# block 1

Figure 1. Nets reached from selected ports (block 1).
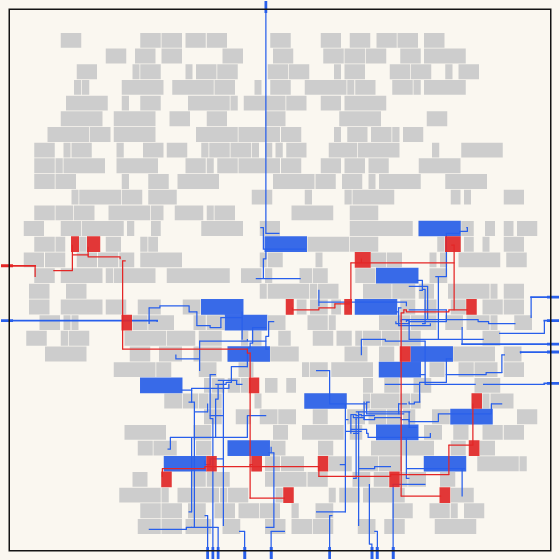

$ cat config.mk
export PLATFORM = sky130hd
export DESIGN_NAME = fetch_stage
export DESIGN_NICKNAME = d
export VERILOG_FILES = /design/src/rtl/fetch_stage.sv
export SDC_FILE = /design/constraint.sdc
export NUM_CORES = 1
export LEC_CHECK = 0
export CAP_MARGIN = 20
export CORE_MARGIN = 2
export CORE_UTILIZATION = 35
export CTS_CLUSTER_SIZE = 10
export DETAILED_ROUTE_END_ITERATION = 12
export PLACE_DENSITY = 0.65
export SLEW_MARGIN = 20
export SYNTH_ARGS = -nofsm -noshare
export SYNTH_HDL_FRONTEND = slang
export SYNTH_SLANG_ARGS = --single-unit
$ cat constraint.sdc
create_clock -name clk -period 2 [get_ports clk]
set_clock_uncertainty 0.2 [all_clocks]
set_input_delay 0.4 -clock clk [delete_from_list [all_inputs] [get_ports clk]]
set_output_delay 0.4 -clock clk [all_outputs]
set_load 0.02 [all_outputs]
$ cat src/rtl/fetch_stage.sv
// Instruction-fetch stage and IF/ID pipeline register of the 16-bit RISC core.
// Owns the PC, tracks two-word LDM instructions so the immediate word is flagged, and handles stall/redirect.
module fetch_stage #(
    parameter int                  PC_WIDTH   = 16,
    parameter logic [PC_WIDTH-1:0] RESET_PC   = '0,
    parameter logic [15:0]         NOP_WORD   = 16'hF800,
    parameter logic [4:0]          LDM_OPCODE = 5'b00111
) (
    input  logic                clk,
    input  logic                rst,
    input  logic                stall,
    input  logic                redirect_valid,
    input  logic [PC_WIDTH-1:0] redirect_pc,
    output logic [PC_WIDTH-1:0] imem_addr,
    input  logic [15:0]         imem_data,
    output logic [15:0]         inst_out,
    output logic [15:0]         last_out,
    output logic [PC_WIDTH-1:0] pc_out,
    output logic                imm_flag,
    output logic                valid_out
);

    typedef enum logic {
        NORMAL,
        IMM
    } fetch_state_t;

    fetch_state_t        state;
    logic [PC_WIDTH-1:0] pc;

    assign imem_addr = pc;

    // A word fetched in IMM is always data, so an immediate that looks like an LDM never re-arms the FSM.
    always_ff @(posedge clk) begin
        if (rst) begin
            pc        <= RESET_PC;
            inst_out  <= NOP_WORD;
            last_out  <= NOP_WORD;
            pc_out    <= RESET_PC;
            imm_flag  <= 1'b0;
            valid_out <= 1'b0;
            state     <= NORMAL;
        end else if (redirect_valid) begin
            pc        <= redirect_pc;
            inst_out  <= NOP_WORD;
            last_out  <= NOP_WORD;
            pc_out    <= redirect_pc;
            imm_flag  <= 1'b0;
            valid_out <= 1'b0;
            state     <= NORMAL;
        end else if (!stall) begin
            pc        <= pc + PC_WIDTH'(1);
            last_out  <= inst_out;
            inst_out  <= imem_data;
            pc_out    <= pc;
            valid_out <= 1'b1;
            case (state)
                NORMAL: begin
                    imm_flag <= 1'b0;
                    if (imem_data[15:11] == LDM_OPCODE) begin
                        state <= IMM;
                    end
                end
                IMM: begin
                    imm_flag <= 1'b1;
                    state    <= NORMAL;
                end
                default: begin
                    imm_flag <= 1'b0;
                    state    <= NORMAL;
                end
            endcase
        end
    end

endmodule

# block 2

==> src/rtl/itch_frame_tx.sv <==
// Wraps one ITCH message per frame in Eth/IPv4/UDP/MoldUDP64 headers and streams it bytewise, MSB first.
// First byte valid 2 cycles after the message handshake; the registered byte holds while txReady is low.
module itch_frame_tx #(
    parameter logic [47:0] DST_MAC    = 48'hA846D2197E2B,
    parameter logic [47:0] SRC_MAC    = 48'h123456789ABC,
    parameter logic [31:0] SRC_IP     = 32'h12345678,
    parameter logic [31:0] DST_IP     = 32'hE0000000,
    parameter logic [15:0] SRC_PORT   = 16'h3E80,
    parameter logic [15:0] DST_PORT   = 16'h2710,
    parameter logic [79:0] SESSION_ID = 80'h0,
    parameter logic [63:0] SEQ_INIT   = 64'd1
) (
    input  logic         clk,
    input  logic         rstN,
    input  logic         msgValid,
    output logic         msgReady,
    input  logic [287:0] msgData,
    output logic [7:0]   txData,
    output logic         txValid,
    output logic         txLast,
    input  logic         txReady,
    output logic [63:0]  seqNum,
    output logic [15:0]  dropCnt
);

    typedef enum logic [1:0] {IDLE, CSUM, SEND} state_e;

    state_e        state_q, state_d;
    logic [287:0]  msg_q, msg_d;
    logic [6:0]    len_q, len_d;
    logic [15:0]   csum_q, csum_d;
    logic [6:0]    idx_q, idx_d;
    logic [63:0]   seq_q, seq_d;
    logic [15:0]   drop_q, drop_d;
    logic          rdy_q, rdy_d;
    logic          vld_q, vld_d;
    logic          last_q, last_d;
    logic [7:0]    dat_q, dat_d;

    logic [15:0]   mold_len, ip_len, udp_len;
    logic [19:0]   csum_acc;
    logic [16:0]   fold1;
    logic [15:0]   fold2;
    logic [511:0]  hdr;
    logic [799:0]  frame;
    logic [7:0]    cur_byte;
    logic [6:0]    last_idx;

    always_comb begin
        mold_len = {9'd0, len_q};
        ip_len   = 16'd50 + mold_len;
        udp_len  = 16'd30 + mold_len;
        // Header words with the checksum field taken as zero; id, flags and ttl are zero too.
        csum_acc = 20'(16'h4500) + 20'(ip_len) + 20'(16'h0011)
                 + 20'(SRC_IP[31:16]) + 20'(SRC_IP[15:0])
                 + 20'(DST_IP[31:16]) + 20'(DST_IP[15:0]);
        fold1    = {1'b0, csum_acc[15:0]} + {13'd0, csum_acc[19:16]};
        fold2    = fold1[15:0] + {15'd0, fold1[16]};
        hdr = {DST_MAC, SRC_MAC, 16'h0800,
               8'h45, 8'h00, ip_len, 16'h0000, 16'h0000, 8'h00, 8'h11, csum_q, SRC_IP, DST_IP,
               SRC_PORT, DST_PORT, udp_len, 16'h0000,
               SESSION_ID, seq_q, 16'd1, mold_len};
        frame    = {hdr, msg_q};
        cur_byte = frame[10'd799 - {idx_q, 3'b000} -: 8];
        last_idx = 7'd63 + len_q;
    end

    always_comb begin
        state_d = state_q;
        msg_d   = msg_q;
        len_d   = len_q;
        csum_d  = csum_q;
        idx_d   = idx_q;
        seq_d   = seq_q;
        drop_d  = drop_q;
        rdy_d   = rdy_q;
        vld_d   = vld_q;
        last_d  = last_q;
        dat_d   = dat_q;
        case (state_q)
            IDLE: begin
                rdy_d = 1'b1;
                if (msgValid && rdy_q) begin
                    if (msgData[287:280] == 8'h41) begin
                        msg_d   = msgData;
                        len_d   = 7'd36;
                        state_d = CSUM;
                        rdy_d   = 1'b0;
                    end else if (msgData[287:280] == 8'h45 || msgData[287:280] == 8'h58) begin
                        msg_d   = msgData;
                        len_d   = 7'd19;
                        state_d = CSUM;
                        rdy_d   = 1'b0;
                    end else if (drop_q != 16'hFFFF) begin
                        drop_d = drop_q + 16'd1;
                    end
                end
            end
            CSUM: begin
                csum_d  = ~fold2;
                idx_d   = 7'd0;
                state_d = SEND;
            end
            SEND: begin
                if (vld_q && txReady && last_q) begin
                    vld_d   = 1'b0;
                    last_d  = 1'b0;
                    dat_d   = 8'h00;
                    seq_d   = seq_q + 64'd1;
                    rdy_d   = 1'b1;
                    state_d = IDLE;
                end else if (!vld_q || txReady) begin
                    // Output register is empty or its byte is being taken: load the next one.
                    dat_d  = cur_byte;
                    vld_d  = 1'b1;
                    last_d = (idx_q == last_idx);
                    if (idx_q != last_idx) begin
                        idx_d = idx_q + 7'd1;
                    end
                end
            end
            default: state_d = IDLE;
        endcase
    end

    always_ff @(posedge clk) begin
        if (!rstN) begin
            state_q <= IDLE;
            msg_q   <= '0;
            len_q   <= '0;
            csum_q  <= '0;
            idx_q   <= '0;
            seq_q   <= SEQ_INIT;
            drop_q  <= '0;
            rdy_q   <= 1'b0;
            vld_q   <= 1'b0;
            last_q  <= 1'b0;
            dat_q   <= '0;
        end else begin
            state_q <= state_d;
            msg_q   <= msg_d;
            len_q   <= len_d;
            csum_q  <= csum_d;
            idx_q   <= idx_d;
            seq_q   <= seq_d;
            drop_q  <= drop_d;
            rdy_q   <= rdy_d;
            vld_q   <= vld_d;
            last_q  <= last_d;
            dat_q   <= dat_d;
        end
    end

    assign msgReady = rdy_q;
    assign txData   = dat_q;
    assign txValid  = vld_q;
    assign txLast   = last_q;
    assign seqNum   = seq_q;
    assign dropCnt  = drop_q;

endmodule

==> config.mk <==
export PLATFORM = sky130hd
export DESIGN_NAME = itch_frame_tx
export DESIGN_NICKNAME = d
export VERILOG_FILES = /design/src/rtl/itch_frame_tx.sv
export SDC_FILE = /design/constraint.sdc
export NUM_CORES = 1
export LEC_CHECK = 0
export ABC_CLOCK_PERIOD_IN_PS = 8000
export CAP_MARGIN = 20
export CORE_MARGIN = 5
export CORE_UTILIZATION = 30
export DETAILED_ROUTE_END_ITERATION = 8
export HOLD_SLACK_MARGIN = 0.15
export PLACE_DENSITY = 0.56
export SYNTH_ARGS = -nofsm -noshare
export SYNTH_HDL_FRONTEND = slang
export SYNTH_SLANG_ARGS = --single-unit
==> constraint.sdc <==
create_clock -name clk -period 8 [get_ports clk]
set_input_delay 1.6 -clock clk [delete_from_list [all_inputs] [get_ports clk]]
set_output_delay 1.6 -clock clk [all_outputs]
set_load 0.02 [all_outputs]
# block 3

$ cat config.mk
export PLATFORM = sky130hd
export DESIGN_NAME = uart_tx_buf
export DESIGN_NICKNAME = d
export VERILOG_FILES = /design/src/rtl/uart_tx_buf.sv
export SDC_FILE = /design/constraint.sdc
export NUM_CORES = 1
export LEC_CHECK = 0
export ABC_AREA = 1
export CELL_PAD_IN_SITES_DETAIL_PLACEMENT = 1
export CELL_PAD_IN_SITES_GLOBAL_PLACEMENT = 1
export CORE_UTILIZATION = 40
export DETAILED_ROUTE_END_ITERATION = 8
export PLACE_DENSITY_LB_ADDON = 0.1
export SLEW_MARGIN = 20
export SYNTH_ARGS = -nofsm -noshare
export SYNTH_HDL_FRONTEND = slang
export SYNTH_SLANG_ARGS = --single-unit
$ cat constraint.sdc
create_clock -name clk_125m -period 1.7 [get_ports clk_125m]
set_input_delay 0.425 -clock clk_125m [delete_from_list [all_inputs] [get_ports clk_125m]]
set_output_delay 0.425 -clock clk_125m [all_outputs]
set_load 0.02 [all_outputs]
$ cat src/rtl/uart_tx_buf.sv
// uart_tx_buf: byte FIFO plus issue controller feeding a UART transmitter.
// Bytes are issued one at a time as a single-cycle din_vld strobe, and the
// next byte waits until the sink reports ready again. An optional idle gap
// can be inserted between frames. Every output comes straight from a flop or
// from a decode of flops, so nothing here is combinational on tx_rdy.
module uart_tx_buf #(
   parameter int DEPTH      = 16,
   parameter int GAP_CYCLES = 0
) (
   input  logic                     clk_125m,
   input  logic                     rst_n,
   input  logic [7:0]               wr_data,
   input  logic                     wr_en,
   input  logic                     flush,
   input  logic                     ovf_clr,
   output logic                     full,
   output logic                     empty,
   output logic [$clog2(DEPTH):0]   level,
   output logic                     overflow,
   output logic                     busy,
   output logic [7:0]               tx_din,
   output logic                     tx_din_vld,
   input  logic                     tx_rdy
);

   localparam int AW = $clog2(DEPTH);
   localparam int LW = AW + 1;
   localparam int GW = (GAP_CYCLES > 1) ? $clog2(GAP_CYCLES) : 1;
   localparam logic [GW-1:0] GAP_LAST = GW'((GAP_CYCLES > 0) ? GAP_CYCLES - 1 : 0);

   localparam logic [1:0] S_IDLE = 2'd0;
   localparam logic [1:0] S_SENT = 2'd1;
   localparam logic [1:0] S_BUSY = 2'd2;
   localparam logic [1:0] S_GAP  = 2'd3;

   logic [7:0]    mem [DEPTH];
   logic [AW-1:0] wr_ptr_q, wr_ptr_d;
   logic [AW-1:0] rd_ptr_q, rd_ptr_d;
   logic [LW-1:0] level_q, level_d;
   logic          ovf_q, ovf_d;
   logic [1:0]    state_q, state_d;
   logic [GW-1:0] gap_q, gap_d;
   logic [7:0]    din_q, din_d;
   logic          vld_q, vld_d;

   logic push, pop, drop;

   // Status decodes. full/empty come from the level count, never from a
   // pointer compare, so wrap-around needs no extra pointer bit.
   assign full       = (level_q == LW'(DEPTH));
   assign empty      = (level_q == '0);
   assign level      = level_q;
   assign overflow   = ovf_q;
   assign busy       = (state_q != S_IDLE) || !empty;
   assign tx_din     = din_q;
   assign tx_din_vld = vld_q;

   // full is the pre-edge value, so a pop in the same cycle never frees room
   // for a write. Flush discards any same-cycle write without flagging it.
   assign push = wr_en && !full && !flush;
   assign drop = wr_en &&  full && !flush;
   assign pop  = (state_q == S_IDLE) && !empty && tx_rdy && !flush;

   // Pointer, level and sticky-overflow next state.
   always_comb begin
      wr_ptr_d = wr_ptr_q;
      rd_ptr_d = rd_ptr_q;
      level_d  = level_q;
      ovf_d    = ovf_q;
      if (flush) begin
         wr_ptr_d = '0;
         rd_ptr_d = '0;
         level_d  = '0;
      end else begin
         if (push) wr_ptr_d = wr_ptr_q + AW'(1);
         if (pop)  rd_ptr_d = rd_ptr_q + AW'(1);
         case ({push, pop})
            2'b10:   level_d = level_q + LW'(1);
            2'b01:   level_d = level_q - LW'(1);
            default: level_d = level_q;
         endcase
      end
      // A drop in the same cycle as a clear keeps the flag set.
      if (drop)         ovf_d = 1'b1;
      else if (ovf_clr) ovf_d = 1'b0;
   end

   // Issue FSM: pop in IDLE, strobe for one cycle in SENT, wait for ready in
   // BUSY, then optionally idle for GAP_CYCLES before the next byte.
   always_comb begin
      state_d = state_q;
      gap_d   = gap_q;
      din_d   = din_q;
      vld_d   = 1'b0;
      case (state_q)
         S_IDLE: begin
            if (pop) begin
               din_d   = mem[rd_ptr_q];
               vld_d   = 1'b1;
               state_d = S_SENT;
            end
         end
         S_SENT: state_d = S_BUSY;
         S_BUSY: begin
            if (tx_rdy) begin
               if (GAP_CYCLES == 0) begin
                  state_d = S_IDLE;
               end else begin
                  gap_d   = '0;
                  state_d = S_GAP;
               end
            end
         end
         S_GAP: begin
            if (gap_q == GAP_LAST) state_d = S_IDLE;
            else                   gap_d   = gap_q + GW'(1);
         end
         default: state_d = S_IDLE;
      endcase
   end

   // Control and output registers.
   always_ff @(posedge clk_125m or negedge rst_n) begin
      if (!rst_n) begin
         wr_ptr_q <= '0;
         rd_ptr_q <= '0;
         level_q  <= '0;
         ovf_q    <= 1'b0;
         state_q  <= S_IDLE;
         gap_q    <= '0;
         din_q    <= '0;
         vld_q    <= 1'b0;
      end else begin
         wr_ptr_q <= wr_ptr_d;
         rd_ptr_q <= rd_ptr_d;
         level_q  <= level_d;
         ovf_q    <= ovf_d;
         state_q  <= state_d;
         gap_q    <= gap_d;
         din_q    <= din_d;
         vld_q    <= vld_d;
      end
   end

   // Storage array; contents are don't-care until written, so no reset.
   always_ff @(posedge clk_125m) begin
      if (push) mem[wr_ptr_q] <= wr_data;
   end

endmodule

# block 4

$ cat config.mk
export PLATFORM = sky130hd
export DESIGN_NAME = fetch_unit
export DESIGN_NICKNAME = d
export VERILOG_FILES = /design/src/rtl/fetch_unit.sv
export SDC_FILE = /design/constraint.sdc
export NUM_CORES = 1
export LEC_CHECK = 0
export ABC_CLOCK_PERIOD_IN_PS = 18800
export CELL_PAD_IN_SITES_DETAIL_PLACEMENT = 0
export CELL_PAD_IN_SITES_GLOBAL_PLACEMENT = 2
export CORE_AREA = 4 4 174 176
export DETAILED_ROUTE_END_ITERATION = 8
export DIE_AREA = 0 0 178 180
export HOLD_SLACK_MARGIN = 0.03
export PLACE_DENSITY_LB_ADDON = 0.1
export SLEW_MARGIN = 10
export SYNTH_ARGS = -nofsm -noshare
export SYNTH_HDL_FRONTEND = slang
export SYNTH_SLANG_ARGS = --single-unit
$ cat constraint.sdc
create_clock -name clk -period 18.8 [get_ports clk]
set_input_delay 3.76 -clock clk [delete_from_list [all_inputs] [get_ports clk]]
set_output_delay 3.76 -clock clk [all_outputs]
set_load 0.05 [all_outputs]
$ cat src/rtl/fetch_unit.sv
// fetch_unit: RV32I instruction-fetch stage. Credit-limited word requests,
// in-order response buffer, IF/ID register, stall and redirect squash.
package fetch_pkg;
  typedef struct packed {
    logic [31:0] pc;
    logic [31:0] fetched_inst;
  } if_id_t;

  localparam logic [31:0] NOP_INST = 32'h0000_0013;
endpackage

module fetch_unit
  import fetch_pkg::*;
#(
  parameter logic [31:0] RESET_PC   = 32'h0000_0000,
  parameter int          FIFO_DEPTH = 2
) (
  input  logic        clk,
  input  logic        reset,
  output logic        imem_req_valid,
  input  logic        imem_req_ready,
  output logic [31:0] imem_req_addr,
  input  logic        imem_rsp_valid,
  input  logic [31:0] imem_rsp_data,
  input  logic        stall,
  input  logic        redirect_valid,
  input  logic [31:0] redirect_pc,
  output if_id_t      if_id_reg,
  output logic        if_id_valid
);

  localparam int CW = $clog2(FIFO_DEPTH + 1);
  localparam int PW = (FIFO_DEPTH > 1) ? $clog2(FIFO_DEPTH) : 1;
  localparam logic [CW:0]   DEPTH_C  = (CW + 1)'(FIFO_DEPTH);
  localparam logic [PW-1:0] LAST_IDX = PW'(FIFO_DEPTH - 1);
  localparam if_id_t        BUBBLE   = '{pc: 32'h0000_0000, fetched_inst: NOP_INST};

  function automatic logic [PW-1:0] ptr_inc(input logic [PW-1:0] p);
    ptr_inc = (p == LAST_IDX) ? '0 : p + PW'(1'b1);
  endfunction

  logic [31:0]   fetch_pc_r, fetch_pc_nxt;
  logic [CW-1:0] out_cnt_r, out_cnt_nxt;
  logic [CW-1:0] drop_cnt_r, drop_cnt_nxt;
  logic [CW-1:0] fifo_cnt_r, fifo_cnt_nxt;
  logic [PW-1:0] fifo_rd_r, fifo_rd_nxt, fifo_wr_r, fifo_wr_nxt;
  logic [PW-1:0] pcq_rd_r, pcq_wr_r;
  logic [31:0]   fifo_pc_r   [FIFO_DEPTH];
  logic [31:0]   fifo_inst_r [FIFO_DEPTH];
  logic [31:0]   pcq_pc_r    [FIFO_DEPTH];
  if_id_t        if_id_r, if_id_nxt;
  logic          if_id_valid_r, if_id_valid_nxt;

  logic          credit_s, req_valid_s, fire_s, rsp_keep_s;
  logic          fifo_push_s, fifo_pop_s;
  logic [31:0]   rsp_pc_s;

  // Credits count both in-flight requests and buffered responses, so the FIFO can never overflow
  assign credit_s    = ({1'b0, out_cnt_r} + {1'b0, fifo_cnt_r}) < DEPTH_C;
  assign req_valid_s = !reset && !redirect_valid && credit_s;
  assign fire_s      = req_valid_s && imem_req_ready;
  assign rsp_pc_s    = pcq_pc_r[pcq_rd_r];
  assign rsp_keep_s  = imem_rsp_valid && (drop_cnt_r == '0) && !redirect_valid;

  assign imem_req_valid = req_valid_s;
  assign imem_req_addr  = fetch_pc_r;
  assign if_id_reg      = if_id_r;
  assign if_id_valid    = if_id_valid_r;

  // Next-state for fetch PC, counters, FIFO pointers and the IF/ID register
  always_comb begin
    fetch_pc_nxt    = fetch_pc_r;
    drop_cnt_nxt    = drop_cnt_r;
    fifo_cnt_nxt    = fifo_cnt_r;
    fifo_rd_nxt     = fifo_rd_r;
    fifo_wr_nxt     = fifo_wr_r;
    if_id_nxt       = if_id_r;
    if_id_valid_nxt = if_id_valid_r;
    fifo_push_s     = 1'b0;
    fifo_pop_s      = 1'b0;
    out_cnt_nxt     = out_cnt_r + CW'(fire_s) - CW'(imem_rsp_valid);

    if (redirect_valid) begin
      // Every still-outstanding response belongs to the wrong path
      fetch_pc_nxt    = redirect_pc & 32'hFFFF_FFFC;
      drop_cnt_nxt    = out_cnt_r - CW'(imem_rsp_valid);
      fifo_cnt_nxt    = '0;
      fifo_rd_nxt     = '0;
      fifo_wr_nxt     = '0;
      if_id_nxt       = BUBBLE;
      if_id_valid_nxt = 1'b0;
    end else begin
      if (fire_s) begin
        fetch_pc_nxt = fetch_pc_r + 32'd4;
      end else begin
        fetch_pc_nxt = fetch_pc_r;
      end

      if (imem_rsp_valid && (drop_cnt_r != '0)) begin
        drop_cnt_nxt = drop_cnt_r - CW'(1'b1);
      end else begin
        drop_cnt_nxt = drop_cnt_r;
      end

      if (stall) begin
        if_id_nxt       = if_id_r;
        if_id_valid_nxt = if_id_valid_r;
        fifo_push_s     = rsp_keep_s;
      end else if (fifo_cnt_r != '0) begin
        fifo_pop_s      = 1'b1;
        fifo_push_s     = rsp_keep_s;
        if_id_nxt       = '{pc: fifo_pc_r[fifo_rd_r], fetched_inst: fifo_inst_r[fifo_rd_r]};
        if_id_valid_nxt = 1'b1;
      end else if (rsp_keep_s) begin
        if_id_nxt       = '{pc: rsp_pc_s, fetched_inst: imem_rsp_data};
        if_id_valid_nxt = 1'b1;
      end else begin
        if_id_nxt       = BUBBLE;
        if_id_valid_nxt = 1'b0;
      end

      fifo_cnt_nxt = fifo_cnt_r + CW'(fifo_push_s) - CW'(fifo_pop_s);
      if (fifo_push_s) begin
        fifo_wr_nxt = ptr_inc(fifo_wr_r);
      end else begin
        fifo_wr_nxt = fifo_wr_r;
      end
      if (fifo_pop_s) begin
        fifo_rd_nxt = ptr_inc(fifo_rd_r);
      end else begin
        fifo_rd_nxt = fifo_rd_r;
      end
    end
  end

  // Control state register with synchronous reset
  always_ff @(posedge clk) begin
    if (reset) begin
      fetch_pc_r    <= RESET_PC;
      out_cnt_r     <= '0;
      drop_cnt_r    <= '0;
      fifo_cnt_r    <= '0;
      fifo_rd_r     <= '0;
      fifo_wr_r     <= '0;
      pcq_rd_r      <= '0;
      pcq_wr_r      <= '0;
      if_id_r       <= BUBBLE;
      if_id_valid_r <= 1'b0;
    end else begin
      fetch_pc_r    <= fetch_pc_nxt;
      out_cnt_r     <= out_cnt_nxt;
      drop_cnt_r    <= drop_cnt_nxt;
      fifo_cnt_r    <= fifo_cnt_nxt;
      fifo_rd_r     <= fifo_rd_nxt;
      fifo_wr_r     <= fifo_wr_nxt;
      pcq_rd_r      <= imem_rsp_valid ? ptr_inc(pcq_rd_r) : pcq_rd_r;
      pcq_wr_r      <= fire_s ? ptr_inc(pcq_wr_r) : pcq_wr_r;
      if_id_r       <= if_id_nxt;
      if_id_valid_r <= if_id_valid_nxt;
    end
  end

  // Storage arrays; contents are only read behind valid pointers/counts
  always_ff @(posedge clk) begin
    if (fire_s) begin
      pcq_pc_r[pcq_wr_r] <= fetch_pc_r;
    end
    if (fifo_push_s) begin
      fifo_pc_r[fifo_wr_r]   <= rsp_pc_s;
      fifo_inst_r[fifo_wr_r] <= imem_rsp_data;
    end
  end

endmodule


==> screenshots <==
Placed cells, one colour a class.
Plate I
Scale bar: 50 um.
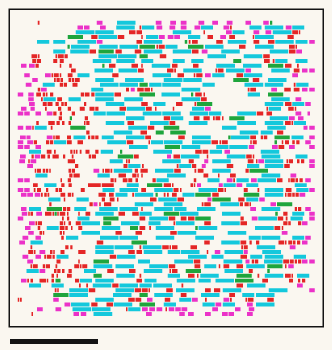
Plate II
Scale bar: 100 um.
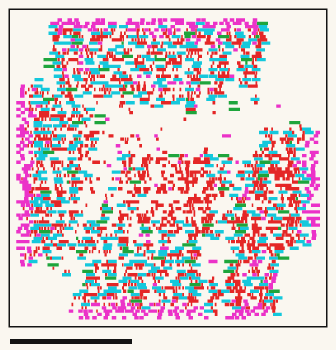
Plate III
Scale bar: 20 um.
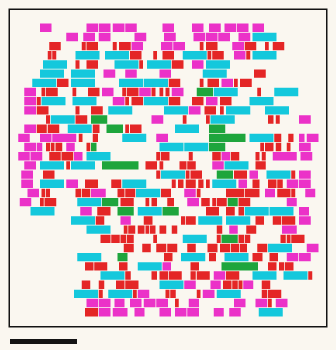
Plate IV
Scale bar: 50 um.
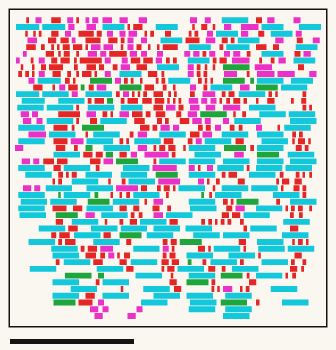
- Plate II = block 2
- Plate I = block 4
- Plate IV = block 3
- Plate III = block 1

Key to Plate III:
| colour | class | cells | share of their area |
|---|---|---|---|
| magenta | other buffers and delay cells | 110 | 27% |
| cyan | flip-flops | 67 | 33% |
| green | clock drivers and dummy loads | 16 | 6.2% |
| red | all other logic | 204 | 34% |

Figure 2. Signal metal coverage by tile (block 3).
Scale bar: 50 um. 26 x 26 tiles, from dark purple (low) to yellow (high), scaled to the fullest tile. Values are wire area over tile area, all layers added.
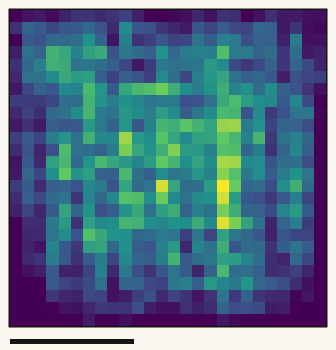
emptiest ninth of the die: south-west
densest ninth of the die: centre
tiles over half the peak: 19%
mean over tiles: 0.18
fullest tile: 0.56

Figure 3. Nets reached from selected ports (block 3).
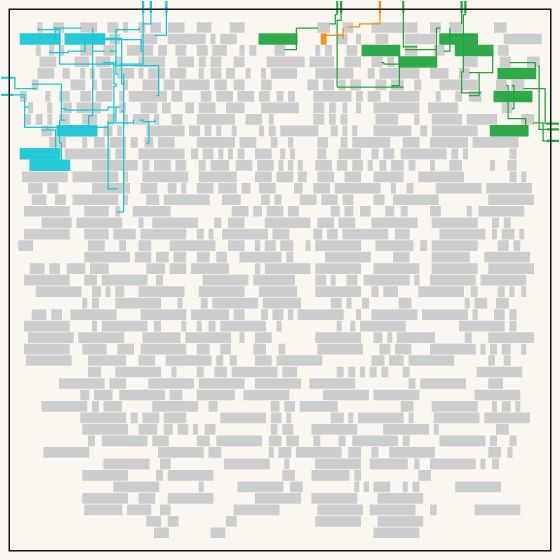
| colour | port | bits | direction | edge | end cells | wire |
|---|---|---|---|---|---|---|
| orange | empty | 1 | output | north | 1 | 18.0 um |
| green | tx_din | 8 | output | 5 north, 3 east | 8 | 225 um |
| cyan | level | 5 | output | 3 north, 2 west | 5 | 362 um |

==> flow_summary.yaml, block 3 <==
# yosys + openroad results
status:
  status: "finished, violations left"
  violations: "setup timing"
cts:
  cts_buffer_depth: 2
  clk_pin_slew_ns: 0.06
grt:
  use_met2_pct: 39.1
  use_met1_pct: 30.2
  grt_pass1_wl_um: 27600
  overflow: 0
  grt_pass1_vias: 4845
power:
  powerDensity_nw_per_um2: 1540
  leakage_nw: 3.21
  power.total_w: 0.0137
  p_seq_share_pct: 32.8
logic_synthesis:
  synth_area_um2: 6340
  synthMuxAreaShare_pct: 0
  yosysWarnings: 0
routing:
  drt-initial-drc-count: 372
  m1WireLength_um: 7890
  first_pass_iters: 4
flow_run:
  cap_violations: 0
worst_setup_path:
  end_kind: "flop"
final_timing:
  setup_ws_ns: -0.204
  finalCritPeriodShare_pct: 112
  min_period_ns: 1.90
  setup_viol: 14
place:
  post_dp_cell_area_um2: 7440
## block 3: area by class of cell
type | instances | area share [%]
Tap cell | 211 | 2.98
Clock buffer | 18 | 4.85
Sequential cell | 153 | 50.6
Timing Repair Buffer | 126 | 14.5
Multi-Input combinational cell | 305 | 23.9
Clock inverter | 13 | 1.99
Inverter | 26 | 1.24
## block 3: synth_stat cells, types with 2 or more instances
| master | instances |
|---|---|
| a21oi_1 | 2 |
| buf_2 | 5 |
| clkbuf_1 | 21 |
| clkinv_1 | 2 |
| dfrtp_1 | 25 |
| edfxtp_1 | 128 |
| ha_1 | 7 |
| inv_1 | 21 |
| inv_4 | 2 |
| nand2_1 | 35 |
| nand2_2 | 3 |
| nand2_4 | 2 |
| nand3_1 | 24 |
| nand3_2 | 3 |
| nand3b_1 | 2 |
| nor2_1 | 85 |
| nor2_2 | 3 |
| nor3_1 | 2 |
| o211ai_1 | 11 |
| o21a_1 | 8 |
| o21ai_0 | 77 |
| o221ai_1 | 21 |
| o22ai_1 | 12 |
## block 3: worst max-delay path, delay by kind of cell (launching register included)
family / cells / cell delay, ns
flops: 1 / 0.42
buf+inv: 2 / 0.09
fa+ha+maj: 1 / 0.15
simple gates: 12 / 1.12
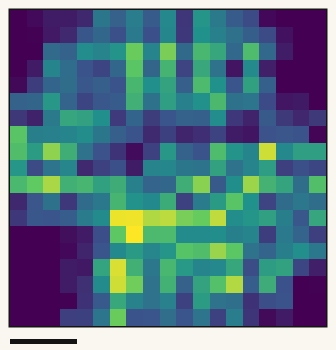
Figure 4: block 1, signal metal coverage by tile.
Scale bar: 20 um. 19 x 19 tiles, from dark purple (low) to yellow (high), scaled to the fullest tile. Values are wire area over tile area, all layers added.
fullest tile: 0.34
nearly empty tiles: 13%
emptiest ninth of the die: south-west
tiles over half the peak: 25%

Figure 5. Congestion heat map (block 1).
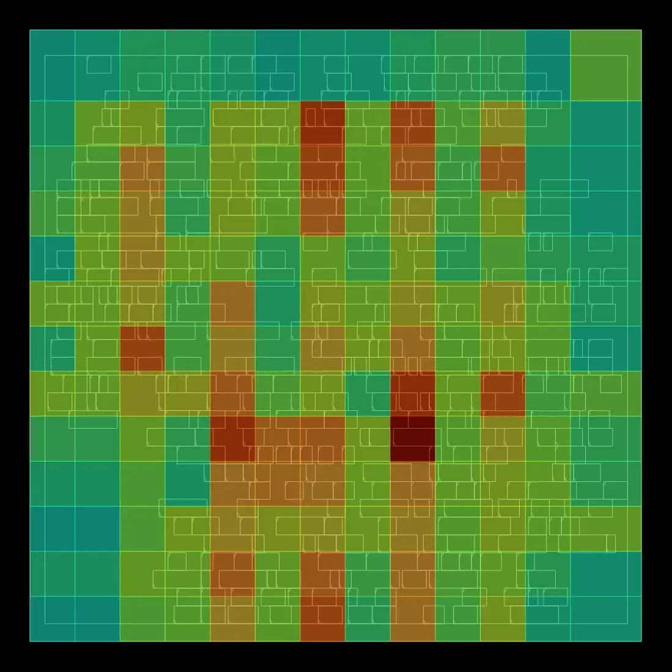
grt met1 use: 20.3%
most used routing layer: met2
M2 GR Usage: 26.4%

Notes on Figure 1 above:
| colour | port | bits | direction | edge | end cells | wire |
|---|---|---|---|---|---|---|
| red | rst | 1 | input | west | 19 | 265 um |
| blue | imem_addr | 16 | output | 9 south, 5 east, 1 west, 1 north | 16 | 835 um |

==> flow_summary.yaml, block 1 <==
# yosys + openroad results
logic_synthesis:
  postSynthCellCount: 291
  adder_share_pct: 0.445
  yosysWarnings: 0
  syn_area_per_cell_um2: 9.67
  simple_gate_area_share_pct: 13.3
worst_setup_path:
  worst_ep_arrival_time_ns: 1.33
  critPathKind: "flop to output pin"
  cp.depth: 1
  crit_required_ns: 1.40
  critPathMaxStageDelay_ns: 0.64
layout:
  final_core_util_pct: 53.9
grt:
  overflow: 0
  grt_use_total_pct: 15.7
  grt_pass1_vias: 2284
status:
  status: "finished, final reports clean"
place:
  gp_congestion: 0.749
power:
  power_leader: "sequential cells"
cts:
  h-tree-depth: 3
final_timing:
  setup_viol: 0
hold_path:
  hold_class: "primary input to flop"
block 1: layout make-up:
class                           count  area (um^2)  share of cell area (%)
Clock inverter                      6          113                    2.69
Multi-Input combinational cell    188         1320                    31.6
Timing Repair Buffer              110         1090                    26.0
Sequential cell                    67         1340                    32.0
Clock buffer                       10          138                    3.29
Tap cell                          102          128                    3.05
Inverter                           16         60.1                    1.43
block 1: worst min-delay path by stage:
stage	from	endpoint	slack, ns	depth (start not counted)
final	redirect_valid	last_out[12]	0.18	3
after global routing	redirect_valid	last_out[12]	0.19	3
after CTS	redirect_valid	last_out[12]	0.17	3
after detailed placement	valid_out	valid_out	0.24	2
after global placement	valid_out	valid_out	0.24	2
after floorplan	state	state	0.28	2
block 1: state kept, by name, summed over array words and instances, names as in the netlist:
signal	cells
valid_out	1
pc_out	16
last_out	16
inst_out	16
state	1
imm_flag	1
imem_addr	16
block 1: repair_timing:
action                                  4_1_cts  5_1_grt
hold buffers                                  0        0
hold endpoints to repair                      0        0
endpoints found under the setup margin       11        3
gates resized                                11        3
block 1: layer usage:
layer	wire, um	GRT usage [%]	share of wire [%]
met1	3110	20.3	46
met2	3290	26.4	49
met3	289	3.37	4.3
met4	31	4.71	0.46
met5	0	0	0
Figure 6. Drive-strength map (block 4).
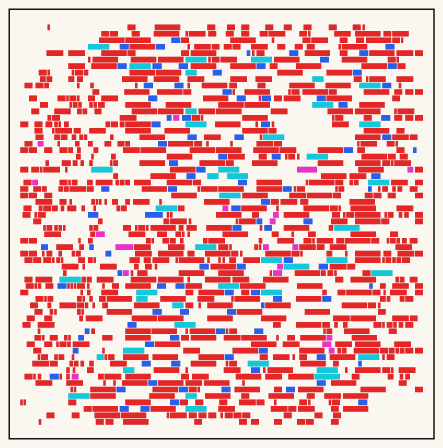
| colour | size | cells | share |
|---|---|---|---|
| blue | drive 2 | 100 | 9.9% |
| cyan | drive 6 and up | 43 | 4.2% |
| red | drive 1 or less | 851 | 84% |
| magenta | drive 3 to 4 | 19 | 1.9% |

Figure 7. Signal metal coverage by tile (block 4).
Scale bar: 50 um. 36 x 36 tiles, from dark purple (low) to yellow (high), scaled to the fullest tile. Values are wire area over tile area, all layers added.
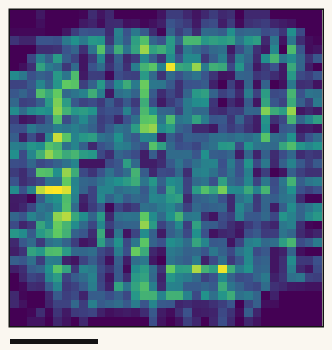
nearly empty tiles: 8.3%
emptiest ninth of the die: south-east
mean over tiles: 0.13
fullest tile: 0.45
tiles over half the peak: 16%

==> flow_summary.yaml, block 4 <==
# yosys + openroad results
routing:
  vias_per_cell: 5.28
  wl_met2_um: 12200
  vias: 7381
  wl_um: 26800
  top_layer: "met4"
logic_synthesis:
  edf_count: 184
  syn_area_per_cell_um2: 13.6
  synthMuxAreaShare_pct: 9.59
  yosysMostFrequentCell: "edfxtp_1"
final_timing:
  max_clock_freq_mhz: 104
layout:
  combGateArea_um2: 3490
  lay_top_count: "edfxtp_1"
  comb_cells: 480
worst_setup_path:
  r2r_end: "pcq_pc_r[0][22]"
  reg2reg_from: "fifo_cnt_r[0]"
  reg2reg_setup_slack_ns: 15.49
die:
  die_area_um2: 32000
  die_y_um: 180
  io-pin-count: 168
  die_x_um: 178
  core_area_um2: 28600
cts:
  post_cts_buffers: 0
  h-tree-depth: 1
grt:
  overflow: 0
  global_route.usage.met3_pct: 3.15
hold_path:
  hold_class: "flop to flop"
status:
  status: "finished, final reports clean"
block 4: through the flow:
| stage | worst slack [ns] | hold WS (ns) | power, W | area, um^2 |
|---|---|---|---|---|
| 2_1_floorplan | 9.80 | 0.480 | 0.000802 | 11400 |
| 4_1_cts | 9.20 | 0.485 | 0.00147 | 14400 |
| 3_5_place_dp | 9.21 | 0.475 | 0.000853 | 13400 |
| 5_1_grt | 9.13 | 0.512 | 0.00150 | 14400 |
| 3_3_place_gp | 9.22 | 0.465 | 0.000852 | 13400 |
| 6_report | 9.22 | 0.480 | 0.00145 | 14400 |
block 4: report_power, final:
| part | leakage (nW) | internal (W) | switching, W | total, W |
|---|---|---|---|---|
| sequential | 2.53 | 0.000695 | 0.0000176 | 0.000713 |
| clock | 0.517 | 0.000373 | 0.000237 | 0.000610 |
| combinational | 1.68 | 0.0000512 | 0.0000745 | 0.000126 |
block 4: worst reg2reg max path, delay by kind of cell (launching register included):
kind | cells | cell delay, ns
AND/OR/NAND/NOR | 4 | 1.43
buffers and inverters | 2 | 0.63
adder cells (fa/ha/maj) | 1 | 0.45
flip-flops | 1 | 0.44
Figure 8. Drive-strength map (block 2).
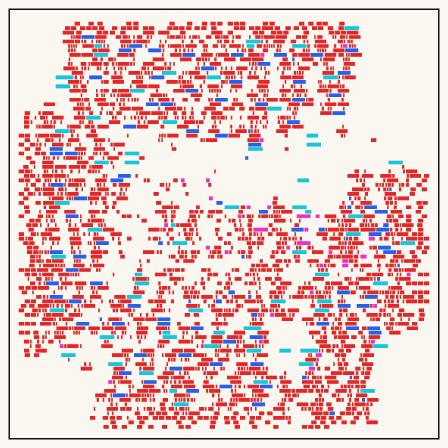
| colour | size | cells | share |
|---|---|---|---|
| cyan | drive 6 and up | 64 | 2.5% |
| magenta | drive 3 to 4 | 34 | 1.3% |
| blue | drive 2 | 105 | 4.1% |
| red | drive 1 or less | 2370 | 92% |

Figure 9. Nets reached from selected ports (block 2).
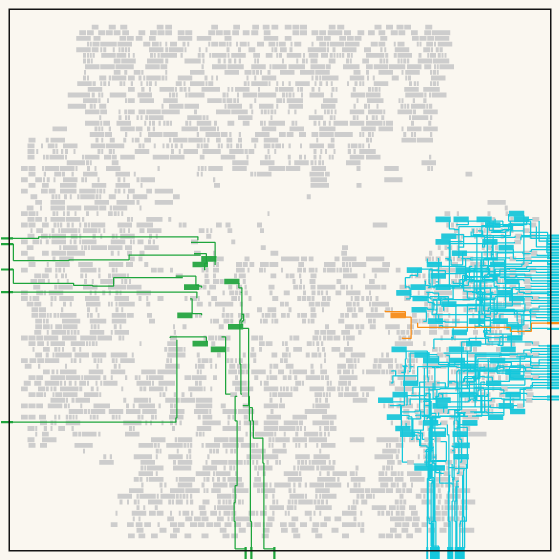
| colour | port | bits | direction | edge | end cells | wire |
|---|---|---|---|---|---|---|
| orange | txLast | 1 | output | east | 1 | 101 um |
| cyan | seqNum | 64 | output | 50 east, 14 south | 64 | 5210 um |
| green | txData | 8 | output | 5 west, 3 south | 8 | 967 um |

==> flow_summary.yaml, block 2 <==
# yosys + openroad results
grt:
  grt_pass1_wl_um: 102000
  grt_max_degree: 215
  overflow: 0
  grt_pass1_vias: 17100
  antenna_found_initial: 3
worst_setup_path:
  critPathBufInv: 2
  critPathKind: "primary input to flop"
status:
  status: "finished, final reports clean"
power:
  share_comb_of_total_power_pct: 4.9
  power.total_w: 0.00439
  switchingPower_w: 0.000968
logic_synthesis:
  ys_types: 75
  synth-xor-area-share_pct: 3.41
cts:
  cts_buffers: 47
place:
  dp_hpwl_um: 48100
final_timing:
  final_hold_viol_count: 0
layout:
  nClkBuffers: 61
## block 2: metal layers
metal	track usage (%)	wire, um	vias to the layer above
met5	0	0	-
met4	5.23	1560	0
met3	3.51	4270	105
met2	32.0	32900	524
met1	25.5	28800	8465
li1	-	-	8406
## block 2: cells in the final DEF, fill, tap and decap left out, types with 7 or more instances in the layout
cell type,count
a21oi_1,342
a221oi_1,7
a22o_1,7
a22oi_1,14
a31oi_1,10
and3_1,18
and4_1,10
buf_4,18
clkbuf_16,50
clkdlybuf4s50_1,382
clkinv_2,9
dfxtp_1,398
ha_1,19
inv_1,26
mux2i_1,21
mux4_2,79
nand2_1,645
nand2b_1,14
nand3_1,46
nand4_1,19
nor2_1,113
nor2b_1,8
nor3_1,31
nor4_1,16
o211ai_1,11
o21ai_0,32
o221ai_1,7
o22ai_1,8
or3_1,20
xnor2_1,54
xor2_1,18
## block 2: flip-flops by register name, indices dropped and copies added (netlist names), 2 cells and up
name     cells
csum_q      11
dropCnt     16
idx_q        7
len_q        2
msg_q      288
seqNum      64
state_q      2
txData       8

# block 5

Figure 10. Drive-strength map (block 5).
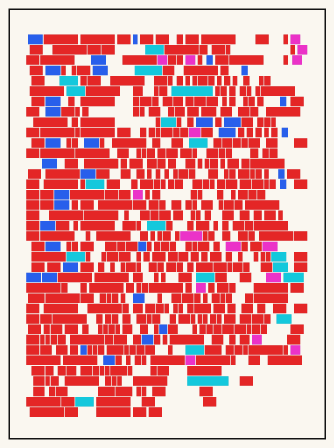

**src/rtl/flash_sample_reader_if.sv**
```systemverilog
// Avalon-MM read-master bundle between the sample reader and the flash slave.
interface flash_sample_reader_if;
  localparam int unsigned ADDR_W = 23;
  localparam int unsigned DATA_W = 32;

  logic              read;
  logic [ADDR_W-1:0] address;
  logic [3:0]        byteenable;
  logic              waitrequest;
  logic [DATA_W-1:0] readdata;
  logic              readdatavalid;

  modport master (
    output read, address, byteenable,
    input  waitrequest, readdata, readdatavalid
  );

  modport slave (
    input  read, address, byteenable,
    output waitrequest, readdata, readdatavalid
  );
endinterface

```
**src/rtl/flash_sample_reader.sv**
```systemverilog
// Delivers one 8-bit sample per sample_tick, fetching 32-bit flash words on demand
// and unpacking two samples per word, forward or backward through the song.
module flash_sample_reader #(
  parameter logic [22:0] MAX_ADDR = 23'h7FFFF
) (
  input  logic                  CLOCK_50,
  input  logic                  reset,
  input  logic                  sample_tick,
  input  logic                  direction,
  input  logic                  pause,
  input  logic                  restart,
  flash_sample_reader_if.master flash_mem,
  output logic [7:0]            audio_data,
  output logic [7:0]            missed_ticks
);

  localparam int unsigned ADDR_W   = 23;
  localparam int unsigned DATA_W   = 32;
  localparam int unsigned SAMPLE_W = 8;

  typedef enum logic [1:0] {
    IDLE,
    REQ,
    WAIT_DATA,
    OUTPUT
  } state_t;

  state_t              state;
  logic [ADDR_W-1:0]   addr;
  logic                half;
  logic                pending;
  logic                loaded;
  logic                discard;
  logic                dir_reg;
  logic [DATA_W-1:0]   word_reg;

  logic                tick_c;
  logic                go_c;
  logic [ADDR_W-1:0]   step_addr_c;
  logic [ADDR_W-1:0]   start_now_c;
  logic [ADDR_W-1:0]   start_latched_c;
  logic [SAMPLE_W-1:0] sample_c;
  logic                unused_bytes_c;

  assign flash_mem.address    = addr;
  assign flash_mem.byteenable = 4'hF;

  assign tick_c = sample_tick & ~pause;
  assign go_c   = ~pause & (sample_tick | pending);

  // Start points: the live direction for an immediate restart, the latched one
  // for a restart deferred until an in-flight request is accepted.
  assign start_now_c     = direction ? MAX_ADDR : ADDR_W'(0);
  assign start_latched_c = dir_reg   ? MAX_ADDR : ADDR_W'(0);

  // Middle and low bytes of each word carry no sample.
  assign unused_bytes_c = ^{word_reg[23:16], word_reg[7:0]};

  always_comb begin
    step_addr_c = addr;
    if (dir_reg) begin
      step_addr_c = (addr == ADDR_W'(0)) ? MAX_ADDR : addr - ADDR_W'(1);
    end else begin
      step_addr_c = (addr == MAX_ADDR) ? ADDR_W'(0) : addr + ADDR_W'(1);
    end
  end

  always_comb begin
    sample_c = word_reg[15:8];
    if (dir_reg ^ half) begin
      sample_c = word_reg[31:24];
    end
  end

  always_ff @(posedge CLOCK_50 or posedge reset) begin
    if (reset) begin
      state          <= IDLE;
      addr           <= '0;
      half           <= 1'b0;
      pending        <= 1'b0;
      loaded         <= 1'b0;
      discard        <= 1'b0;
      dir_reg        <= 1'b0;
      word_reg       <= '0;
      flash_mem.read <= 1'b0;
      audio_data     <= '0;
      missed_ticks   <= '0;
    end else begin
      // Ticks that land while busy: the first is remembered, later ones dropped.
      if (state != IDLE && !restart && tick_c) begin
        if (pending) begin
          if (missed_ticks != 8'hFF) begin
            missed_ticks <= missed_ticks + 8'd1;
          end
        end else begin
          pending <= 1'b1;
        end
      end
      if (pause) begin
        pending <= 1'b0;
      end

      if (restart) begin
        if (state != REQ) begin
          addr <= start_now_c;
        end
        half    <= 1'b0;
        pending <= 1'b0;
        loaded  <= 1'b0;
        dir_reg <= direction;
        if (state == REQ || state == WAIT_DATA) begin
          discard <= 1'b1;
        end
      end

      case (state)
        IDLE: begin
          if (!restart && go_c) begin
            pending <= pending & sample_tick;
            if (half || loaded) begin
              state <= OUTPUT;
            end else begin
              dir_reg        <= direction;
              flash_mem.read <= 1'b1;
              state          <= REQ;
            end
          end
        end

        REQ: begin
          // Address stays put while read is high; a restart lands at acceptance.
          if (!flash_mem.waitrequest) begin
            flash_mem.read <= 1'b0;
            state          <= WAIT_DATA;
            if (restart) begin
              addr <= start_now_c;
            end else if (discard) begin
              addr <= start_latched_c;
            end
          end
        end

        WAIT_DATA: begin
          if (flash_mem.readdatavalid) begin
            if (discard || restart) begin
              discard <= 1'b0;
              state   <= IDLE;
            end else begin
              word_reg <= flash_mem.readdata;
              if (pause) begin
                loaded <= 1'b1;
                state  <= IDLE;
              end else begin
                state <= OUTPUT;
              end
            end
          end
        end

        OUTPUT: begin
          if (restart) begin
            state <= IDLE;
          end else if (pause) begin
            loaded <= 1'b1;
            state  <= IDLE;
          end else begin
            audio_data <= sample_c;
            half       <= ~half;
            loaded     <= 1'b0;
            if (half) begin
              addr <= step_addr_c;
            end
            state <= IDLE;
          end
        end

        default: state <= IDLE;
      endcase
    end
  end

endmodule

```
**src/flat_wrapper.sv**
```systemverilog
// flat-port wrapper written by rule: the top's interface ports become plain ports
module flash_sample_reader_flat 
#(
  parameter logic [22:0] MAX_ADDR = 23'h7FFFF
)
  (CLOCK_50, reset, sample_tick, direction, pause, restart, audio_data, missed_ticks, flash_mem_read, flash_mem_address, flash_mem_byteenable, flash_mem_waitrequest, flash_mem_readdata, flash_mem_readdatavalid);
  flash_sample_reader_if flash_mem_i ();
  input  logic CLOCK_50;
  input  logic reset;
  input  logic sample_tick;
  input  logic direction;
  input  logic pause;
  input  logic restart;
  output logic [7:0] audio_data;
  output logic [7:0] missed_ticks;
  output wire logic [$bits(flash_mem_i.read)-1:0] flash_mem_read;
  output wire logic [$bits(flash_mem_i.address)-1:0] flash_mem_address;
  output wire logic [$bits(flash_mem_i.byteenable)-1:0] flash_mem_byteenable;
  input wire logic [$bits(flash_mem_i.waitrequest)-1:0] flash_mem_waitrequest;
  input wire logic [$bits(flash_mem_i.readdata)-1:0] flash_mem_readdata;
  input wire logic [$bits(flash_mem_i.readdatavalid)-1:0] flash_mem_readdatavalid;
  assign flash_mem_read = flash_mem_i.read;
  assign flash_mem_address = flash_mem_i.address;
  assign flash_mem_byteenable = flash_mem_i.byteenable;
  assign flash_mem_i.waitrequest = flash_mem_waitrequest;
  assign flash_mem_i.readdata = flash_mem_readdata;
  assign flash_mem_i.readdatavalid = flash_mem_readdatavalid;
  flash_sample_reader #(.MAX_ADDR(MAX_ADDR)) u_core (.CLOCK_50(CLOCK_50), .reset(reset), .sample_tick(sample_tick), .direction(direction), .pause(pause), .restart(restart), .flash_mem(flash_mem_i), .audio_data(audio_data), .missed_ticks(missed_ticks));
endmodule
```
**config.mk**
```make
export PLATFORM = sky130hd
export DESIGN_NAME = flash_sample_reader_flat
export DESIGN_NICKNAME = d
export VERILOG_FILES = /design/src/rtl/flash_sample_reader_if.sv /design/src/rtl/flash_sample_reader.sv /design/src/flat_wrapper.sv
export SDC_FILE = /design/constraint.sdc
export NUM_CORES = 1
export LEC_CHECK = 0
export CAP_MARGIN = 20
export CORE_ASPECT_RATIO = 1.4
export CORE_MARGIN = 4
export CORE_UTILIZATION = 57
export DETAILED_ROUTE_END_ITERATION = 8
export GPL_ROUTABILITY_DRIVEN = 0
export GPL_TIMING_DRIVEN = 0
export PLACE_DENSITY = 0.86
export SETUP_SLACK_MARGIN = 0.02
export SYNTH_ARGS = -nofsm -noshare
export SYNTH_HDL_FRONTEND = slang
export SYNTH_SLANG_ARGS = --single-unit
```
**constraint.sdc**
```tcl
create_clock -name CLOCK_50 -period 5.05 [get_ports CLOCK_50]
set_input_delay 1.01 -clock CLOCK_50 [delete_from_list [all_inputs] [get_ports CLOCK_50]]
set_output_delay 1.01 -clock CLOCK_50 [all_outputs]
set_load 0.02 [all_outputs]
```
# block 6

File: src/rtl/ram_delay_line_ctrl.sv
`default_nettype none
// ============================================================================
// Module      : ram_delay_line_ctrl
// Description : Address/enable sequencer for a simple-dual-port READ_FIRST
//               BRAM used as a runtime-configurable delay line. A legal
//               cfg_load latches the ring length L = cfg_delay - RD_LATENCY
//               and restarts the line. A single shared address (wptr) is
//               presented to both ports, so each read returns the sample
//               written L ce-cycles earlier, and the BRAM output register
//               adds the remaining RD_LATENCY ce-cycles.
//               Optional feature macro: RAM_DELAY_CTRL_ZERO_FILL_EN
//               (adds a CLEAR state that zeroes the ring before FILL, so the
//               output behaves like a reset flip-flop delay line).
// Revision    : 1.0  initial release
// ============================================================================
module ram_delay_line_ctrl #(
    parameter int ADDR_WIDTH = 10,
    parameter int MAX_DELAY  = 1024,
    parameter int RD_LATENCY = 1
) (
    input  logic                  clk,
    input  logic                  rst,
    input  logic                  ce,
    input  logic [ADDR_WIDTH:0]   cfg_delay,
    input  logic                  cfg_load,
    output logic                  cfg_err,
    output logic                  mem_we,
    output logic [ADDR_WIDTH-1:0] mem_waddr,
    output logic                  mem_wzero,
    output logic                  mem_re,
    output logic [ADDR_WIDTH-1:0] mem_raddr,
    output logic                  out_valid,
    output logic                  busy
);

    localparam logic [1:0] c_st_idle  = 2'd0;
    localparam logic [1:0] c_st_clear = 2'd1;
    localparam logic [1:0] c_st_fill  = 2'd2;
    localparam logic [1:0] c_st_run   = 2'd3;

    localparam logic [ADDR_WIDTH:0] c_min_delay = (ADDR_WIDTH+1)'(RD_LATENCY + 2);
    localparam logic [ADDR_WIDTH:0] c_max_delay = (ADDR_WIDTH+1)'(MAX_DELAY);
    localparam logic [ADDR_WIDTH:0] c_rd_lat    = (ADDR_WIDTH+1)'(RD_LATENCY);
    localparam logic [ADDR_WIDTH:0] c_one       = (ADDR_WIDTH+1)'(1);

`ifdef RAM_DELAY_CTRL_ZERO_FILL_EN
    // A restart first zeroes the whole ring.
    localparam logic [1:0] c_st_start = c_st_clear;
`else
    localparam logic [1:0] c_st_start = c_st_fill;
`endif

    logic [1:0]            r_state;
    logic [ADDR_WIDTH-1:0] r_wptr;
    logic [ADDR_WIDTH:0]   r_fill_cnt;
    logic [ADDR_WIDTH:0]   r_len;
    logic                  r_cfg_err;
    logic [RD_LATENCY-1:0] r_vpipe;

    logic                  w_cfg_ok;
    logic                  w_load_ok;
    logic [ADDR_WIDTH:0]   w_len_m1;
    logic                  w_wptr_last;
    logic [ADDR_WIDTH-1:0] w_wptr_next;
    logic                  w_valid_in;
    logic                  w_mem_we;

    assign w_cfg_ok    = (cfg_delay >= c_min_delay) && (cfg_delay <= c_max_delay);
    assign w_load_ok   = cfg_load && w_cfg_ok;
    assign w_len_m1    = r_len - c_one;
    // wptr never reaches L, so wrapping at L-1 keeps it inside the ring.
    assign w_wptr_last = ({1'b0, r_wptr} == w_len_m1);
    assign w_wptr_next = w_wptr_last ? '0 : r_wptr + ADDR_WIDTH'(1);

`ifdef RAM_DELAY_CTRL_ZERO_FILL_EN
    // Ring already holds zeros, so reads are meaningful from FILL onward.
    assign w_valid_in = (r_state == c_st_fill) || (r_state == c_st_run);
    assign mem_wzero  = (r_state == c_st_clear);
`else
    assign w_valid_in = (r_state == c_st_run);
    assign mem_wzero  = 1'b0;
`endif

    // Write enable: free-running in CLEAR, follows the stream in FILL/RUN.
    always_comb begin
        w_mem_we = 1'b0;
        case (r_state)
            c_st_clear:          w_mem_we = 1'b1;
            c_st_fill, c_st_run: w_mem_we = ce;
            default:             w_mem_we = 1'b0;
        endcase
    end

    assign mem_we    = w_mem_we;
    assign mem_re    = ce;
    assign mem_waddr = r_wptr;
    assign mem_raddr = r_wptr;
    assign busy      = (r_state == c_st_clear) || (r_state == c_st_fill);
    assign cfg_err   = r_cfg_err;
    assign out_valid = r_vpipe[RD_LATENCY-1];

    // Sequencer: restart on legal load, otherwise walk the ring.
    always_ff @(posedge clk) begin
        if (rst) begin
            r_state    <= c_st_idle;
            r_wptr     <= '0;
            r_fill_cnt <= '0;
            r_len      <= '0;
        end else if (w_load_ok) begin
            r_state    <= c_st_start;
            r_wptr     <= '0;
            r_fill_cnt <= '0;
            r_len      <= cfg_delay - c_rd_lat;
        end else begin
            case (r_state)
`ifdef RAM_DELAY_CTRL_ZERO_FILL_EN
                c_st_clear: begin
                    r_wptr <= w_wptr_next;
                    if (w_wptr_last) begin
                        r_state <= c_st_fill;
                    end
                end
`endif
                c_st_fill: begin
                    if (ce) begin
                        r_wptr     <= w_wptr_next;
                        r_fill_cnt <= r_fill_cnt + c_one;
                        // L-th write: the next read returns the first real sample.
                        if (r_fill_cnt == w_len_m1) begin
                            r_state <= c_st_run;
                        end
                    end
                end
                c_st_run: begin
                    if (ce) begin
                        r_wptr <= w_wptr_next;
                    end
                end
                default: ;
            endcase
        end
    end

    // Out-of-range request flag, one cycle per rejected load.
    always_ff @(posedge clk) begin
        if (rst) begin
            r_cfg_err <= 1'b0;
        end else begin
            r_cfg_err <= cfg_load && !w_cfg_ok;
        end
    end

    generate
        if (RD_LATENCY == 1) begin : g_vpipe_1
            // Valid tracks the BRAM output register, advanced on ce.
            always_ff @(posedge clk) begin
                if (rst || w_load_ok) begin
                    r_vpipe <= '0;
                end else if (ce) begin
                    r_vpipe[0] <= w_valid_in;
                end
            end
        end else begin : g_vpipe_n
            // Valid tracks the BRAM read pipeline, advanced on ce.
            always_ff @(posedge clk) begin
                if (rst || w_load_ok) begin
                    r_vpipe <= '0;
                end else if (ce) begin
                    r_vpipe <= {r_vpipe[RD_LATENCY-2:0], w_valid_in};
                end
            end
        end
    endgenerate

endmodule
`default_nettype wire
File: config.mk
export PLATFORM = sky130hd
export DESIGN_NAME = ram_delay_line_ctrl
export DESIGN_NICKNAME = d
export VERILOG_FILES = /design/src/rtl/ram_delay_line_ctrl.sv
export SDC_FILE = /design/constraint.sdc
export NUM_CORES = 1
export LEC_CHECK = 0
export CORE_MARGIN = 4
export CORE_UTILIZATION = 48
export DETAILED_ROUTE_END_ITERATION = 10
export GPL_TIMING_DRIVEN = 0
export HOLD_SLACK_MARGIN = 0.06
export PLACE_DENSITY = 0.83
export SLEW_MARGIN = 20
export SYNTH_ARGS = -nofsm -noshare
export SYNTH_HDL_FRONTEND = slang
export SYNTH_SLANG_ARGS = --single-unit
File: constraint.sdc
create_clock -name clk -period 5.9 [get_ports clk]
set_input_delay 0.885 -clock clk [delete_from_list [all_inputs] [get_ports clk]]
set_output_delay 0.885 -clock clk [all_outputs]
set_load 0.1 [all_outputs]
# block 7

**src/rtl/serial_alu.sv**
```systemverilog
// serial_alu: multi-cycle ALU that processes SLICE bits per cycle, least-significant slice first
module serial_alu #(
    parameter int WIDTH = 32,
    parameter int SLICE = 8
) (
    input  logic             clk,
    input  logic             reset,
    input  logic             start,
    input  logic [2:0]       ALUControl,
    input  logic [WIDTH-1:0] SrcA,
    input  logic [WIDTH-1:0] SrcB,
    output logic             busy,
    output logic             done,
    output logic [WIDTH-1:0] ALUResult,
    output logic             Zero,
    output logic             illegal
);
    localparam int NS = WIDTH / SLICE;
    localparam int CW = NS > 1 ? $clog2(NS) : 1;
    typedef enum logic [1:0] {IDLE, EXEC, FIN} state_t;
    state_t state_q, state_d;
    logic [WIDTH-1:0] a_q, a_d, b_q, b_d, acc_q, acc_d, res_q, res_d;
    logic [2:0] op_q, op_d;
    logic [CW-1:0] cnt_q, cnt_d;
    logic carry_q, carry_d, zero_q, zero_d, ill_q, ill_d;
    logic inv, bad, last, lt;
    logic [SLICE-1:0] sa, sb, sr;
    logic [SLICE:0] sum;
    always_comb begin
        inv = op_q == 3'b001 || op_q == 3'b101;
        bad = op_q == 3'b100 || op_q[2:1] == 2'b11;
        sa = a_q[SLICE-1:0];
        sb = b_q[SLICE-1:0] ^ {SLICE{inv}};
        sum = {1'b0, sa} + {1'b0, sb} + {{SLICE{1'b0}}, carry_q};
        sr = op_q == 3'b010 ? sa & sb : op_q == 3'b011 ? sa | sb : sum[SLICE-1:0];
        last = cnt_q == CW'(NS - 1);
        // signed less-than from the top slice: sign of difference corrected by overflow
        lt = sum[SLICE-1] ^ ((sa[SLICE-1] == sb[SLICE-1]) && (sum[SLICE-1] != sa[SLICE-1]));
        state_d = state_q;
        a_d = a_q;
        b_d = b_q;
        acc_d = acc_q;
        op_d = op_q;
        cnt_d = cnt_q;
        carry_d = carry_q;
        res_d = res_q;
        zero_d = zero_q;
        ill_d = ill_q;
        case (state_q)
            IDLE: if (start) begin
                a_d = SrcA;
                b_d = SrcB;
                op_d = ALUControl;
                acc_d = '0;
                cnt_d = '0;
                carry_d = ALUControl == 3'b001 || ALUControl == 3'b101;
                state_d = EXEC;
            end
            EXEC: begin
                a_d = a_q >> SLICE;
                b_d = b_q >> SLICE;
                acc_d = (acc_q >> SLICE) | (WIDTH'(sr) << (WIDTH - SLICE));
                carry_d = sum[SLICE];
                cnt_d = cnt_q + CW'(1);
                if (last) begin
                    res_d = bad ? '0 : op_q == 3'b101 ? WIDTH'(lt) : acc_d;
                    zero_d = res_d == '0;
                    ill_d = bad;
                    state_d = FIN;
                end
            end
            FIN: state_d = IDLE;
            default: state_d = IDLE;
        endcase
    end
    always_ff @(posedge clk) begin
        if (reset) begin
            state_q <= IDLE;
            a_q <= '0;
            b_q <= '0;
            acc_q <= '0;
            op_q <= '0;
            cnt_q <= '0;
            carry_q <= 1'b0;
            res_q <= '0;
            zero_q <= 1'b1;
            ill_q <= 1'b0;
        end else begin
            state_q <= state_d;
            a_q <= a_d;
            b_q <= b_d;
            acc_q <= acc_d;
            op_q <= op_d;
            cnt_q <= cnt_d;
            carry_q <= carry_d;
            res_q <= res_d;
            zero_q <= zero_d;
            ill_q <= ill_d;
        end
    end
    assign busy = state_q == EXEC;
    assign done = state_q == FIN;
    assign ALUResult = res_q;
    assign Zero = zero_q;
    assign illegal = ill_q;
endmodule

```
**config.mk**
```make
export PLATFORM = sky130hd
export DESIGN_NAME = serial_alu
export DESIGN_NICKNAME = d
export VERILOG_FILES = /design/src/rtl/serial_alu.sv
export SDC_FILE = /design/constraint.sdc
export NUM_CORES = 1
export LEC_CHECK = 0
export CORE_ASPECT_RATIO = 0.75
export CORE_UTILIZATION = 61
export CTS_BUF_LIST = sky130_fd_sc_hd__clkbuf_4
export CTS_CLUSTER_SIZE = 16
export DETAILED_ROUTE_END_ITERATION = 16
export DONT_BUFFER_PORTS = 1
export PLACE_DENSITY = 0.78
export SYNTH_ARGS = -nofsm -noshare
export SYNTH_HDL_FRONTEND = slang
export SYNTH_SLANG_ARGS = --single-unit
```
**constraint.sdc**
```tcl
create_clock -name clk -period 7.1 [get_ports clk]
set_input_delay 0.71 -clock clk [delete_from_list [all_inputs] [get_ports clk]]
set_output_delay 0.71 -clock clk [all_outputs]
set_load 0.05 [all_outputs]
```

==> screenshots <==
Placed cells, one colour a class.
Scale bar: 20 um.
(a)
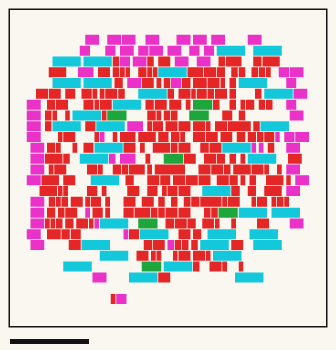
(b)
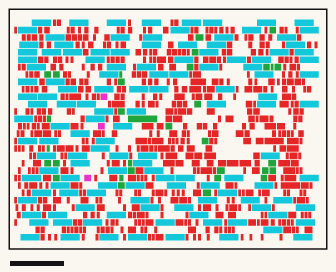
(c)
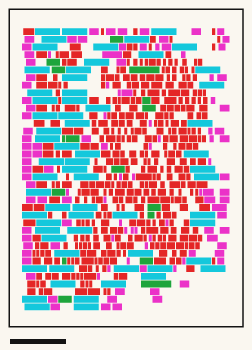
(c) is block 5.
(a) is block 6.
(b) is block 7.
Of these, most cells: (b)
Of these, smallest die: (a)

Figure 11. Nets reached from selected ports (block 7).
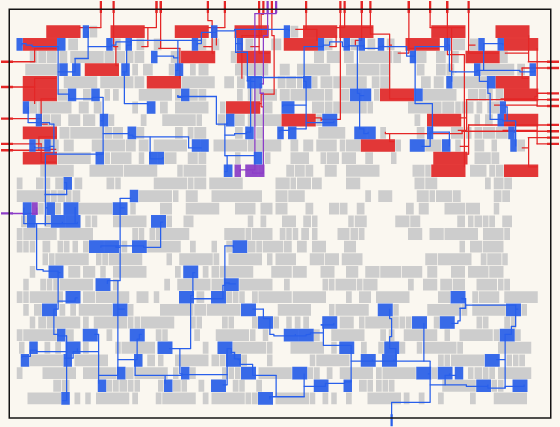
| colour | port | bits | direction | edge | end cells | wire |
|---|---|---|---|---|---|---|
| purple | ALUControl | 3 | input | 2 north, 1 west | 4 | 88.6 um |
| blue | reset | 1 | input | south | 130 | 997 um |
| red | ALUResult | 32 | output | 18 north, 9 east, 5 west | 32 | 563 um |

==> flow_summary.yaml, block 7 <==
# yosys + openroad results
status:
  status: "finished, final reports clean"
worst_setup_path:
  cp-start-kind: "flop"
  critPathKind: "flop to flop"
  reg2reg_setup_slack_ns: 2.80
  end_kind: "flop"
  critPathBufInv: 2
grt:
  grt_max_degree: 131
  grt_use_total_pct: 30.1
  grt_pass1_vias: 4685
  antenna_found_initial: 0
power:
  powerDensity_nw_per_um2: 245
  switchingPower_w: 0.000472
  p_int_w: 0.00103
  share_comb_of_total_power_pct: 16.0
  leakage_nw: 2.47
final_timing:
  rsz0062_at_grt: "no"
  clock_skew_ns: 0.0229
  max_clock_freq_mhz: 233
  min_period_ns: 4.30
place:
  post_dp_cell_area_um2: 5910
  gp_congestion: 0.803
  dp_hpwl_um: 9830
logic_synthesis:
  adder_share_pct: 4.24
  ys_ff: 130
  top_area_cell: "dfxtp_1"
  ys.flop_type: "dfxtp_1"
  aoi_share_pct: 19.2
  postSynthCellCount: 767
  synthMuxAreaShare_pct: 0.692
  yosysWarnings: 0
routing:
  drc: 0
  ant_nets: 0
  vias: 5244
  first_pass_iters: 7
cts:
  cts_sinks: 130
  ctsResizeCount: 0
layout:
  ff_count: 130
  drive_gt1_share_pct: 5.84
  num_antenna_cells: 0
die:
  num_tap_cells: 128
  die_area_um2: 10200
  die_y_um: 87.6
flow_run:
  warnings: 37
hold_path:
  holdCritStartpoint: "reset"
-- block 7: stage by stage --
stage	hold slack, ns	setup slack [ns]	util (%)	std cells	total power (W)
2_1_floorplan	0.448	3.82	-	767	0.00101
4_1_cts	0.219	2.86	66.4	864	0.00151
5_1_grt	0.201	2.51	66.4	864	0.00158
3_5_place_dp	0.453	2.90	63.7	832	0.00106
3_3_place_gp	0.450	3.05	63.7	832	0.00105
6_report	0.248	2.80	66.4	864	0.00151
-- block 7: layer usage --
layer | up-vias | wire, um | track usage [%] | part of all wire [%]
li1 | 2551 | - | - | -
met1 | 2481 | 7150 | 44.9 | 48
met2 | 193 | 6370 | 43.4 | 43
met3 | 19 | 1110 | 7.34 | 7.5
met4 | 0 | 138 | 7.69 | 0.93
met5 | - | 0 | 0 | 0
-- block 7: worst paths after layout --
path,end,depth (start not counted)
setup reg to reg,Zero,12
hold reg to reg,b_q[25],2
hold / removal,b_q[24],1
setup / recovery,Zero,12
-- block 7: registers in the layout, indices dropped and copies added, names as in the netlist --
register   count
Zero           1
b_q           32
carry_q        1
state_q        2
illegal        1
acc_q         24
cnt_q          2
op_q           3
a_q           32
ALUResult     32
Figure 12. Congestion heat map (block 5).
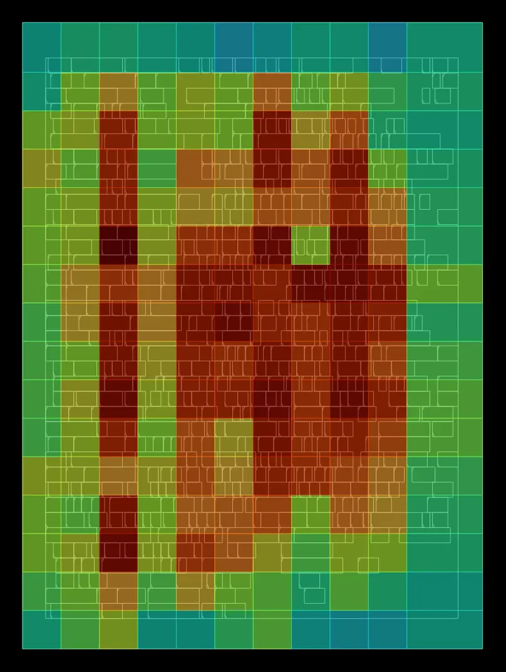
GRT Resource Usage Total: 30.6%
grt met1 use: 36.4%
Util after Layout: 73.2%
GRT met3 Usage: 6.98%
most used routing layer: met2

Notes on Figure 10 above:
| colour | size | cells | share |
|---|---|---|---|
| magenta | drive 3 to 4 | 15 | 2.5% |
| cyan | drive 6 and up | 18 | 3.0% |
| blue | drive 2 | 33 | 5.5% |
| red | drive 1 or less | 529 | 89% |

==> flow_summary.yaml, block 5 <==
# yosys + openroad results
place:
  dp.cells: 675
  dp_slack_ns: 1.39
  dp_hpwl_um: 9470
hold_path:
  holdPathStages: 1
status:
  status: "finished, final reports clean"
cts:
  post_cts_buffers: 0
  cts_root_buffer: "clkbuf_8"
logic_synthesis:
  top_logic_kind: "simple AND/OR/NAND/NOR gates"
  yosys_area_um2: 4440
  postSynthCellCount: 511
  simple_gate_area_share_pct: 22.2
  ys.flop_type: "dfrtp_1"
power:
  ir_drop_mv: 0.323
  switching_share_pct: 44.7
  p_seq_share_pct: 27.1
routing:
  first_pass_iters: 8
  vias_per_cell: 6.64
  wl_um: 13500
layout:
  combGateArea_um2: 2570
final_timing:
  min_period_ns: 3.35
die:
  die_area_um2: 9290
## block 5: worst register-to-register path: cells and delay by family, from the launching register on
kind	cells	cell delay [ns]
AND-OR/OR-AND	3	0.75
adder cells (fa/ha/maj)	1	0.22
buffers and inverters	1	0.15
flip-flops	1	0.47
AND/OR/NAND/NOR	2	1.41
## block 5: final cells by class
cell class / count / area share [%]
multi-input combinational: 390 / 47.1
clock buffer: 11 / 2.59
tap: 97 / 2.23
inverter: 16 / 1.10
sequential: 63 / 28.9
clock inverter: 5 / 1.49
timing repair buffer: 65 / 12.1
buffer: 45 / 4.54
## block 5: power groups by stage
stage	clock network (W)	registers, W	logic (W)
detailed placement	0	0.000837	0.00168
global route	0.000532	0.000862	0.00187
global placement	0	0.000831	0.00163
floorplan	0	0.000952	0.00102
CTS	0.000511	0.000835	0.00170
finish	0.000509	0.000837	0.00174
## block 5: per-layer routing
layer	vias up	global-route usage (%)	wire length (um)
met5	-	0	0
met4	0	20.7	908
met3	103	6.98	1470
met2	334	48.1	6310
met1	2126	36.4	4780
li1	2035	-	-
Figure 13. Signal metal coverage by tile (block 6).
Scale bar: 20 um. 16 x 16 tiles, from dark purple (low) to yellow (high), scaled to the fullest tile. Values are wire area over tile area, all layers added.
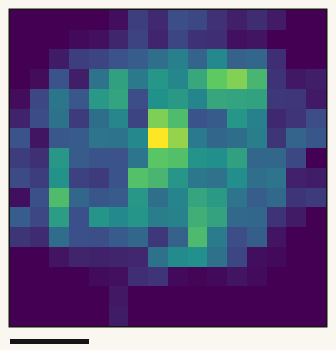
tiles over half the peak: 14%
nearly empty tiles: 25%
fullest tile: 0.64
emptiest ninth of the die: south-east
densest ninth of the die: centre
mean over tiles: 0.15

==> flow_summary.yaml, block 6 <==
# yosys + openroad results
worst_setup_path:
  worst_ep_arrival_time_ns: 2.46
  critPathBufInv: 2
  critical_path.endpoint: "mem_we"
  cp.depth: 4
power:
  leakage_nw: 1.10
grt:
  grt_pass1_wl_um: 9940
  grt_use_total_pct: 19.6
  grt_pass1_vias: 2173
die:
  die_x_um: 79.6
  core_area_um2: 4850
cts:
  cts_buffer_depth: 2
  cts_root_buffer: "clkbuf_8"
  clk_pin_slew_ns: 0.07
  ctsHoldBuffers: 0
routing:
  vias: 2256
layout:
  buffers: 62
  seq_share_pct: 23.9
  nonClockInverterCount: 10
  lay_top_count: "clkdlybuf4s50_1"
  nNetsFinal: 365
final_timing:
  max_clock_freq_mhz: 299
  worstMarginPinSlew_ns: 0.977
logic_synthesis:
  yosysMostFrequentCell: "dfxtp_1"
  syn_area_per_cell_um2: 8.29
  yosys_area_um2: 2460
status:
  status: "finished, final reports clean"
hold_path:
  hold_class: "flop to flop"
block 6: worst min-delay path: stages, from the launching register on:
cell and delay [ns]:
dfxtp_1 0.35, nand2_1 0.07, a21oi_1 0.05
block 6: sequential cells by signal (all words and copies together), names as in the netlist:
name / count
r_fill_cnt: 11
r_state: 2
cfg_err: 1
out_valid: 1
r_len: 11
mem_raddr: 10
block 6: where the power goes:
| part | leakage [nW] | internal (W) | total (W) | switching [W] |
|---|---|---|---|---|
| Combinational | 0.759 | 0.0000589 | 0.000143 | 0.0000843 |
| Sequential | 0.293 | 0.000249 | 0.000258 | 0.00000832 |
| Clock | 0.0503 | 0.000104 | 0.000190 | 0.0000864 |
block 6: metrics by stage:
stage	worst slack, ns	instance area [um^2]	hold slack, ns
detailed placement	2.36	2930	0.500
global route	2.40	3020	0.555
floorplan	2.53	2460	0.469
CTS	2.54	3020	0.510
finish	2.56	3020	0.511
global placement	2.41	2930	0.474
block 6: layer usage:
metal	global-route usage, %	routed length [um]	vias up
met5	0	0	-
met4	6.70	104	0
met3	4.18	321	15
met2	34.6	2940	72
met1	23.3	2470	1039
li1	-	-	1130

# block 8

Figure 14. Nets reached from selected ports (block 8).
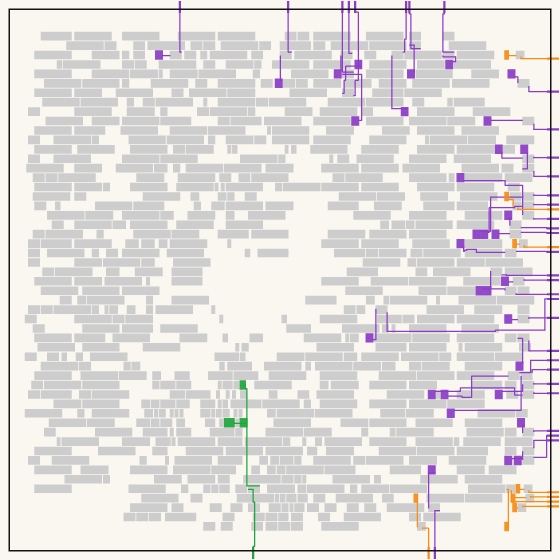

## config.mk

```make
export PLATFORM = sky130hd
export DESIGN_NAME = alu_issue_queue
export DESIGN_NICKNAME = d
export VERILOG_FILES = /design/src/rtl/alu_issue_queue.sv
export SDC_FILE = /design/constraint.sdc
export NUM_CORES = 1
export LEC_CHECK = 0
export CAP_MARGIN = 10
export CORE_MARGIN = 4
export CORE_UTILIZATION = 50
export CTS_BUF_LIST = sky130_fd_sc_hd__clkbuf_8 sky130_fd_sc_hd__clkbuf_16
export DETAILED_ROUTE_END_ITERATION = 6
export GPL_TIMING_DRIVEN = 0
export PLACE_DENSITY = 0.74
export SLEW_MARGIN = 20
export SYNTH_ARGS = -nofsm -noshare
export SYNTH_HDL_FRONTEND = slang
export SYNTH_SLANG_ARGS = --single-unit
```

## constraint.sdc

```tcl
create_clock -name clk -period 8.2 [get_ports clk]
set_input_delay 1.23 -clock clk [delete_from_list [all_inputs] [get_ports clk]]
set_output_delay 1.23 -clock clk [all_outputs]
set_load 0.02 [all_outputs]
```

## src/rtl/alu_issue_queue.sv

```systemverilog
// Decodes ALUOp/funct into a 4-bit ALU control and queues {control, src1, src2}; `ALU_ISSUE_ILLEGAL_CNT_EN enables illegal_cnt.
// Head appears the cycle after push (no bypass); in_ready drops when full, head held stable while out_ready is low.
module alu_issue_queue #(
   parameter int DEPTH = 4,
   parameter int CW    = 4
) (
   input  logic                         clk,
   input  logic                         rst,
   input  logic                         in_valid,
   output logic                         in_ready,
   input  logic [1:0]                   in_aluop,
   input  logic [5:0]                   in_funct,
   input  logic [31:0]                  in_src1,
   input  logic [31:0]                  in_src2,
   output logic                         out_valid,
   input  logic                         out_ready,
   output logic [CW-1:0]                out_control,
   output logic [31:0]                  out_src1,
   output logic [31:0]                  out_src2,
   output logic [$clog2(DEPTH+1)-1:0]   level,
   output logic [7:0]                   illegal_cnt
);

   localparam int AW = $clog2(DEPTH);
   localparam int LW = $clog2(DEPTH+1);

   typedef struct packed {
      logic [CW-1:0] control;
      logic [31:0]   src1;
      logic [31:0]   src2;
   } entry_t;

   entry_t        mem [DEPTH];
   entry_t        head;
   logic [AW-1:0] wr_ptr;
   logic [AW-1:0] rd_ptr;
   logic [CW-1:0] dec_control;
   logic          push;
   logic          pop;

   always_comb begin
      dec_control = CW'(4'b1111);
      case (in_aluop)
         2'b00: dec_control = CW'(4'b0010);
         2'b01: dec_control = CW'(4'b0110);
         2'b11: dec_control = CW'(4'b0111);
         default: begin
            case (in_funct)
               6'b100000: dec_control = CW'(4'b0010);
               6'b100010: dec_control = CW'(4'b0110);
               6'b100100: dec_control = CW'(4'b0000);
               6'b100101: dec_control = CW'(4'b0001);
               6'b100111: dec_control = CW'(4'b1100);
               6'b101010: dec_control = CW'(4'b0111);
               default:   dec_control = CW'(4'b1111);
            endcase
         end
      endcase
   end

   assign in_ready  = (level != LW'(DEPTH));
   assign out_valid = (level != '0);
   assign push      = in_valid && in_ready;
   assign pop       = out_valid && out_ready;

   // Storage needs no reset: level gates everything visible at the head.
   always_ff @(posedge clk) begin
      if (!rst && push) begin
         mem[wr_ptr] <= '{control: dec_control, src1: in_src1, src2: in_src2};
      end
   end

   always_ff @(posedge clk) begin
      if (rst) begin
         wr_ptr <= '0;
         rd_ptr <= '0;
         level  <= '0;
      end else begin
         if (push) wr_ptr <= wr_ptr + AW'(1);
         if (pop)  rd_ptr <= rd_ptr + AW'(1);
         case ({push, pop})
            2'b10:   level <= level + LW'(1);
            2'b01:   level <= level - LW'(1);
            default: level <= level;
         endcase
      end
   end

   assign head        = mem[rd_ptr];
   assign out_control = out_valid ? head.control : '0;
   assign out_src1    = out_valid ? head.src1    : '0;
   assign out_src2    = out_valid ? head.src2    : '0;

`ifdef ALU_ISSUE_ILLEGAL_CNT_EN
   logic [7:0] illegal_q;
   logic       dec_illegal;

   // Only R-type can decode to 1111, but keep the aluop qualifier explicit.
   assign dec_illegal = (in_aluop == 2'b10) && (dec_control == CW'(4'b1111));

   always_ff @(posedge clk) begin
      if (rst) begin
         illegal_q <= 8'd0;
      end else if (push && dec_illegal && illegal_q != 8'hFF) begin
         illegal_q <= illegal_q + 8'd1;
      end
   end

   assign illegal_cnt = illegal_q;
`else
   assign illegal_cnt = 8'd0;
`endif

endmodule

```

# block 9

[config.mk]
export PLATFORM = sky130hd
export DESIGN_NAME = mod_updown_counter_flat
export DESIGN_NICKNAME = d
export VERILOG_FILES = /design/src/rtl/mod_updown_counter_pkg.sv /design/src/rtl/mod_updown_counter_if.sv /design/src/rtl/mod_updown_counter_bounded_step.sv /design/src/rtl/mod_updown_counter.sv /design/src/flat_wrapper.sv
export SDC_FILE = /design/constraint.sdc
export NUM_CORES = 1
export LEC_CHECK = 0
export ABC_AREA = 1
export CORE_MARGIN = 1
export CORE_UTILIZATION = 40
export DETAILED_ROUTE_END_ITERATION = 10
export GPL_TIMING_DRIVEN = 0
export PLACE_DENSITY = 0.73
export RECOVER_POWER = 100
export SETUP_SLACK_MARGIN = 0.2
export SLEW_MARGIN = 20
export SYNTH_ARGS = -nofsm -noshare
export SYNTH_HDL_FRONTEND = slang
export SYNTH_SLANG_ARGS = --single-unit
export TNS_END_PERCENT = 10
[constraint.sdc]
create_clock -name clk -period 2.6 [get_ports clk]
set_input_delay 0.65 -clock clk [delete_from_list [all_inputs] [get_ports clk]]
set_output_delay 0.65 -clock clk [all_outputs]
set_load 0.1 [all_outputs]
[src/rtl/mod_updown_counter_pkg.sv]
// rtl/mod_updown_counter_pkg.sv - shared constants and reset-value helper for the bounded counter
package counter_pkg;

  localparam logic SAT_MODE  = 1'b1;
  localparam logic WRAP_MODE = 1'b0;

  // Zero when the range contains it, otherwise the lower bound.
  function automatic int reset_val(input int min_v, input int max_v);
    return (min_v <= 0 && max_v >= 0) ? 0 : min_v;
  endfunction

endpackage

[src/rtl/mod_updown_counter_if.sv]
// rtl/mod_updown_counter_if.sv - control and status bundle for mod_updown_counter
interface mod_updown_counter_if #(
  parameter int WIDTH  = 8,
  parameter int STEP_W = 4
);
  logic                    en;
  logic                    up;
  logic [STEP_W-1:0]       step;
  logic                    sat;
  logic                    load;
  logic signed [WIDTH-1:0] load_val;
  logic                    ovf_clr;
  logic signed [WIDTH-1:0] q;
  logic                    tc;
  logic                    ovf;

  modport master (
    output en, up, step, sat, load, load_val, ovf_clr,
    input  q, tc, ovf
  );

  modport slave (
    input  en, up, step, sat, load, load_val, ovf_clr,
    output q, tc, ovf
  );
endinterface

[src/rtl/mod_updown_counter_bounded_step.sv]
// rtl/mod_updown_counter_bounded_step.sv - combinational bounded step with wrap/saturate and event flag
module bounded_step
  import counter_pkg::*;
#(
  parameter int WIDTH   = 8,
  parameter int MIN_VAL = -(2**(WIDTH-1)),
  parameter int MAX_VAL = 2**(WIDTH-1)-1,
  parameter int STEP_W  = 4
) (
  input  logic signed [WIDTH-1:0] q,
  input  logic [STEP_W-1:0]       step,
  input  logic                    up,
  input  logic                    sat,
  output logic signed [WIDTH-1:0] next_q,
  output logic                    evt
);
  // Wide enough that q +/- step never overflows before the bound compare.
  localparam int RW = WIDTH + STEP_W + 1;
  localparam logic signed [RW-1:0] MIN_R   = RW'(MIN_VAL);
  localparam logic signed [RW-1:0] MAX_R   = RW'(MAX_VAL);
  localparam logic signed [RW-1:0] RANGE_R = RW'(MAX_VAL - MIN_VAL + 1);

  logic signed [RW-1:0] q_x;
  logic signed [RW-1:0] step_x;
  logic signed [RW-1:0] raw;
  logic signed [RW-1:0] adj;

  always_comb begin
    q_x    = RW'(q);
    step_x = RW'(step);
    if (step_x > RANGE_R) step_x = RANGE_R;
    raw    = up ? (q_x + step_x) : (q_x - step_x);
    adj    = raw;
    evt    = 1'b0;
    if (up && raw > MAX_R) begin
      evt = 1'b1;
      adj = (sat == SAT_MODE) ? MAX_R : (raw - RANGE_R);
    end else if (!up && raw < MIN_R) begin
      evt = 1'b1;
      adj = (sat == SAT_MODE) ? MIN_R : (raw + RANGE_R);
    end
    next_q = adj[WIDTH-1:0];
  end

endmodule

[src/rtl/mod_updown_counter.sv]
// rtl/mod_updown_counter.sv - signed up/down counter with range, variable step, load and overflow flags
module mod_updown_counter
  import counter_pkg::*;
#(
  parameter int WIDTH   = 8,
  parameter int MIN_VAL = -(2**(WIDTH-1)),
  parameter int MAX_VAL = 2**(WIDTH-1)-1,
  parameter int STEP_W  = 4
) (
  input  logic                clk,
  input  logic                clr,
  mod_updown_counter_if.slave bus
);
  localparam logic signed [WIDTH-1:0] MIN_W = WIDTH'(MIN_VAL);
  localparam logic signed [WIDTH-1:0] MAX_W = WIDTH'(MAX_VAL);
  localparam logic signed [WIDTH-1:0] RST_W = WIDTH'(reset_val(MIN_VAL, MAX_VAL));

  logic signed [WIDTH-1:0] q_r;
  logic                    tc_r;
  logic                    ovf_r;
  logic signed [WIDTH-1:0] next_q;
  logic                    evt;
  logic signed [WIDTH-1:0] load_clamped;

  bounded_step #(
    .WIDTH  (WIDTH),
    .MIN_VAL(MIN_VAL),
    .MAX_VAL(MAX_VAL),
    .STEP_W (STEP_W)
  ) u_step (
    .q     (q_r),
    .step  (bus.step),
    .up    (bus.up),
    .sat   (bus.sat),
    .next_q(next_q),
    .evt   (evt)
  );

  always_comb begin
    load_clamped = bus.load_val;
    if (bus.load_val < MIN_W) load_clamped = MIN_W;
    else if (bus.load_val > MAX_W) load_clamped = MAX_W;
  end

  always_ff @(posedge clk) begin
    if (!clr) begin
      q_r   <= RST_W;
      tc_r  <= 1'b0;
      ovf_r <= 1'b0;
    end else begin
      tc_r <= 1'b0;
      if (bus.load) begin
        q_r <= load_clamped;
      end else if (bus.en) begin
        q_r  <= next_q;
        tc_r <= evt;
      end
      // A same-edge event outranks ovf_clr.
      if (bus.en && !bus.load && evt) ovf_r <= 1'b1;
      else if (bus.ovf_clr)           ovf_r <= 1'b0;
    end
  end

  assign bus.q   = q_r;
  assign bus.tc  = tc_r;
  assign bus.ovf = ovf_r;

endmodule
[src/flat_wrapper.sv]
// flat-port wrapper written by rule: the top's interface ports become plain ports
module mod_updown_counter_flat import counter_pkg::*;
#(
  parameter int WIDTH   = 8,
  parameter int MIN_VAL = -(2**(WIDTH-1)),
  parameter int MAX_VAL = 2**(WIDTH-1)-1,
  parameter int STEP_W  = 4
)
  (clk, clr, bus_en, bus_up, bus_step, bus_sat, bus_load, bus_load_val, bus_ovf_clr, bus_q, bus_tc, bus_ovf);
  mod_updown_counter_if #(.WIDTH(WIDTH), .STEP_W(STEP_W)) bus_i ();
  input  logic clk;
  input  logic clr;
  input wire logic [$bits(bus_i.en)-1:0] bus_en;
  input wire logic [$bits(bus_i.up)-1:0] bus_up;
  input wire logic [$bits(bus_i.step)-1:0] bus_step;
  input wire logic [$bits(bus_i.sat)-1:0] bus_sat;
  input wire logic [$bits(bus_i.load)-1:0] bus_load;
  input wire logic [$bits(bus_i.load_val)-1:0] bus_load_val;
  input wire logic [$bits(bus_i.ovf_clr)-1:0] bus_ovf_clr;
  output wire logic [$bits(bus_i.q)-1:0] bus_q;
  output wire logic [$bits(bus_i.tc)-1:0] bus_tc;
  output wire logic [$bits(bus_i.ovf)-1:0] bus_ovf;
  assign bus_i.en = bus_en;
  assign bus_i.up = bus_up;
  assign bus_i.step = bus_step;
  assign bus_i.sat = bus_sat;
  assign bus_i.load = bus_load;
  assign bus_i.load_val = bus_load_val;
  assign bus_i.ovf_clr = bus_ovf_clr;
  assign bus_q = bus_i.q;
  assign bus_tc = bus_i.tc;
  assign bus_ovf = bus_i.ovf;
  mod_updown_counter #(.WIDTH(WIDTH), .MIN_VAL(MIN_VAL), .MAX_VAL(MAX_VAL), .STEP_W(STEP_W)) u_core (.clk(clk), .clr(clr), .bus(bus_i));
endmodule
Figure 15. Drive-strength map (block 9).
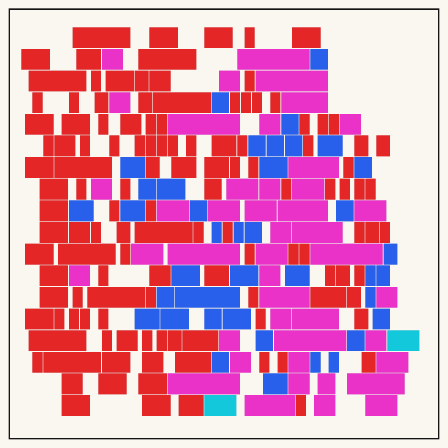
| colour | size | cells | share |
|---|---|---|---|
| magenta | drive 3 to 4 | 44 | 21% |
| blue | drive 2 | 39 | 19% |
| red | drive 1 or less | 125 | 60% |
| cyan | drive 6 and up | 2 | 0.95% |

==> flow_summary.yaml, block 9 <==
# yosys + openroad results
worst_setup_path:
  crit_slowest_cell: "dlygate4sd3_1"
  path_cells: "dlygate4sd3_1"
  worst_ep_arrival_time_ns: 1.89
  worst-path-max-fanout: 3
grt:
  overflow: 0
layout:
  num_antenna_cells: 0
  flop_area_um2: 200
  nNetsFinal: 242
  fillCellCount: 199
  nonClockInverterCount: 25
  ff_count: 10
  largest_reg_flops: 8
logic_synthesis:
  ys_ff: 10
  common_cells: "nand2_1 (54), inv_1 (23), nand3_1 (15)"
  top_logic_kind: "simple AND/OR/NAND/NOR gates"
  ys.flop_type: "dfxtp_1"
  postSynthCellCount: 167
  syn_area_per_cell_um2: 6.43
  synth_top_area_share_pct: 18.9
  yosys_area_um2: 1070
  aoi_share_pct: 14.7
power:
  clockPowerShare_pct: 12.4
  switchingPower_w: 0.000397
  share_comb_of_total_power_pct: 65.2
cts:
  insertion_delay_ns: 0.26
final_timing:
  setup_viol: 0
  min_period_ns: 2.54
  final_hold_viol_count: 0
  fin_tns_setup_ns: 0
routing:
  drt-initial-drc-count: 20
  m1WireLength_um: 1380
  wire_per_inst_um: 13.3
  ant_nets: 0
place:
  dp.cells: 224
  dp_hpwl_um: 2200
die:
  core_area_um2: 2500
status:
  status: "finished, final reports clean"
-- block 9: worst min-delay path, stage by stage (launching register included) --
cell and delay, ns:
dfxtp_1 0.31, inv_1 0.04, o31ai_1 0.06
-- block 9: power groups by stage --
stage	Sequential [W]	Combinational (W)	Clock [W]
finish	0.000185	0.000541	0.000103
global route	0.000187	0.000582	0.000111
CTS	0.000184	0.000447	0.000106
detailed placement	0.000186	0.000413	0
global placement	0.000185	0.000406	0
floorplan	0.000282	0.000216	0
-- block 9: cell usage in the layout (no fill, tap or decap), types with 6 or more instances in the layout --
cell and n:
buf_4 15, nand2_1 38, nand2_2 15, inv_1 18, clkdlybuf4s50_1 16, nand3_1 8, nand2_4 7, ha_4 7
dfxtp_1 10, a22oi_1 7, inv_2 6
-- block 9: worst paths after layout --
path                            slack [ns]  depth (start not counted)       startpoint              end
worst max-delay path                  0.06                          1  u_core.bus.q[3]         bus_q[3]
worst min-delay path                  0.46                          2   u_core.bus.ovf   u_core.bus.ovf
worst max register to register        0.59                         12  u_core.bus.q[0]  u_core.bus.q[4]
worst min register to register        0.46                          2   u_core.bus.ovf   u_core.bus.ovf
Figure 16. Congestion heat map (block 8).
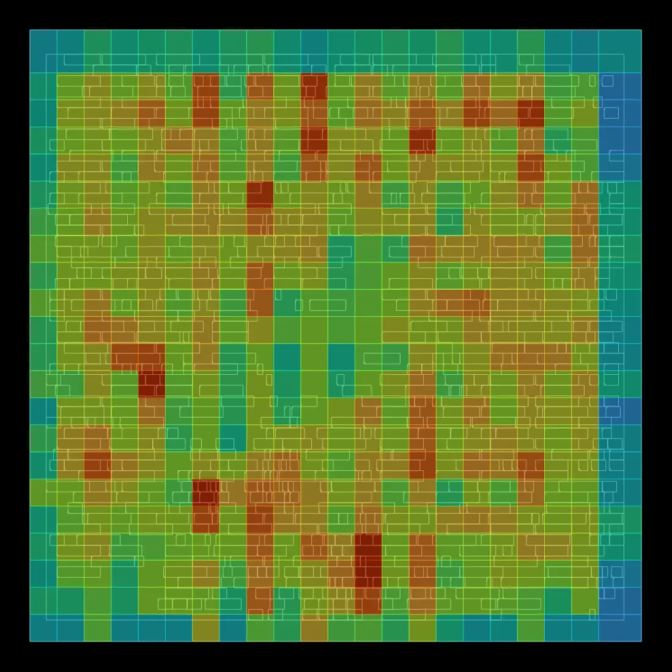
Util after Layout: 66.3%
post-DR wirelength/cell: 20.5 um

Figure 17. Placed cells, one colour a class (block 8).
Scale bar: 50 um.
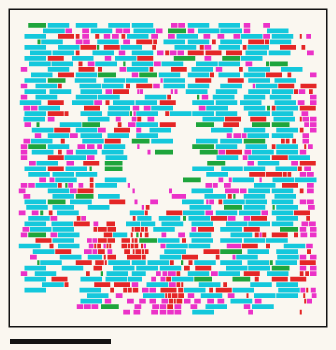
| colour | class | cells | share of their area |
|---|---|---|---|
| red | all other logic | 201 | 17% |
| cyan | flip-flops | 281 | 61% |
| magenta | other buffers and delay cells | 221 | 15% |
| green | clock drivers and dummy loads | 52 | 6.7% |

## Picture notes: Figure 14
| colour | port | bits | direction | edge | end cells | wire |
|---|---|---|---|---|---|---|
| green | out_ready | 1 | input | south | 3 | 56.9 um |
| purple | out_src2 | 32 | output | 23 east, 8 north, 1 south | 32 | 686 um |
| orange | illegal_cnt | 8 | output | 7 east, 1 south | 8 | 94.3 um |

==> flow_summary.yaml, block 8 <==
# yosys + openroad results
status:
  status: "finished, final reports clean"
place:
  port_buffers: 148
  dp.cells: 978
logic_synthesis:
  ys_async_sr_fraction_pct: 0
worst_setup_path:
  worst_ep_arrival_time_ns: 2.86
  crit_required_ns: 6.97
  critPathMaxStageDelay_ns: 0.62
power:
  powerDensity_nw_per_um2: 316
  power_leader: "sequential cells"
  pg_seq_w: 0.00169
routing:
  vias: 5513
  ant_nets: 0
hold_path:
  holdPathStages: 2
layout:
  ff_count: 281
  nClkBuffers: 29
cts:
  ctsResizeCount: 0
  clk_pin_slew_ns: 0.06
die:
  core_area_um2: 21200
final_timing:
  clock_skew_ns: 0.00771
  finalCritPeriodShare_pct: 49.9
-- block 8: cell usage in the layout (no fill, tap or decap), types with 2 or more instances in the layout --
master / synthesis / final
clkbuf_16: 0 / 29
inv_1: 7 / 11
o21ai_0: 3 / 3
or3_1: 2 / 2
clkinv_1: 0 / 8
a21oi_1: 2 / 2
buf_12: 3 / 3
nor2b_1: 2 / 2
buf_2: 7 / 7
xor2_1: 3 / 3
buf_6: 1 / 14
nor3b_2: 0 / 4
edfxtp_1: 272 / 272
bufinv_16: 0 / 4
clkinv_2: 0 / 7
dfxtp_1: 9 / 9
nand2_1: 2 / 2
clkdlybuf4s50_1: 0 / 148
ha_1: 5 / 5
nand2b_1: 4 / 4
buf_4: 8 / 35
and2_1: 70 / 70
clkbuf_1: 14 / 14
conb_1: 1 / 8
nor2_1: 7 / 7
mux4_2: 68 / 68
-- block 8: routing by layer --
| layer | global-route usage (%) | wire length [um] | vias up |
|---|---|---|---|
| met4 | 4.04 | 377 | 0 |
| met5 | 0 | 0 | - |
| met2 | 30.9 | 11100 | 164 |
| li1 | - | - | 2477 |
| met3 | 3.47 | 1060 | 28 |
| met1 | 23.6 | 8570 | 2844 |

==> layout pictures side by side <==
Signal metal coverage by tile.
image #1
Scale bar: 20 um. 11 x 11 tiles, from dark purple (low) to yellow (high), scaled to the fullest tile. Values are wire area over tile area, all layers added.
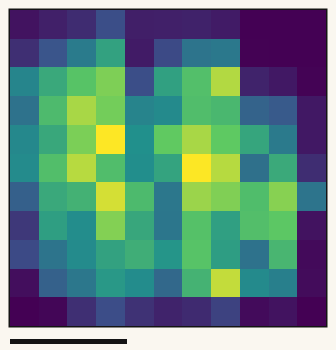
image #2
Scale bar: 50 um. 31 x 31 tiles, from dark purple (low) to yellow (high), scaled to the fullest tile. Values are wire area over tile area, all layers added.
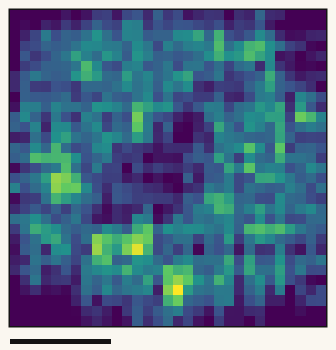
block 8 -> image #2
block 9 -> image #1

Key to image #1:
emptiest ninth of the die: north-east
mean over tiles: 0.17
tiles over half the peak: 41%
nearly empty tiles: 8.3%
fullest tile: 0.40


# block 10

==> src/rtl/axi4_rab_pkg.sv <==
// Types shared by the AXI4 W-channel gate: FSM state encoding and the
// pending-AW queue entry.
package axi4_rab_pkg;

  typedef enum logic [1:0] {
    ST_IDLE = 2'd0,
    ST_PASS = 2'd1,
    ST_DROP = 2'd2
  } state_t;

  typedef struct packed {
    logic       drop;
    logic [7:0] len;
  } entry_t;

  // Burst state selected by a queued AW decision.
  function automatic state_t entry_state(input entry_t e);
    return e.drop ? ST_DROP : ST_PASS;
  endfunction

endpackage

==> src/rtl/axi4_wch_gate_if.sv <==
// AXI4 W channel bundle. The master modport drives the beat, the slave
// modport accepts it.
interface axi4_wch_gate_if #(
  parameter int DATA_W = 64,
  parameter int USER_W = 4
);
  logic [DATA_W-1:0]   wdata;
  logic [DATA_W/8-1:0] wstrb;
  logic                wlast;
  logic [USER_W-1:0]   wuser;
  logic                wvalid;
  logic                wready;

  modport master (output wdata, wstrb, wlast, wuser, wvalid, input wready);
  modport slave  (input wdata, wstrb, wlast, wuser, wvalid, output wready);
endinterface

==> src/rtl/axi4_wch_gate_fifo.sv <==
// Pending-AW decision queue. Exposes the head entry and the one behind it
// so the gate can move straight into the next burst without a bubble.
module axi4_wch_gate_fifo
  import axi4_rab_pkg::*;
#(
  parameter int DEPTH = 4
) (
  input  logic                     clk,
  input  logic                     rst,
  input  logic                     push,
  input  logic                     pop,
  input  entry_t                   din,
  output logic                     full,
  output logic                     empty,
  output entry_t                   head,
  output entry_t                   head_next,
  output logic [$clog2(DEPTH):0]   count
);
  localparam int AW = $clog2(DEPTH);
  localparam int CW = AW + 1;

  entry_t        mem [DEPTH];
  logic [AW-1:0] wr_ptr;
  logic [AW-1:0] rd_ptr;
  logic          do_push;
  logic          do_pop;

  // A push while full is dropped even if the same cycle pops.
  assign do_push   = push & ~full;
  assign do_pop    = pop & ~empty;
  assign full      = (count == CW'(DEPTH));
  assign empty     = (count == '0);
  assign head      = mem[rd_ptr];
  assign head_next = mem[AW'(rd_ptr + 1'b1)];

  // Pointer and occupancy bookkeeping; pointers wrap naturally (power-of-2 depth).
  always_ff @(posedge clk or posedge rst) begin
    if (rst) begin
      wr_ptr <= '0;
      rd_ptr <= '0;
      count  <= '0;
    end else begin
      if (do_push) wr_ptr <= AW'(wr_ptr + 1'b1);
      if (do_pop)  rd_ptr <= AW'(rd_ptr + 1'b1);
      case ({do_push, do_pop})
        2'b10:   count <= CW'(count + 1'b1);
        2'b01:   count <= CW'(count - 1'b1);
        default: count <= count;
      endcase
    end
  end

  // Entry storage; contents are qualified by count, so no reset needed.
  always_ff @(posedge clk) begin
    if (do_push) mem[wr_ptr] <= din;
  end

endmodule

==> src/rtl/axi4_wch_gate.sv <==
// AXI4 W-channel gate: forwards or discards W bursts in the order of the
// AW decisions queued by the AW sender.
// Optional macro AXI4_WCH_LEN_CHECK_EN adds a beat counter that flags
// (sticky len_err) any burst whose wlast disagrees with its awlen.
module axi4_wch_gate
  import axi4_rab_pkg::*;
#(
  parameter int C_AXI_DATA_WIDTH = 64,
  parameter int C_AXI_USER_WIDTH = 4,
  parameter int C_DEPTH          = 4
) (
  input  logic                   axi4_aclk,
  input  logic                   axi4_arst,
  input  logic                   aw_push,
  input  logic                   aw_drop,
  input  logic [7:0]             aw_len,
  output logic                   stall_aw,
  axi4_wch_gate_if.slave         s_axi4,
  axi4_wch_gate_if.master        m_axi4,
  output logic                   wdrop_done,
  output logic                   len_err
);
  localparam int CW = $clog2(C_DEPTH) + 1;

  state_t        state;
  state_t        state_nxt;
  entry_t        head;
  entry_t        head_next;
  entry_t        din;
  logic          full;
  logic          empty;
  logic [CW-1:0] count;
  logic          hs;
  logic          burst_end;

  assign din       = '{drop: aw_drop, len: aw_len};
  assign stall_aw  = full;
  assign hs        = s_axi4.wvalid & s_axi4.wready;
  assign burst_end = hs & s_axi4.wlast;

  axi4_wch_gate_fifo #(.DEPTH(C_DEPTH)) u_fifo (
    .clk       (axi4_aclk),
    .rst       (axi4_arst),
    .push      (aw_push),
    .pop       (burst_end),
    .din       (din),
    .full      (full),
    .empty     (empty),
    .head      (head),
    .head_next (head_next),
    .count     (count)
  );

  // Beat payload always flows through; only the handshake is gated.
  assign m_axi4.wdata = s_axi4.wdata[C_AXI_DATA_WIDTH-1:0];
  assign m_axi4.wstrb = s_axi4.wstrb[C_AXI_DATA_WIDTH/8-1:0];
  assign m_axi4.wlast = s_axi4.wlast;
  assign m_axi4.wuser = s_axi4.wuser[C_AXI_USER_WIDTH-1:0];

  // State register.
  always_ff @(posedge axi4_aclk or posedge axi4_arst) begin
    if (axi4_arst) state <= ST_IDLE;
    else           state <= state_nxt;
  end

  // Next state: start on a queued entry, chain into the following one on wlast.
  always_comb begin
    state_nxt = state;
    unique case (state)
      ST_IDLE: begin
        if (!empty) state_nxt = entry_state(head);
      end
      ST_PASS, ST_DROP: begin
        if (burst_end)
          state_nxt = (count > CW'(1)) ? entry_state(head_next) : ST_IDLE;
      end
      default: state_nxt = ST_IDLE;
    endcase
  end

  // Handshake gating per state.
  always_comb begin
    m_axi4.wvalid = 1'b0;
    s_axi4.wready = 1'b0;
    wdrop_done    = 1'b0;
    unique case (state)
      ST_PASS: begin
        m_axi4.wvalid = s_axi4.wvalid;
        s_axi4.wready = m_axi4.wready;
      end
      ST_DROP: begin
        s_axi4.wready = 1'b1;
        wdrop_done    = s_axi4.wvalid & s_axi4.wlast;
      end
      default: ;
    endcase
  end

`ifdef AXI4_WCH_LEN_CHECK_EN
  logic [7:0] beat_cnt;
  logic       len_err_q;
  logic       unused_len;

  assign unused_len = ^head_next.len;
  assign len_err    = len_err_q;

  // Beat counter restarts after each wlast; a mismatch between wlast and
  // the expected final beat (count == len) latches len_err until reset.
  always_ff @(posedge axi4_aclk or posedge axi4_arst) begin
    if (axi4_arst) begin
      beat_cnt  <= 8'd0;
      len_err_q <= 1'b0;
    end else if (hs) begin
      beat_cnt <= s_axi4.wlast ? 8'd0 : beat_cnt + 8'd1;
      if (s_axi4.wlast != (beat_cnt == head.len)) len_err_q <= 1'b1;
    end
  end
`else
  logic unused_len;

  assign unused_len = ^{head.len, head_next.len};
  assign len_err    = 1'b0;
`endif

endmodule

==> src/flat_wrapper.sv <==
// flat-port wrapper written by rule: the top's interface ports become plain ports
module axi4_wch_gate_flat import axi4_rab_pkg::*;
#(
  parameter int C_AXI_DATA_WIDTH = 64,
  parameter int C_AXI_USER_WIDTH = 4,
  parameter int C_DEPTH          = 4
)
  (axi4_aclk, axi4_arst, aw_push, aw_drop, aw_len, stall_aw, wdrop_done, len_err, s_axi4_wdata, s_axi4_wstrb, s_axi4_wlast, s_axi4_wuser, s_axi4_wvalid, s_axi4_wready, m_axi4_wdata, m_axi4_wstrb, m_axi4_wlast, m_axi4_wuser, m_axi4_wvalid, m_axi4_wready);
  axi4_wch_gate_if #(.DATA_W((64)), .USER_W((4))) s_axi4_i ();
  axi4_wch_gate_if #(.DATA_W((64)), .USER_W((4))) m_axi4_i ();
  input  logic axi4_aclk;
  input  logic axi4_arst;
  input  logic aw_push;
  input  logic aw_drop;
  input  logic [7:0] aw_len;
  output logic stall_aw;
  output logic wdrop_done;
  output logic len_err;
  input wire logic [$bits(s_axi4_i.wdata)-1:0] s_axi4_wdata;
  input wire logic [$bits(s_axi4_i.wstrb)-1:0] s_axi4_wstrb;
  input wire logic [$bits(s_axi4_i.wlast)-1:0] s_axi4_wlast;
  input wire logic [$bits(s_axi4_i.wuser)-1:0] s_axi4_wuser;
  input wire logic [$bits(s_axi4_i.wvalid)-1:0] s_axi4_wvalid;
  output wire logic [$bits(s_axi4_i.wready)-1:0] s_axi4_wready;
  output wire logic [$bits(m_axi4_i.wdata)-1:0] m_axi4_wdata;
  output wire logic [$bits(m_axi4_i.wstrb)-1:0] m_axi4_wstrb;
  output wire logic [$bits(m_axi4_i.wlast)-1:0] m_axi4_wlast;
  output wire logic [$bits(m_axi4_i.wuser)-1:0] m_axi4_wuser;
  output wire logic [$bits(m_axi4_i.wvalid)-1:0] m_axi4_wvalid;
  input wire logic [$bits(m_axi4_i.wready)-1:0] m_axi4_wready;
  assign s_axi4_i.wdata = s_axi4_wdata;
  assign s_axi4_i.wstrb = s_axi4_wstrb;
  assign s_axi4_i.wlast = s_axi4_wlast;
  assign s_axi4_i.wuser = s_axi4_wuser;
  assign s_axi4_i.wvalid = s_axi4_wvalid;
  assign s_axi4_wready = s_axi4_i.wready;
  assign m_axi4_wdata = m_axi4_i.wdata;
  assign m_axi4_wstrb = m_axi4_i.wstrb;
  assign m_axi4_wlast = m_axi4_i.wlast;
  assign m_axi4_wuser = m_axi4_i.wuser;
  assign m_axi4_wvalid = m_axi4_i.wvalid;
  assign m_axi4_i.wready = m_axi4_wready;
  axi4_wch_gate #(.C_AXI_DATA_WIDTH(C_AXI_DATA_WIDTH), .C_AXI_USER_WIDTH(C_AXI_USER_WIDTH), .C_DEPTH(C_DEPTH)) u_core (.axi4_aclk(axi4_aclk), .axi4_arst(axi4_arst), .aw_push(aw_push), .aw_drop(aw_drop), .aw_len(aw_len), .stall_aw(stall_aw), .s_axi4(s_axi4_i), .m_axi4(m_axi4_i), .wdrop_done(wdrop_done), .len_err(len_err));
endmodule
==> config.mk <==
export PLATFORM = sky130hd
export DESIGN_NAME = axi4_wch_gate_flat
export DESIGN_NICKNAME = d
export VERILOG_FILES = /design/src/rtl/axi4_rab_pkg.sv /design/src/rtl/axi4_wch_gate_if.sv /design/src/rtl/axi4_wch_gate_fifo.sv /design/src/rtl/axi4_wch_gate.sv /design/src/flat_wrapper.sv
export SDC_FILE = /design/constraint.sdc
export NUM_CORES = 1
export LEC_CHECK = 0
export ABC_AREA = 1
export ABC_CLOCK_PERIOD_IN_PS = 3500
export CORE_AREA = 3 3 125 67
export DETAILED_ROUTE_END_ITERATION = 8
export DIE_AREA = 0 0 128 70
export HOLD_SLACK_MARGIN = 0.06
export PLACE_DENSITY_LB_ADDON = 0.15
export RECOVER_POWER = 100
export SKIP_LAST_GASP = 1
export SYNTH_ARGS = -nofsm -noshare
export SYNTH_HDL_FRONTEND = slang
export SYNTH_HIERARCHICAL = 1
export SYNTH_SLANG_ARGS = --single-unit
==> constraint.sdc <==
create_clock -name axi4_aclk -period 3.5 [get_ports axi4_aclk]
set_clock_uncertainty 0.2 [all_clocks]
set_input_delay 0.7 -clock axi4_aclk [delete_from_list [all_inputs] [get_ports axi4_aclk]]
set_output_delay 0.7 -clock axi4_aclk [all_outputs]
set_load 0.02 [all_outputs]
# block 11

## src/rtl/sampler_pkg.sv

```systemverilog
// Shared types and constants for the signal sampler: state encoding and
// the DUT interface widths.
package sampler_pkg;

    localparam int DUT_WIDTH    = 32;
    localparam int SELECT_WIDTH = 5;

    typedef enum logic [1:0] {
        IDLE   = 2'd0,
        SETTLE = 2'd1,
        SAMPLE = 2'd2,
        DONE   = 2'd3
    } state_e;

endpackage

```

## src/rtl/signal_sampler.sv

```systemverilog
// Drives a stimulus word into an external DUT, sweeps its bit-select output one
// bit at a time with a settle delay per bit, and returns the assembled word.
module signal_sampler
    import sampler_pkg::*;
#(
    parameter int NUM_SIGNALS   = 32,
    parameter int SETTLE_CYCLES = 2
) (
    input  logic                 clk,
    input  logic                 reset,
    input  logic                 req_valid,
    output logic                 req_ready,
    input  logic [DUT_WIDTH-1:0] req_vector,
    output logic [DUT_WIDTH-1:0] dut_input,
    output logic [DUT_WIDTH-1:0] dut_signal_select,
    input  logic                 dut_output,
    output logic                 rsp_valid,
    input  logic                 rsp_ready,
    output logic [DUT_WIDTH-1:0] rsp_data
);

    localparam logic [SELECT_WIDTH-1:0] SEL_LAST    = SELECT_WIDTH'(NUM_SIGNALS - 1);
    localparam logic [3:0]              SETTLE_LAST = 4'(SETTLE_CYCLES - 1);
    // With no settle time every bit goes straight to its sample cycle.
    localparam state_e                  BIT_START   = (SETTLE_CYCLES == 0) ? SAMPLE : SETTLE;

    state_e                  state_q,     state_d;
    logic [3:0]              cnt_q,       cnt_d;
    logic [SELECT_WIDTH-1:0] sel_q,       sel_d;
    logic [DUT_WIDTH-1:0]    din_q,       din_d;
    logic [DUT_WIDTH-1:0]    data_q,      data_d;
    logic                    rsp_valid_q, rsp_valid_d;
    logic                    req_ready_q, req_ready_d;

    // Next-state and datapath update for the sweep sequencer.
    always_comb begin
        state_d = state_q;
        cnt_d   = cnt_q;
        sel_d   = sel_q;
        din_d   = din_q;
        data_d  = data_q;
        case (state_q)
            IDLE: begin
                if (req_valid) begin
                    din_d   = req_vector;
                    sel_d   = {SELECT_WIDTH{1'b0}};
                    data_d  = {DUT_WIDTH{1'b0}};
                    cnt_d   = 4'd0;
                    state_d = BIT_START;
                end else begin
                    state_d = IDLE;
                end
            end
            SETTLE: begin
                if (cnt_q == SETTLE_LAST) begin
                    cnt_d   = 4'd0;
                    state_d = SAMPLE;
                end else begin
                    cnt_d   = cnt_q + 4'd1;
                end
            end
            SAMPLE: begin
                data_d[sel_q] = dut_output;
                if (sel_q < SEL_LAST) begin
                    sel_d   = sel_q + {{(SELECT_WIDTH-1){1'b0}}, 1'b1};
                    cnt_d   = 4'd0;
                    state_d = BIT_START;
                end else begin
                    state_d = DONE;
                end
            end
            DONE: begin
                if (rsp_ready) begin
                    state_d = IDLE;
                end else begin
                    state_d = DONE;
                end
            end
            default: begin
                state_d = IDLE;
            end
        endcase
        // Handshake flags are registered from the next state so they line up with it.
        req_ready_d = (state_d == IDLE);
        rsp_valid_d = (state_d == DONE);
    end

    // State and datapath registers with synchronous reset.
    always_ff @(posedge clk) begin
        if (reset) begin
            state_q     <= IDLE;
            cnt_q       <= 4'd0;
            sel_q       <= {SELECT_WIDTH{1'b0}};
            din_q       <= {DUT_WIDTH{1'b0}};
            data_q      <= {DUT_WIDTH{1'b0}};
            rsp_valid_q <= 1'b0;
            req_ready_q <= 1'b1;
        end else begin
            state_q     <= state_d;
            cnt_q       <= cnt_d;
            sel_q       <= sel_d;
            din_q       <= din_d;
            data_q      <= data_d;
            rsp_valid_q <= rsp_valid_d;
            req_ready_q <= req_ready_d;
        end
    end

    assign req_ready         = req_ready_q;
    assign rsp_valid         = rsp_valid_q;
    assign rsp_data          = data_q;
    assign dut_input         = din_q;
    assign dut_signal_select = {{(DUT_WIDTH-SELECT_WIDTH){1'b0}}, sel_q};

endmodule

```

## config.mk

```make
export PLATFORM = sky130hd
export DESIGN_NAME = signal_sampler
export DESIGN_NICKNAME = d
export VERILOG_FILES = /design/src/rtl/sampler_pkg.sv /design/src/rtl/signal_sampler.sv
export SDC_FILE = /design/constraint.sdc
export NUM_CORES = 1
export LEC_CHECK = 0
export CORE_MARGIN = 4
export CORE_UTILIZATION = 43
export CTS_CLUSTER_SIZE = 20
export DETAILED_ROUTE_END_ITERATION = 7
export PLACE_DENSITY = 0.79
export SYNTH_ARGS = -nofsm -noshare
export SYNTH_HDL_FRONTEND = slang
export SYNTH_SLANG_ARGS = --single-unit
```

## constraint.sdc

```tcl
create_clock -name clk -period 2.7 [get_ports clk]
set_input_delay 0.405 -clock clk [delete_from_list [all_inputs] [get_ports clk]]
set_output_delay 0.405 -clock clk [all_outputs]
set_load 0.02 [all_outputs]
```

Figure 18. Congestion heat map (block 11).
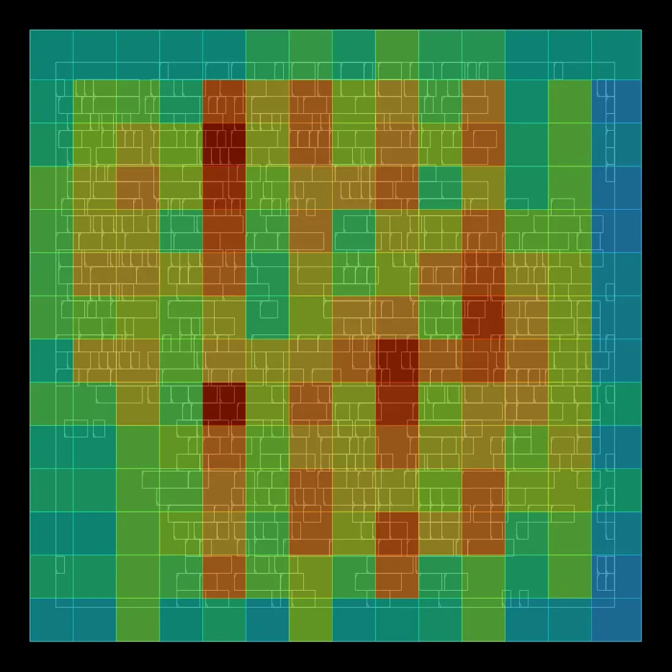
M2 GR Usage: 31.5%
post-DR wirelength/cell: 14.6 um
GRT Resource Usage Total: 17.9%

==> flow_summary.yaml, block 11 <==
# yosys + openroad results
status:
  status: "finished, final reports clean"
worst_setup_path:
  rr_worst_depth: 5
  critPathBufInv: 1
  cp.depth: 1
  path_cells: "clkdlybuf4s50_1"
  critPathMaxStageDelay_ns: 0.71
  cp-start-kind: "flop"
  cp-startpoint: "sel_q[4]"
  r2r_end: "rsp_data[9]"
hold_path:
  holdCritStartpoint: "dut_input[25]"
  hold_class: "flop to flop"
  holdPathStages: 2
final_timing:
  clock_skew_ns: 0.00621
  min_period_ns: 2.14
  finalMaxSlewViolations: 0
  final_hold_viol_count: 0
layout:
  num_antenna_cells: 0
  layout_top_cells: "clkdlybuf4s50_1 (106), dfxtp_1 (77), nand2_1 (74)"
logic_synthesis:
  synth-xor-area-share_pct: 0.507
  ys_cells: 418
  synth_top_area_share_pct: 44.6
  ys_async_sr_fraction_pct: 0
  synthMuxAreaShare_pct: 0
grt:
  busiest_layer: "met2"
  overflow: 0
  grt_pass1_vias: 2921
power:
  leakage_nw: 1.65
  powerDensity_nw_per_um2: 513
place:
  gp_congestion: 0.842
  dp.cells: 601
routing:
  wl_um: 8990
  drt-initial-drc-count: 153
cts:
  cts_tree: "yes"
  cts_root_buffer: "clkbuf_8"
[block 11: power by group through the flow]
stage          clock [W]  combinational, W  sequential [W]
4_1_cts         0.000876          0.000332         0.00119
2_1_floorplan          0          0.000184         0.00125
6_report        0.000863          0.000331         0.00119
3_3_place_gp           0          0.000325         0.00122
5_1_grt         0.000937          0.000355         0.00120
3_5_place_dp           0          0.000330         0.00122
[block 11: registers in the layout, indices dropped and copies added, names as in the netlist]
name / count
rsp_data: 32
req_ready: 1
sel_q: 5
dut_input: 32
rsp_valid: 1
cnt_q: 4
state_q: 2
[block 11: tightest hold or removal path: stages (launching register included)]
cell	delay (ns)
dfxtp_1	0.31
nand2_1	0.05
a21oi_1	0.05
[block 11: metrics by stage]
stage                     setup WS, ns  util [%]
after floorplan                   1.20         -
after global placement           0.706      57.3
after detailed placement         0.682      57.3
after CTS                        0.582      59.8
after global routing             0.501      59.8
final                            0.560      59.8
[block 11: area by class of cell]
| type | instances | area (um^2) |
|---|---|---|
| clock buffer | 10 | 138 |
| inverter | 4 | 15.0 |
| timing repair buffer | 114 | 1120 |
| fill | 709 | 3120 |
| sequential | 77 | 1540 |
| tap | 102 | 128 |
| multi-input combinational | 304 | 1650 |
| clock inverter | 6 | 62.6 |
Figure 19. Signal metal coverage by tile (block 10).
Scale bar: 50 um. 26 x 14 tiles, from dark purple (low) to yellow (high), scaled to the fullest tile. Values are wire area over tile area, all layers added.
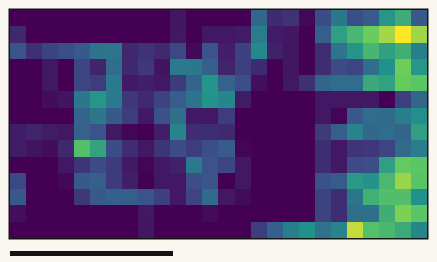
tiles over half the peak: 12%
fullest tile: 0.42
mean over tiles: 0.082

Figure 20. Congestion heat map (block 10).
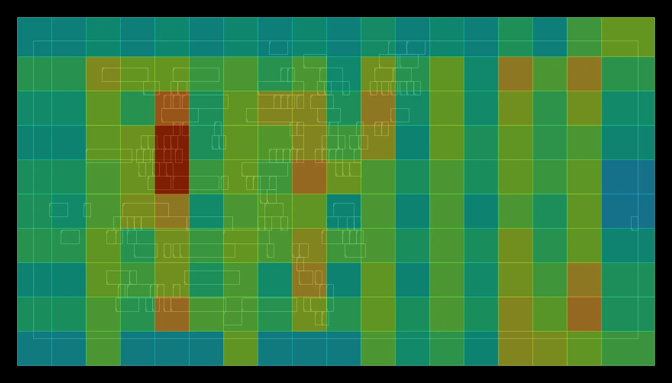
post-DR wirelength/cell: 15.9 um
grt met1 use: 6.30%
GRT met3 Usage: 8.17%
Util after Layout: 17.5%

==> flow_summary.yaml, block 10 <==
# yosys + openroad results
layout:
  nNetsFinal: 251
  comb_cells: 86
  drive_gt1_share_pct: 11.4
  syn2layout_area_growth_pct: -20.2
  nClkBuffers: 4
  ff_count: 13
  comb_area_share_pct: 38.2
  clk_share_pct: 6.19
  buf_share_pct: 8.65
  finalNonFillerCells: 245
  nonClockInverterCount: 35
worst_setup_path:
  rr_worst_depth: 13
  end_kind: "output pin"
  critPathKind: "primary input to output pin"
  crit_required_ns: 2.60
  critPathMaxStageDelay_ns: 0.67
  path_common_cell: "dlygate4sd3_1"
  path_cells: "dlygate4sd3_1, nand2_1, nor2_1, dlygate4sd3_1"
grt:
  overflow: 0
cts:
  ctsHoldBuffers: 0
  clk_pin_slew_ns: 0.05
  ctsResizeCount: 0
  cts_buffers: 3
  h-tree-depth: 1
die:
  fp_util_pct: 21.9
  die_y_um: 70
  die_x_um: 128
  io-pin-count: 173
routing:
  drc: 0
  first_pass_iters: 4
  wl_um: 3900
  vias_per_cell: 3.53
  m1WireLength_um: 929
status:
  status: "finished, final reports clean"
flow_run:
  warnings: 40
power:
  ir_drop_mv: 0.179
  power.total_w: 0.000990
final_timing:
  rsz0062_at_grt: "no"
  max_clock_freq_mhz: 335
  final_hold_viol_count: 0
place:
  dp_hpwl_um: 3610
  post_dp_cell_area_um2: 1200
logic_synthesis:
  synth_area_um2: 1590
-- block 10: state kept, by name (all words and copies together), names as in the netlist --
register and flops:
u_core/u_fifo/rd_ptr 2, u_core/u_fifo/mem 4, u_core/state 2, u_core/u_fifo/wr_ptr 2, u_core/u_fifo/count 3
-- block 10: path summary, 6_finish.rpt --
| check | slack [ns] | start | to |
|---|---|---|---|
| max in group asynchronous | 2.19 | axi4_arst | u_core/u_fifo/wr_ptr[0] |
| min reg2reg | 0.30 | u_core/u_fifo/count[0] | u_core/u_fifo/count[0] |
| max | 0.52 | s_axi4_wlast | wdrop_done |
| min in group asynchronous | 0.57 | axi4_arst | u_core/state[0] |
| min | 0.30 | u_core/u_fifo/count[0] | u_core/u_fifo/count[0] |
| max reg2reg | 1.03 | u_core/state[0] | u_core/u_fifo/count[2] |
-- block 10: worst max-delay path: cells and delay by family --
family        cells  cell delay (ns)
simple gates      2             0.16
buf+inv           2             1.21
-- block 10: where the power goes --
group          switching, W  internal [W]  total [W]  leakage (nW)
Clock             0.0000607      0.000153   0.000214        0.0382
Sequential        0.0000620      0.000218   0.000280         0.148
Combinational      0.000302      0.000194   0.000496         0.500
Total              0.000424      0.000566   0.000990         0.686

==> layout pictures side by side <==
Drive-strength map.
picture 1
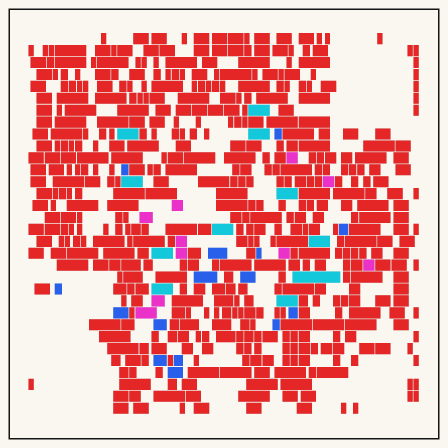
picture 2
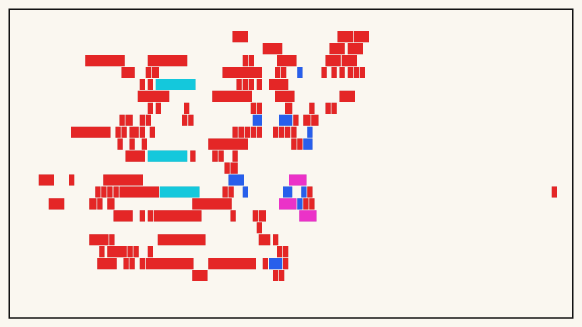
- picture 2 = block 10
- picture 1 = block 11

Key to picture 2:
| colour | size | cells | share |
|---|---|---|---|
| cyan | drive 6 and up | 3 | 2.0% |
| blue | drive 2 | 11 | 7.4% |
| magenta | drive 3 to 4 | 3 | 2.0% |
| red | drive 1 or less | 132 | 89% |



==> screenshots <==
Drive-strength map.
shot_01.png
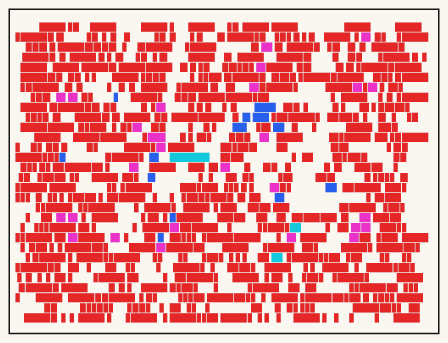
shot_02.png
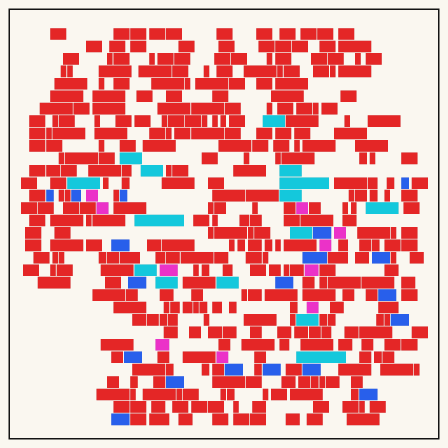
shot_03.png
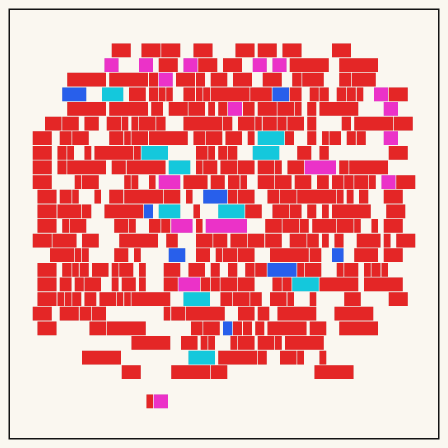
shot_04.png
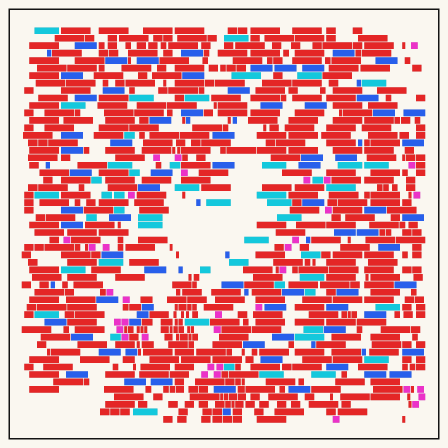
shot_05.png
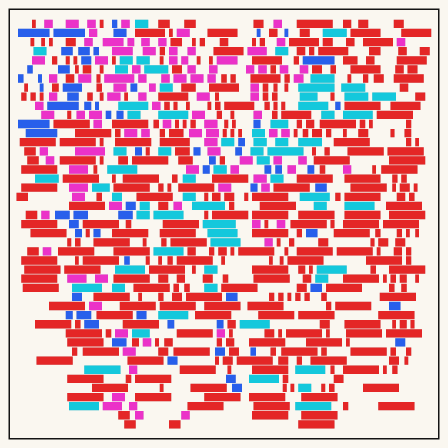
- block 7 = shot_01.png
- block 3 = shot_05.png
- block 1 = shot_02.png
- block 6 = shot_03.png
- block 8 = shot_04.png
The one with the fewest cells is shot_03.png.
The one with the most cells is shot_04.png.


==> screenshots <==
Signal metal coverage by tile.
panel A
Scale bar: 100 um. 26 x 26 tiles, from dark purple (low) to yellow (high), scaled to the fullest tile. Values are wire area over tile area, all layers added.
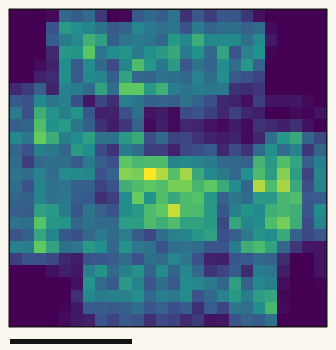
panel B
Scale bar: 20 um. 17 x 22 tiles, from dark purple (low) to yellow (high), scaled to the fullest tile. Values are wire area over tile area, all layers added.
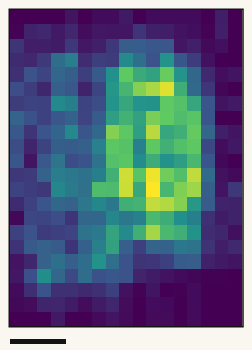
panel C
Scale bar: 20 um. 23 x 18 tiles, from dark purple (low) to yellow (high), scaled to the fullest tile. Values are wire area over tile area, all layers added.
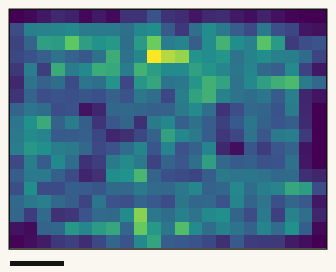
panel D
Scale bar: 20 um. 20 x 20 tiles, from dark purple (low) to yellow (high), scaled to the fullest tile. Values are wire area over tile area, all layers added.
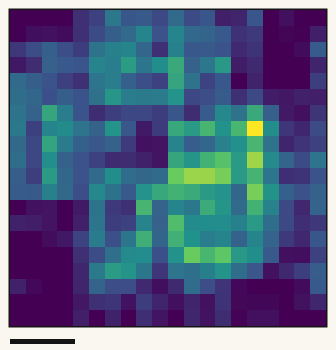
block 11 -> panel D
block 5 -> panel B
block 2 -> panel A
block 7 -> panel C
The one with the largest die is panel A.

Key to panel C:
fullest tile: 0.71
mean over tiles: 0.23
emptiest ninth of the die: east
nearly empty tiles: 2.7%
densest ninth of the die: north
tiles over half the peak: 12%

Power figures rest on the tool's default switching activity, not on a simulated workload.
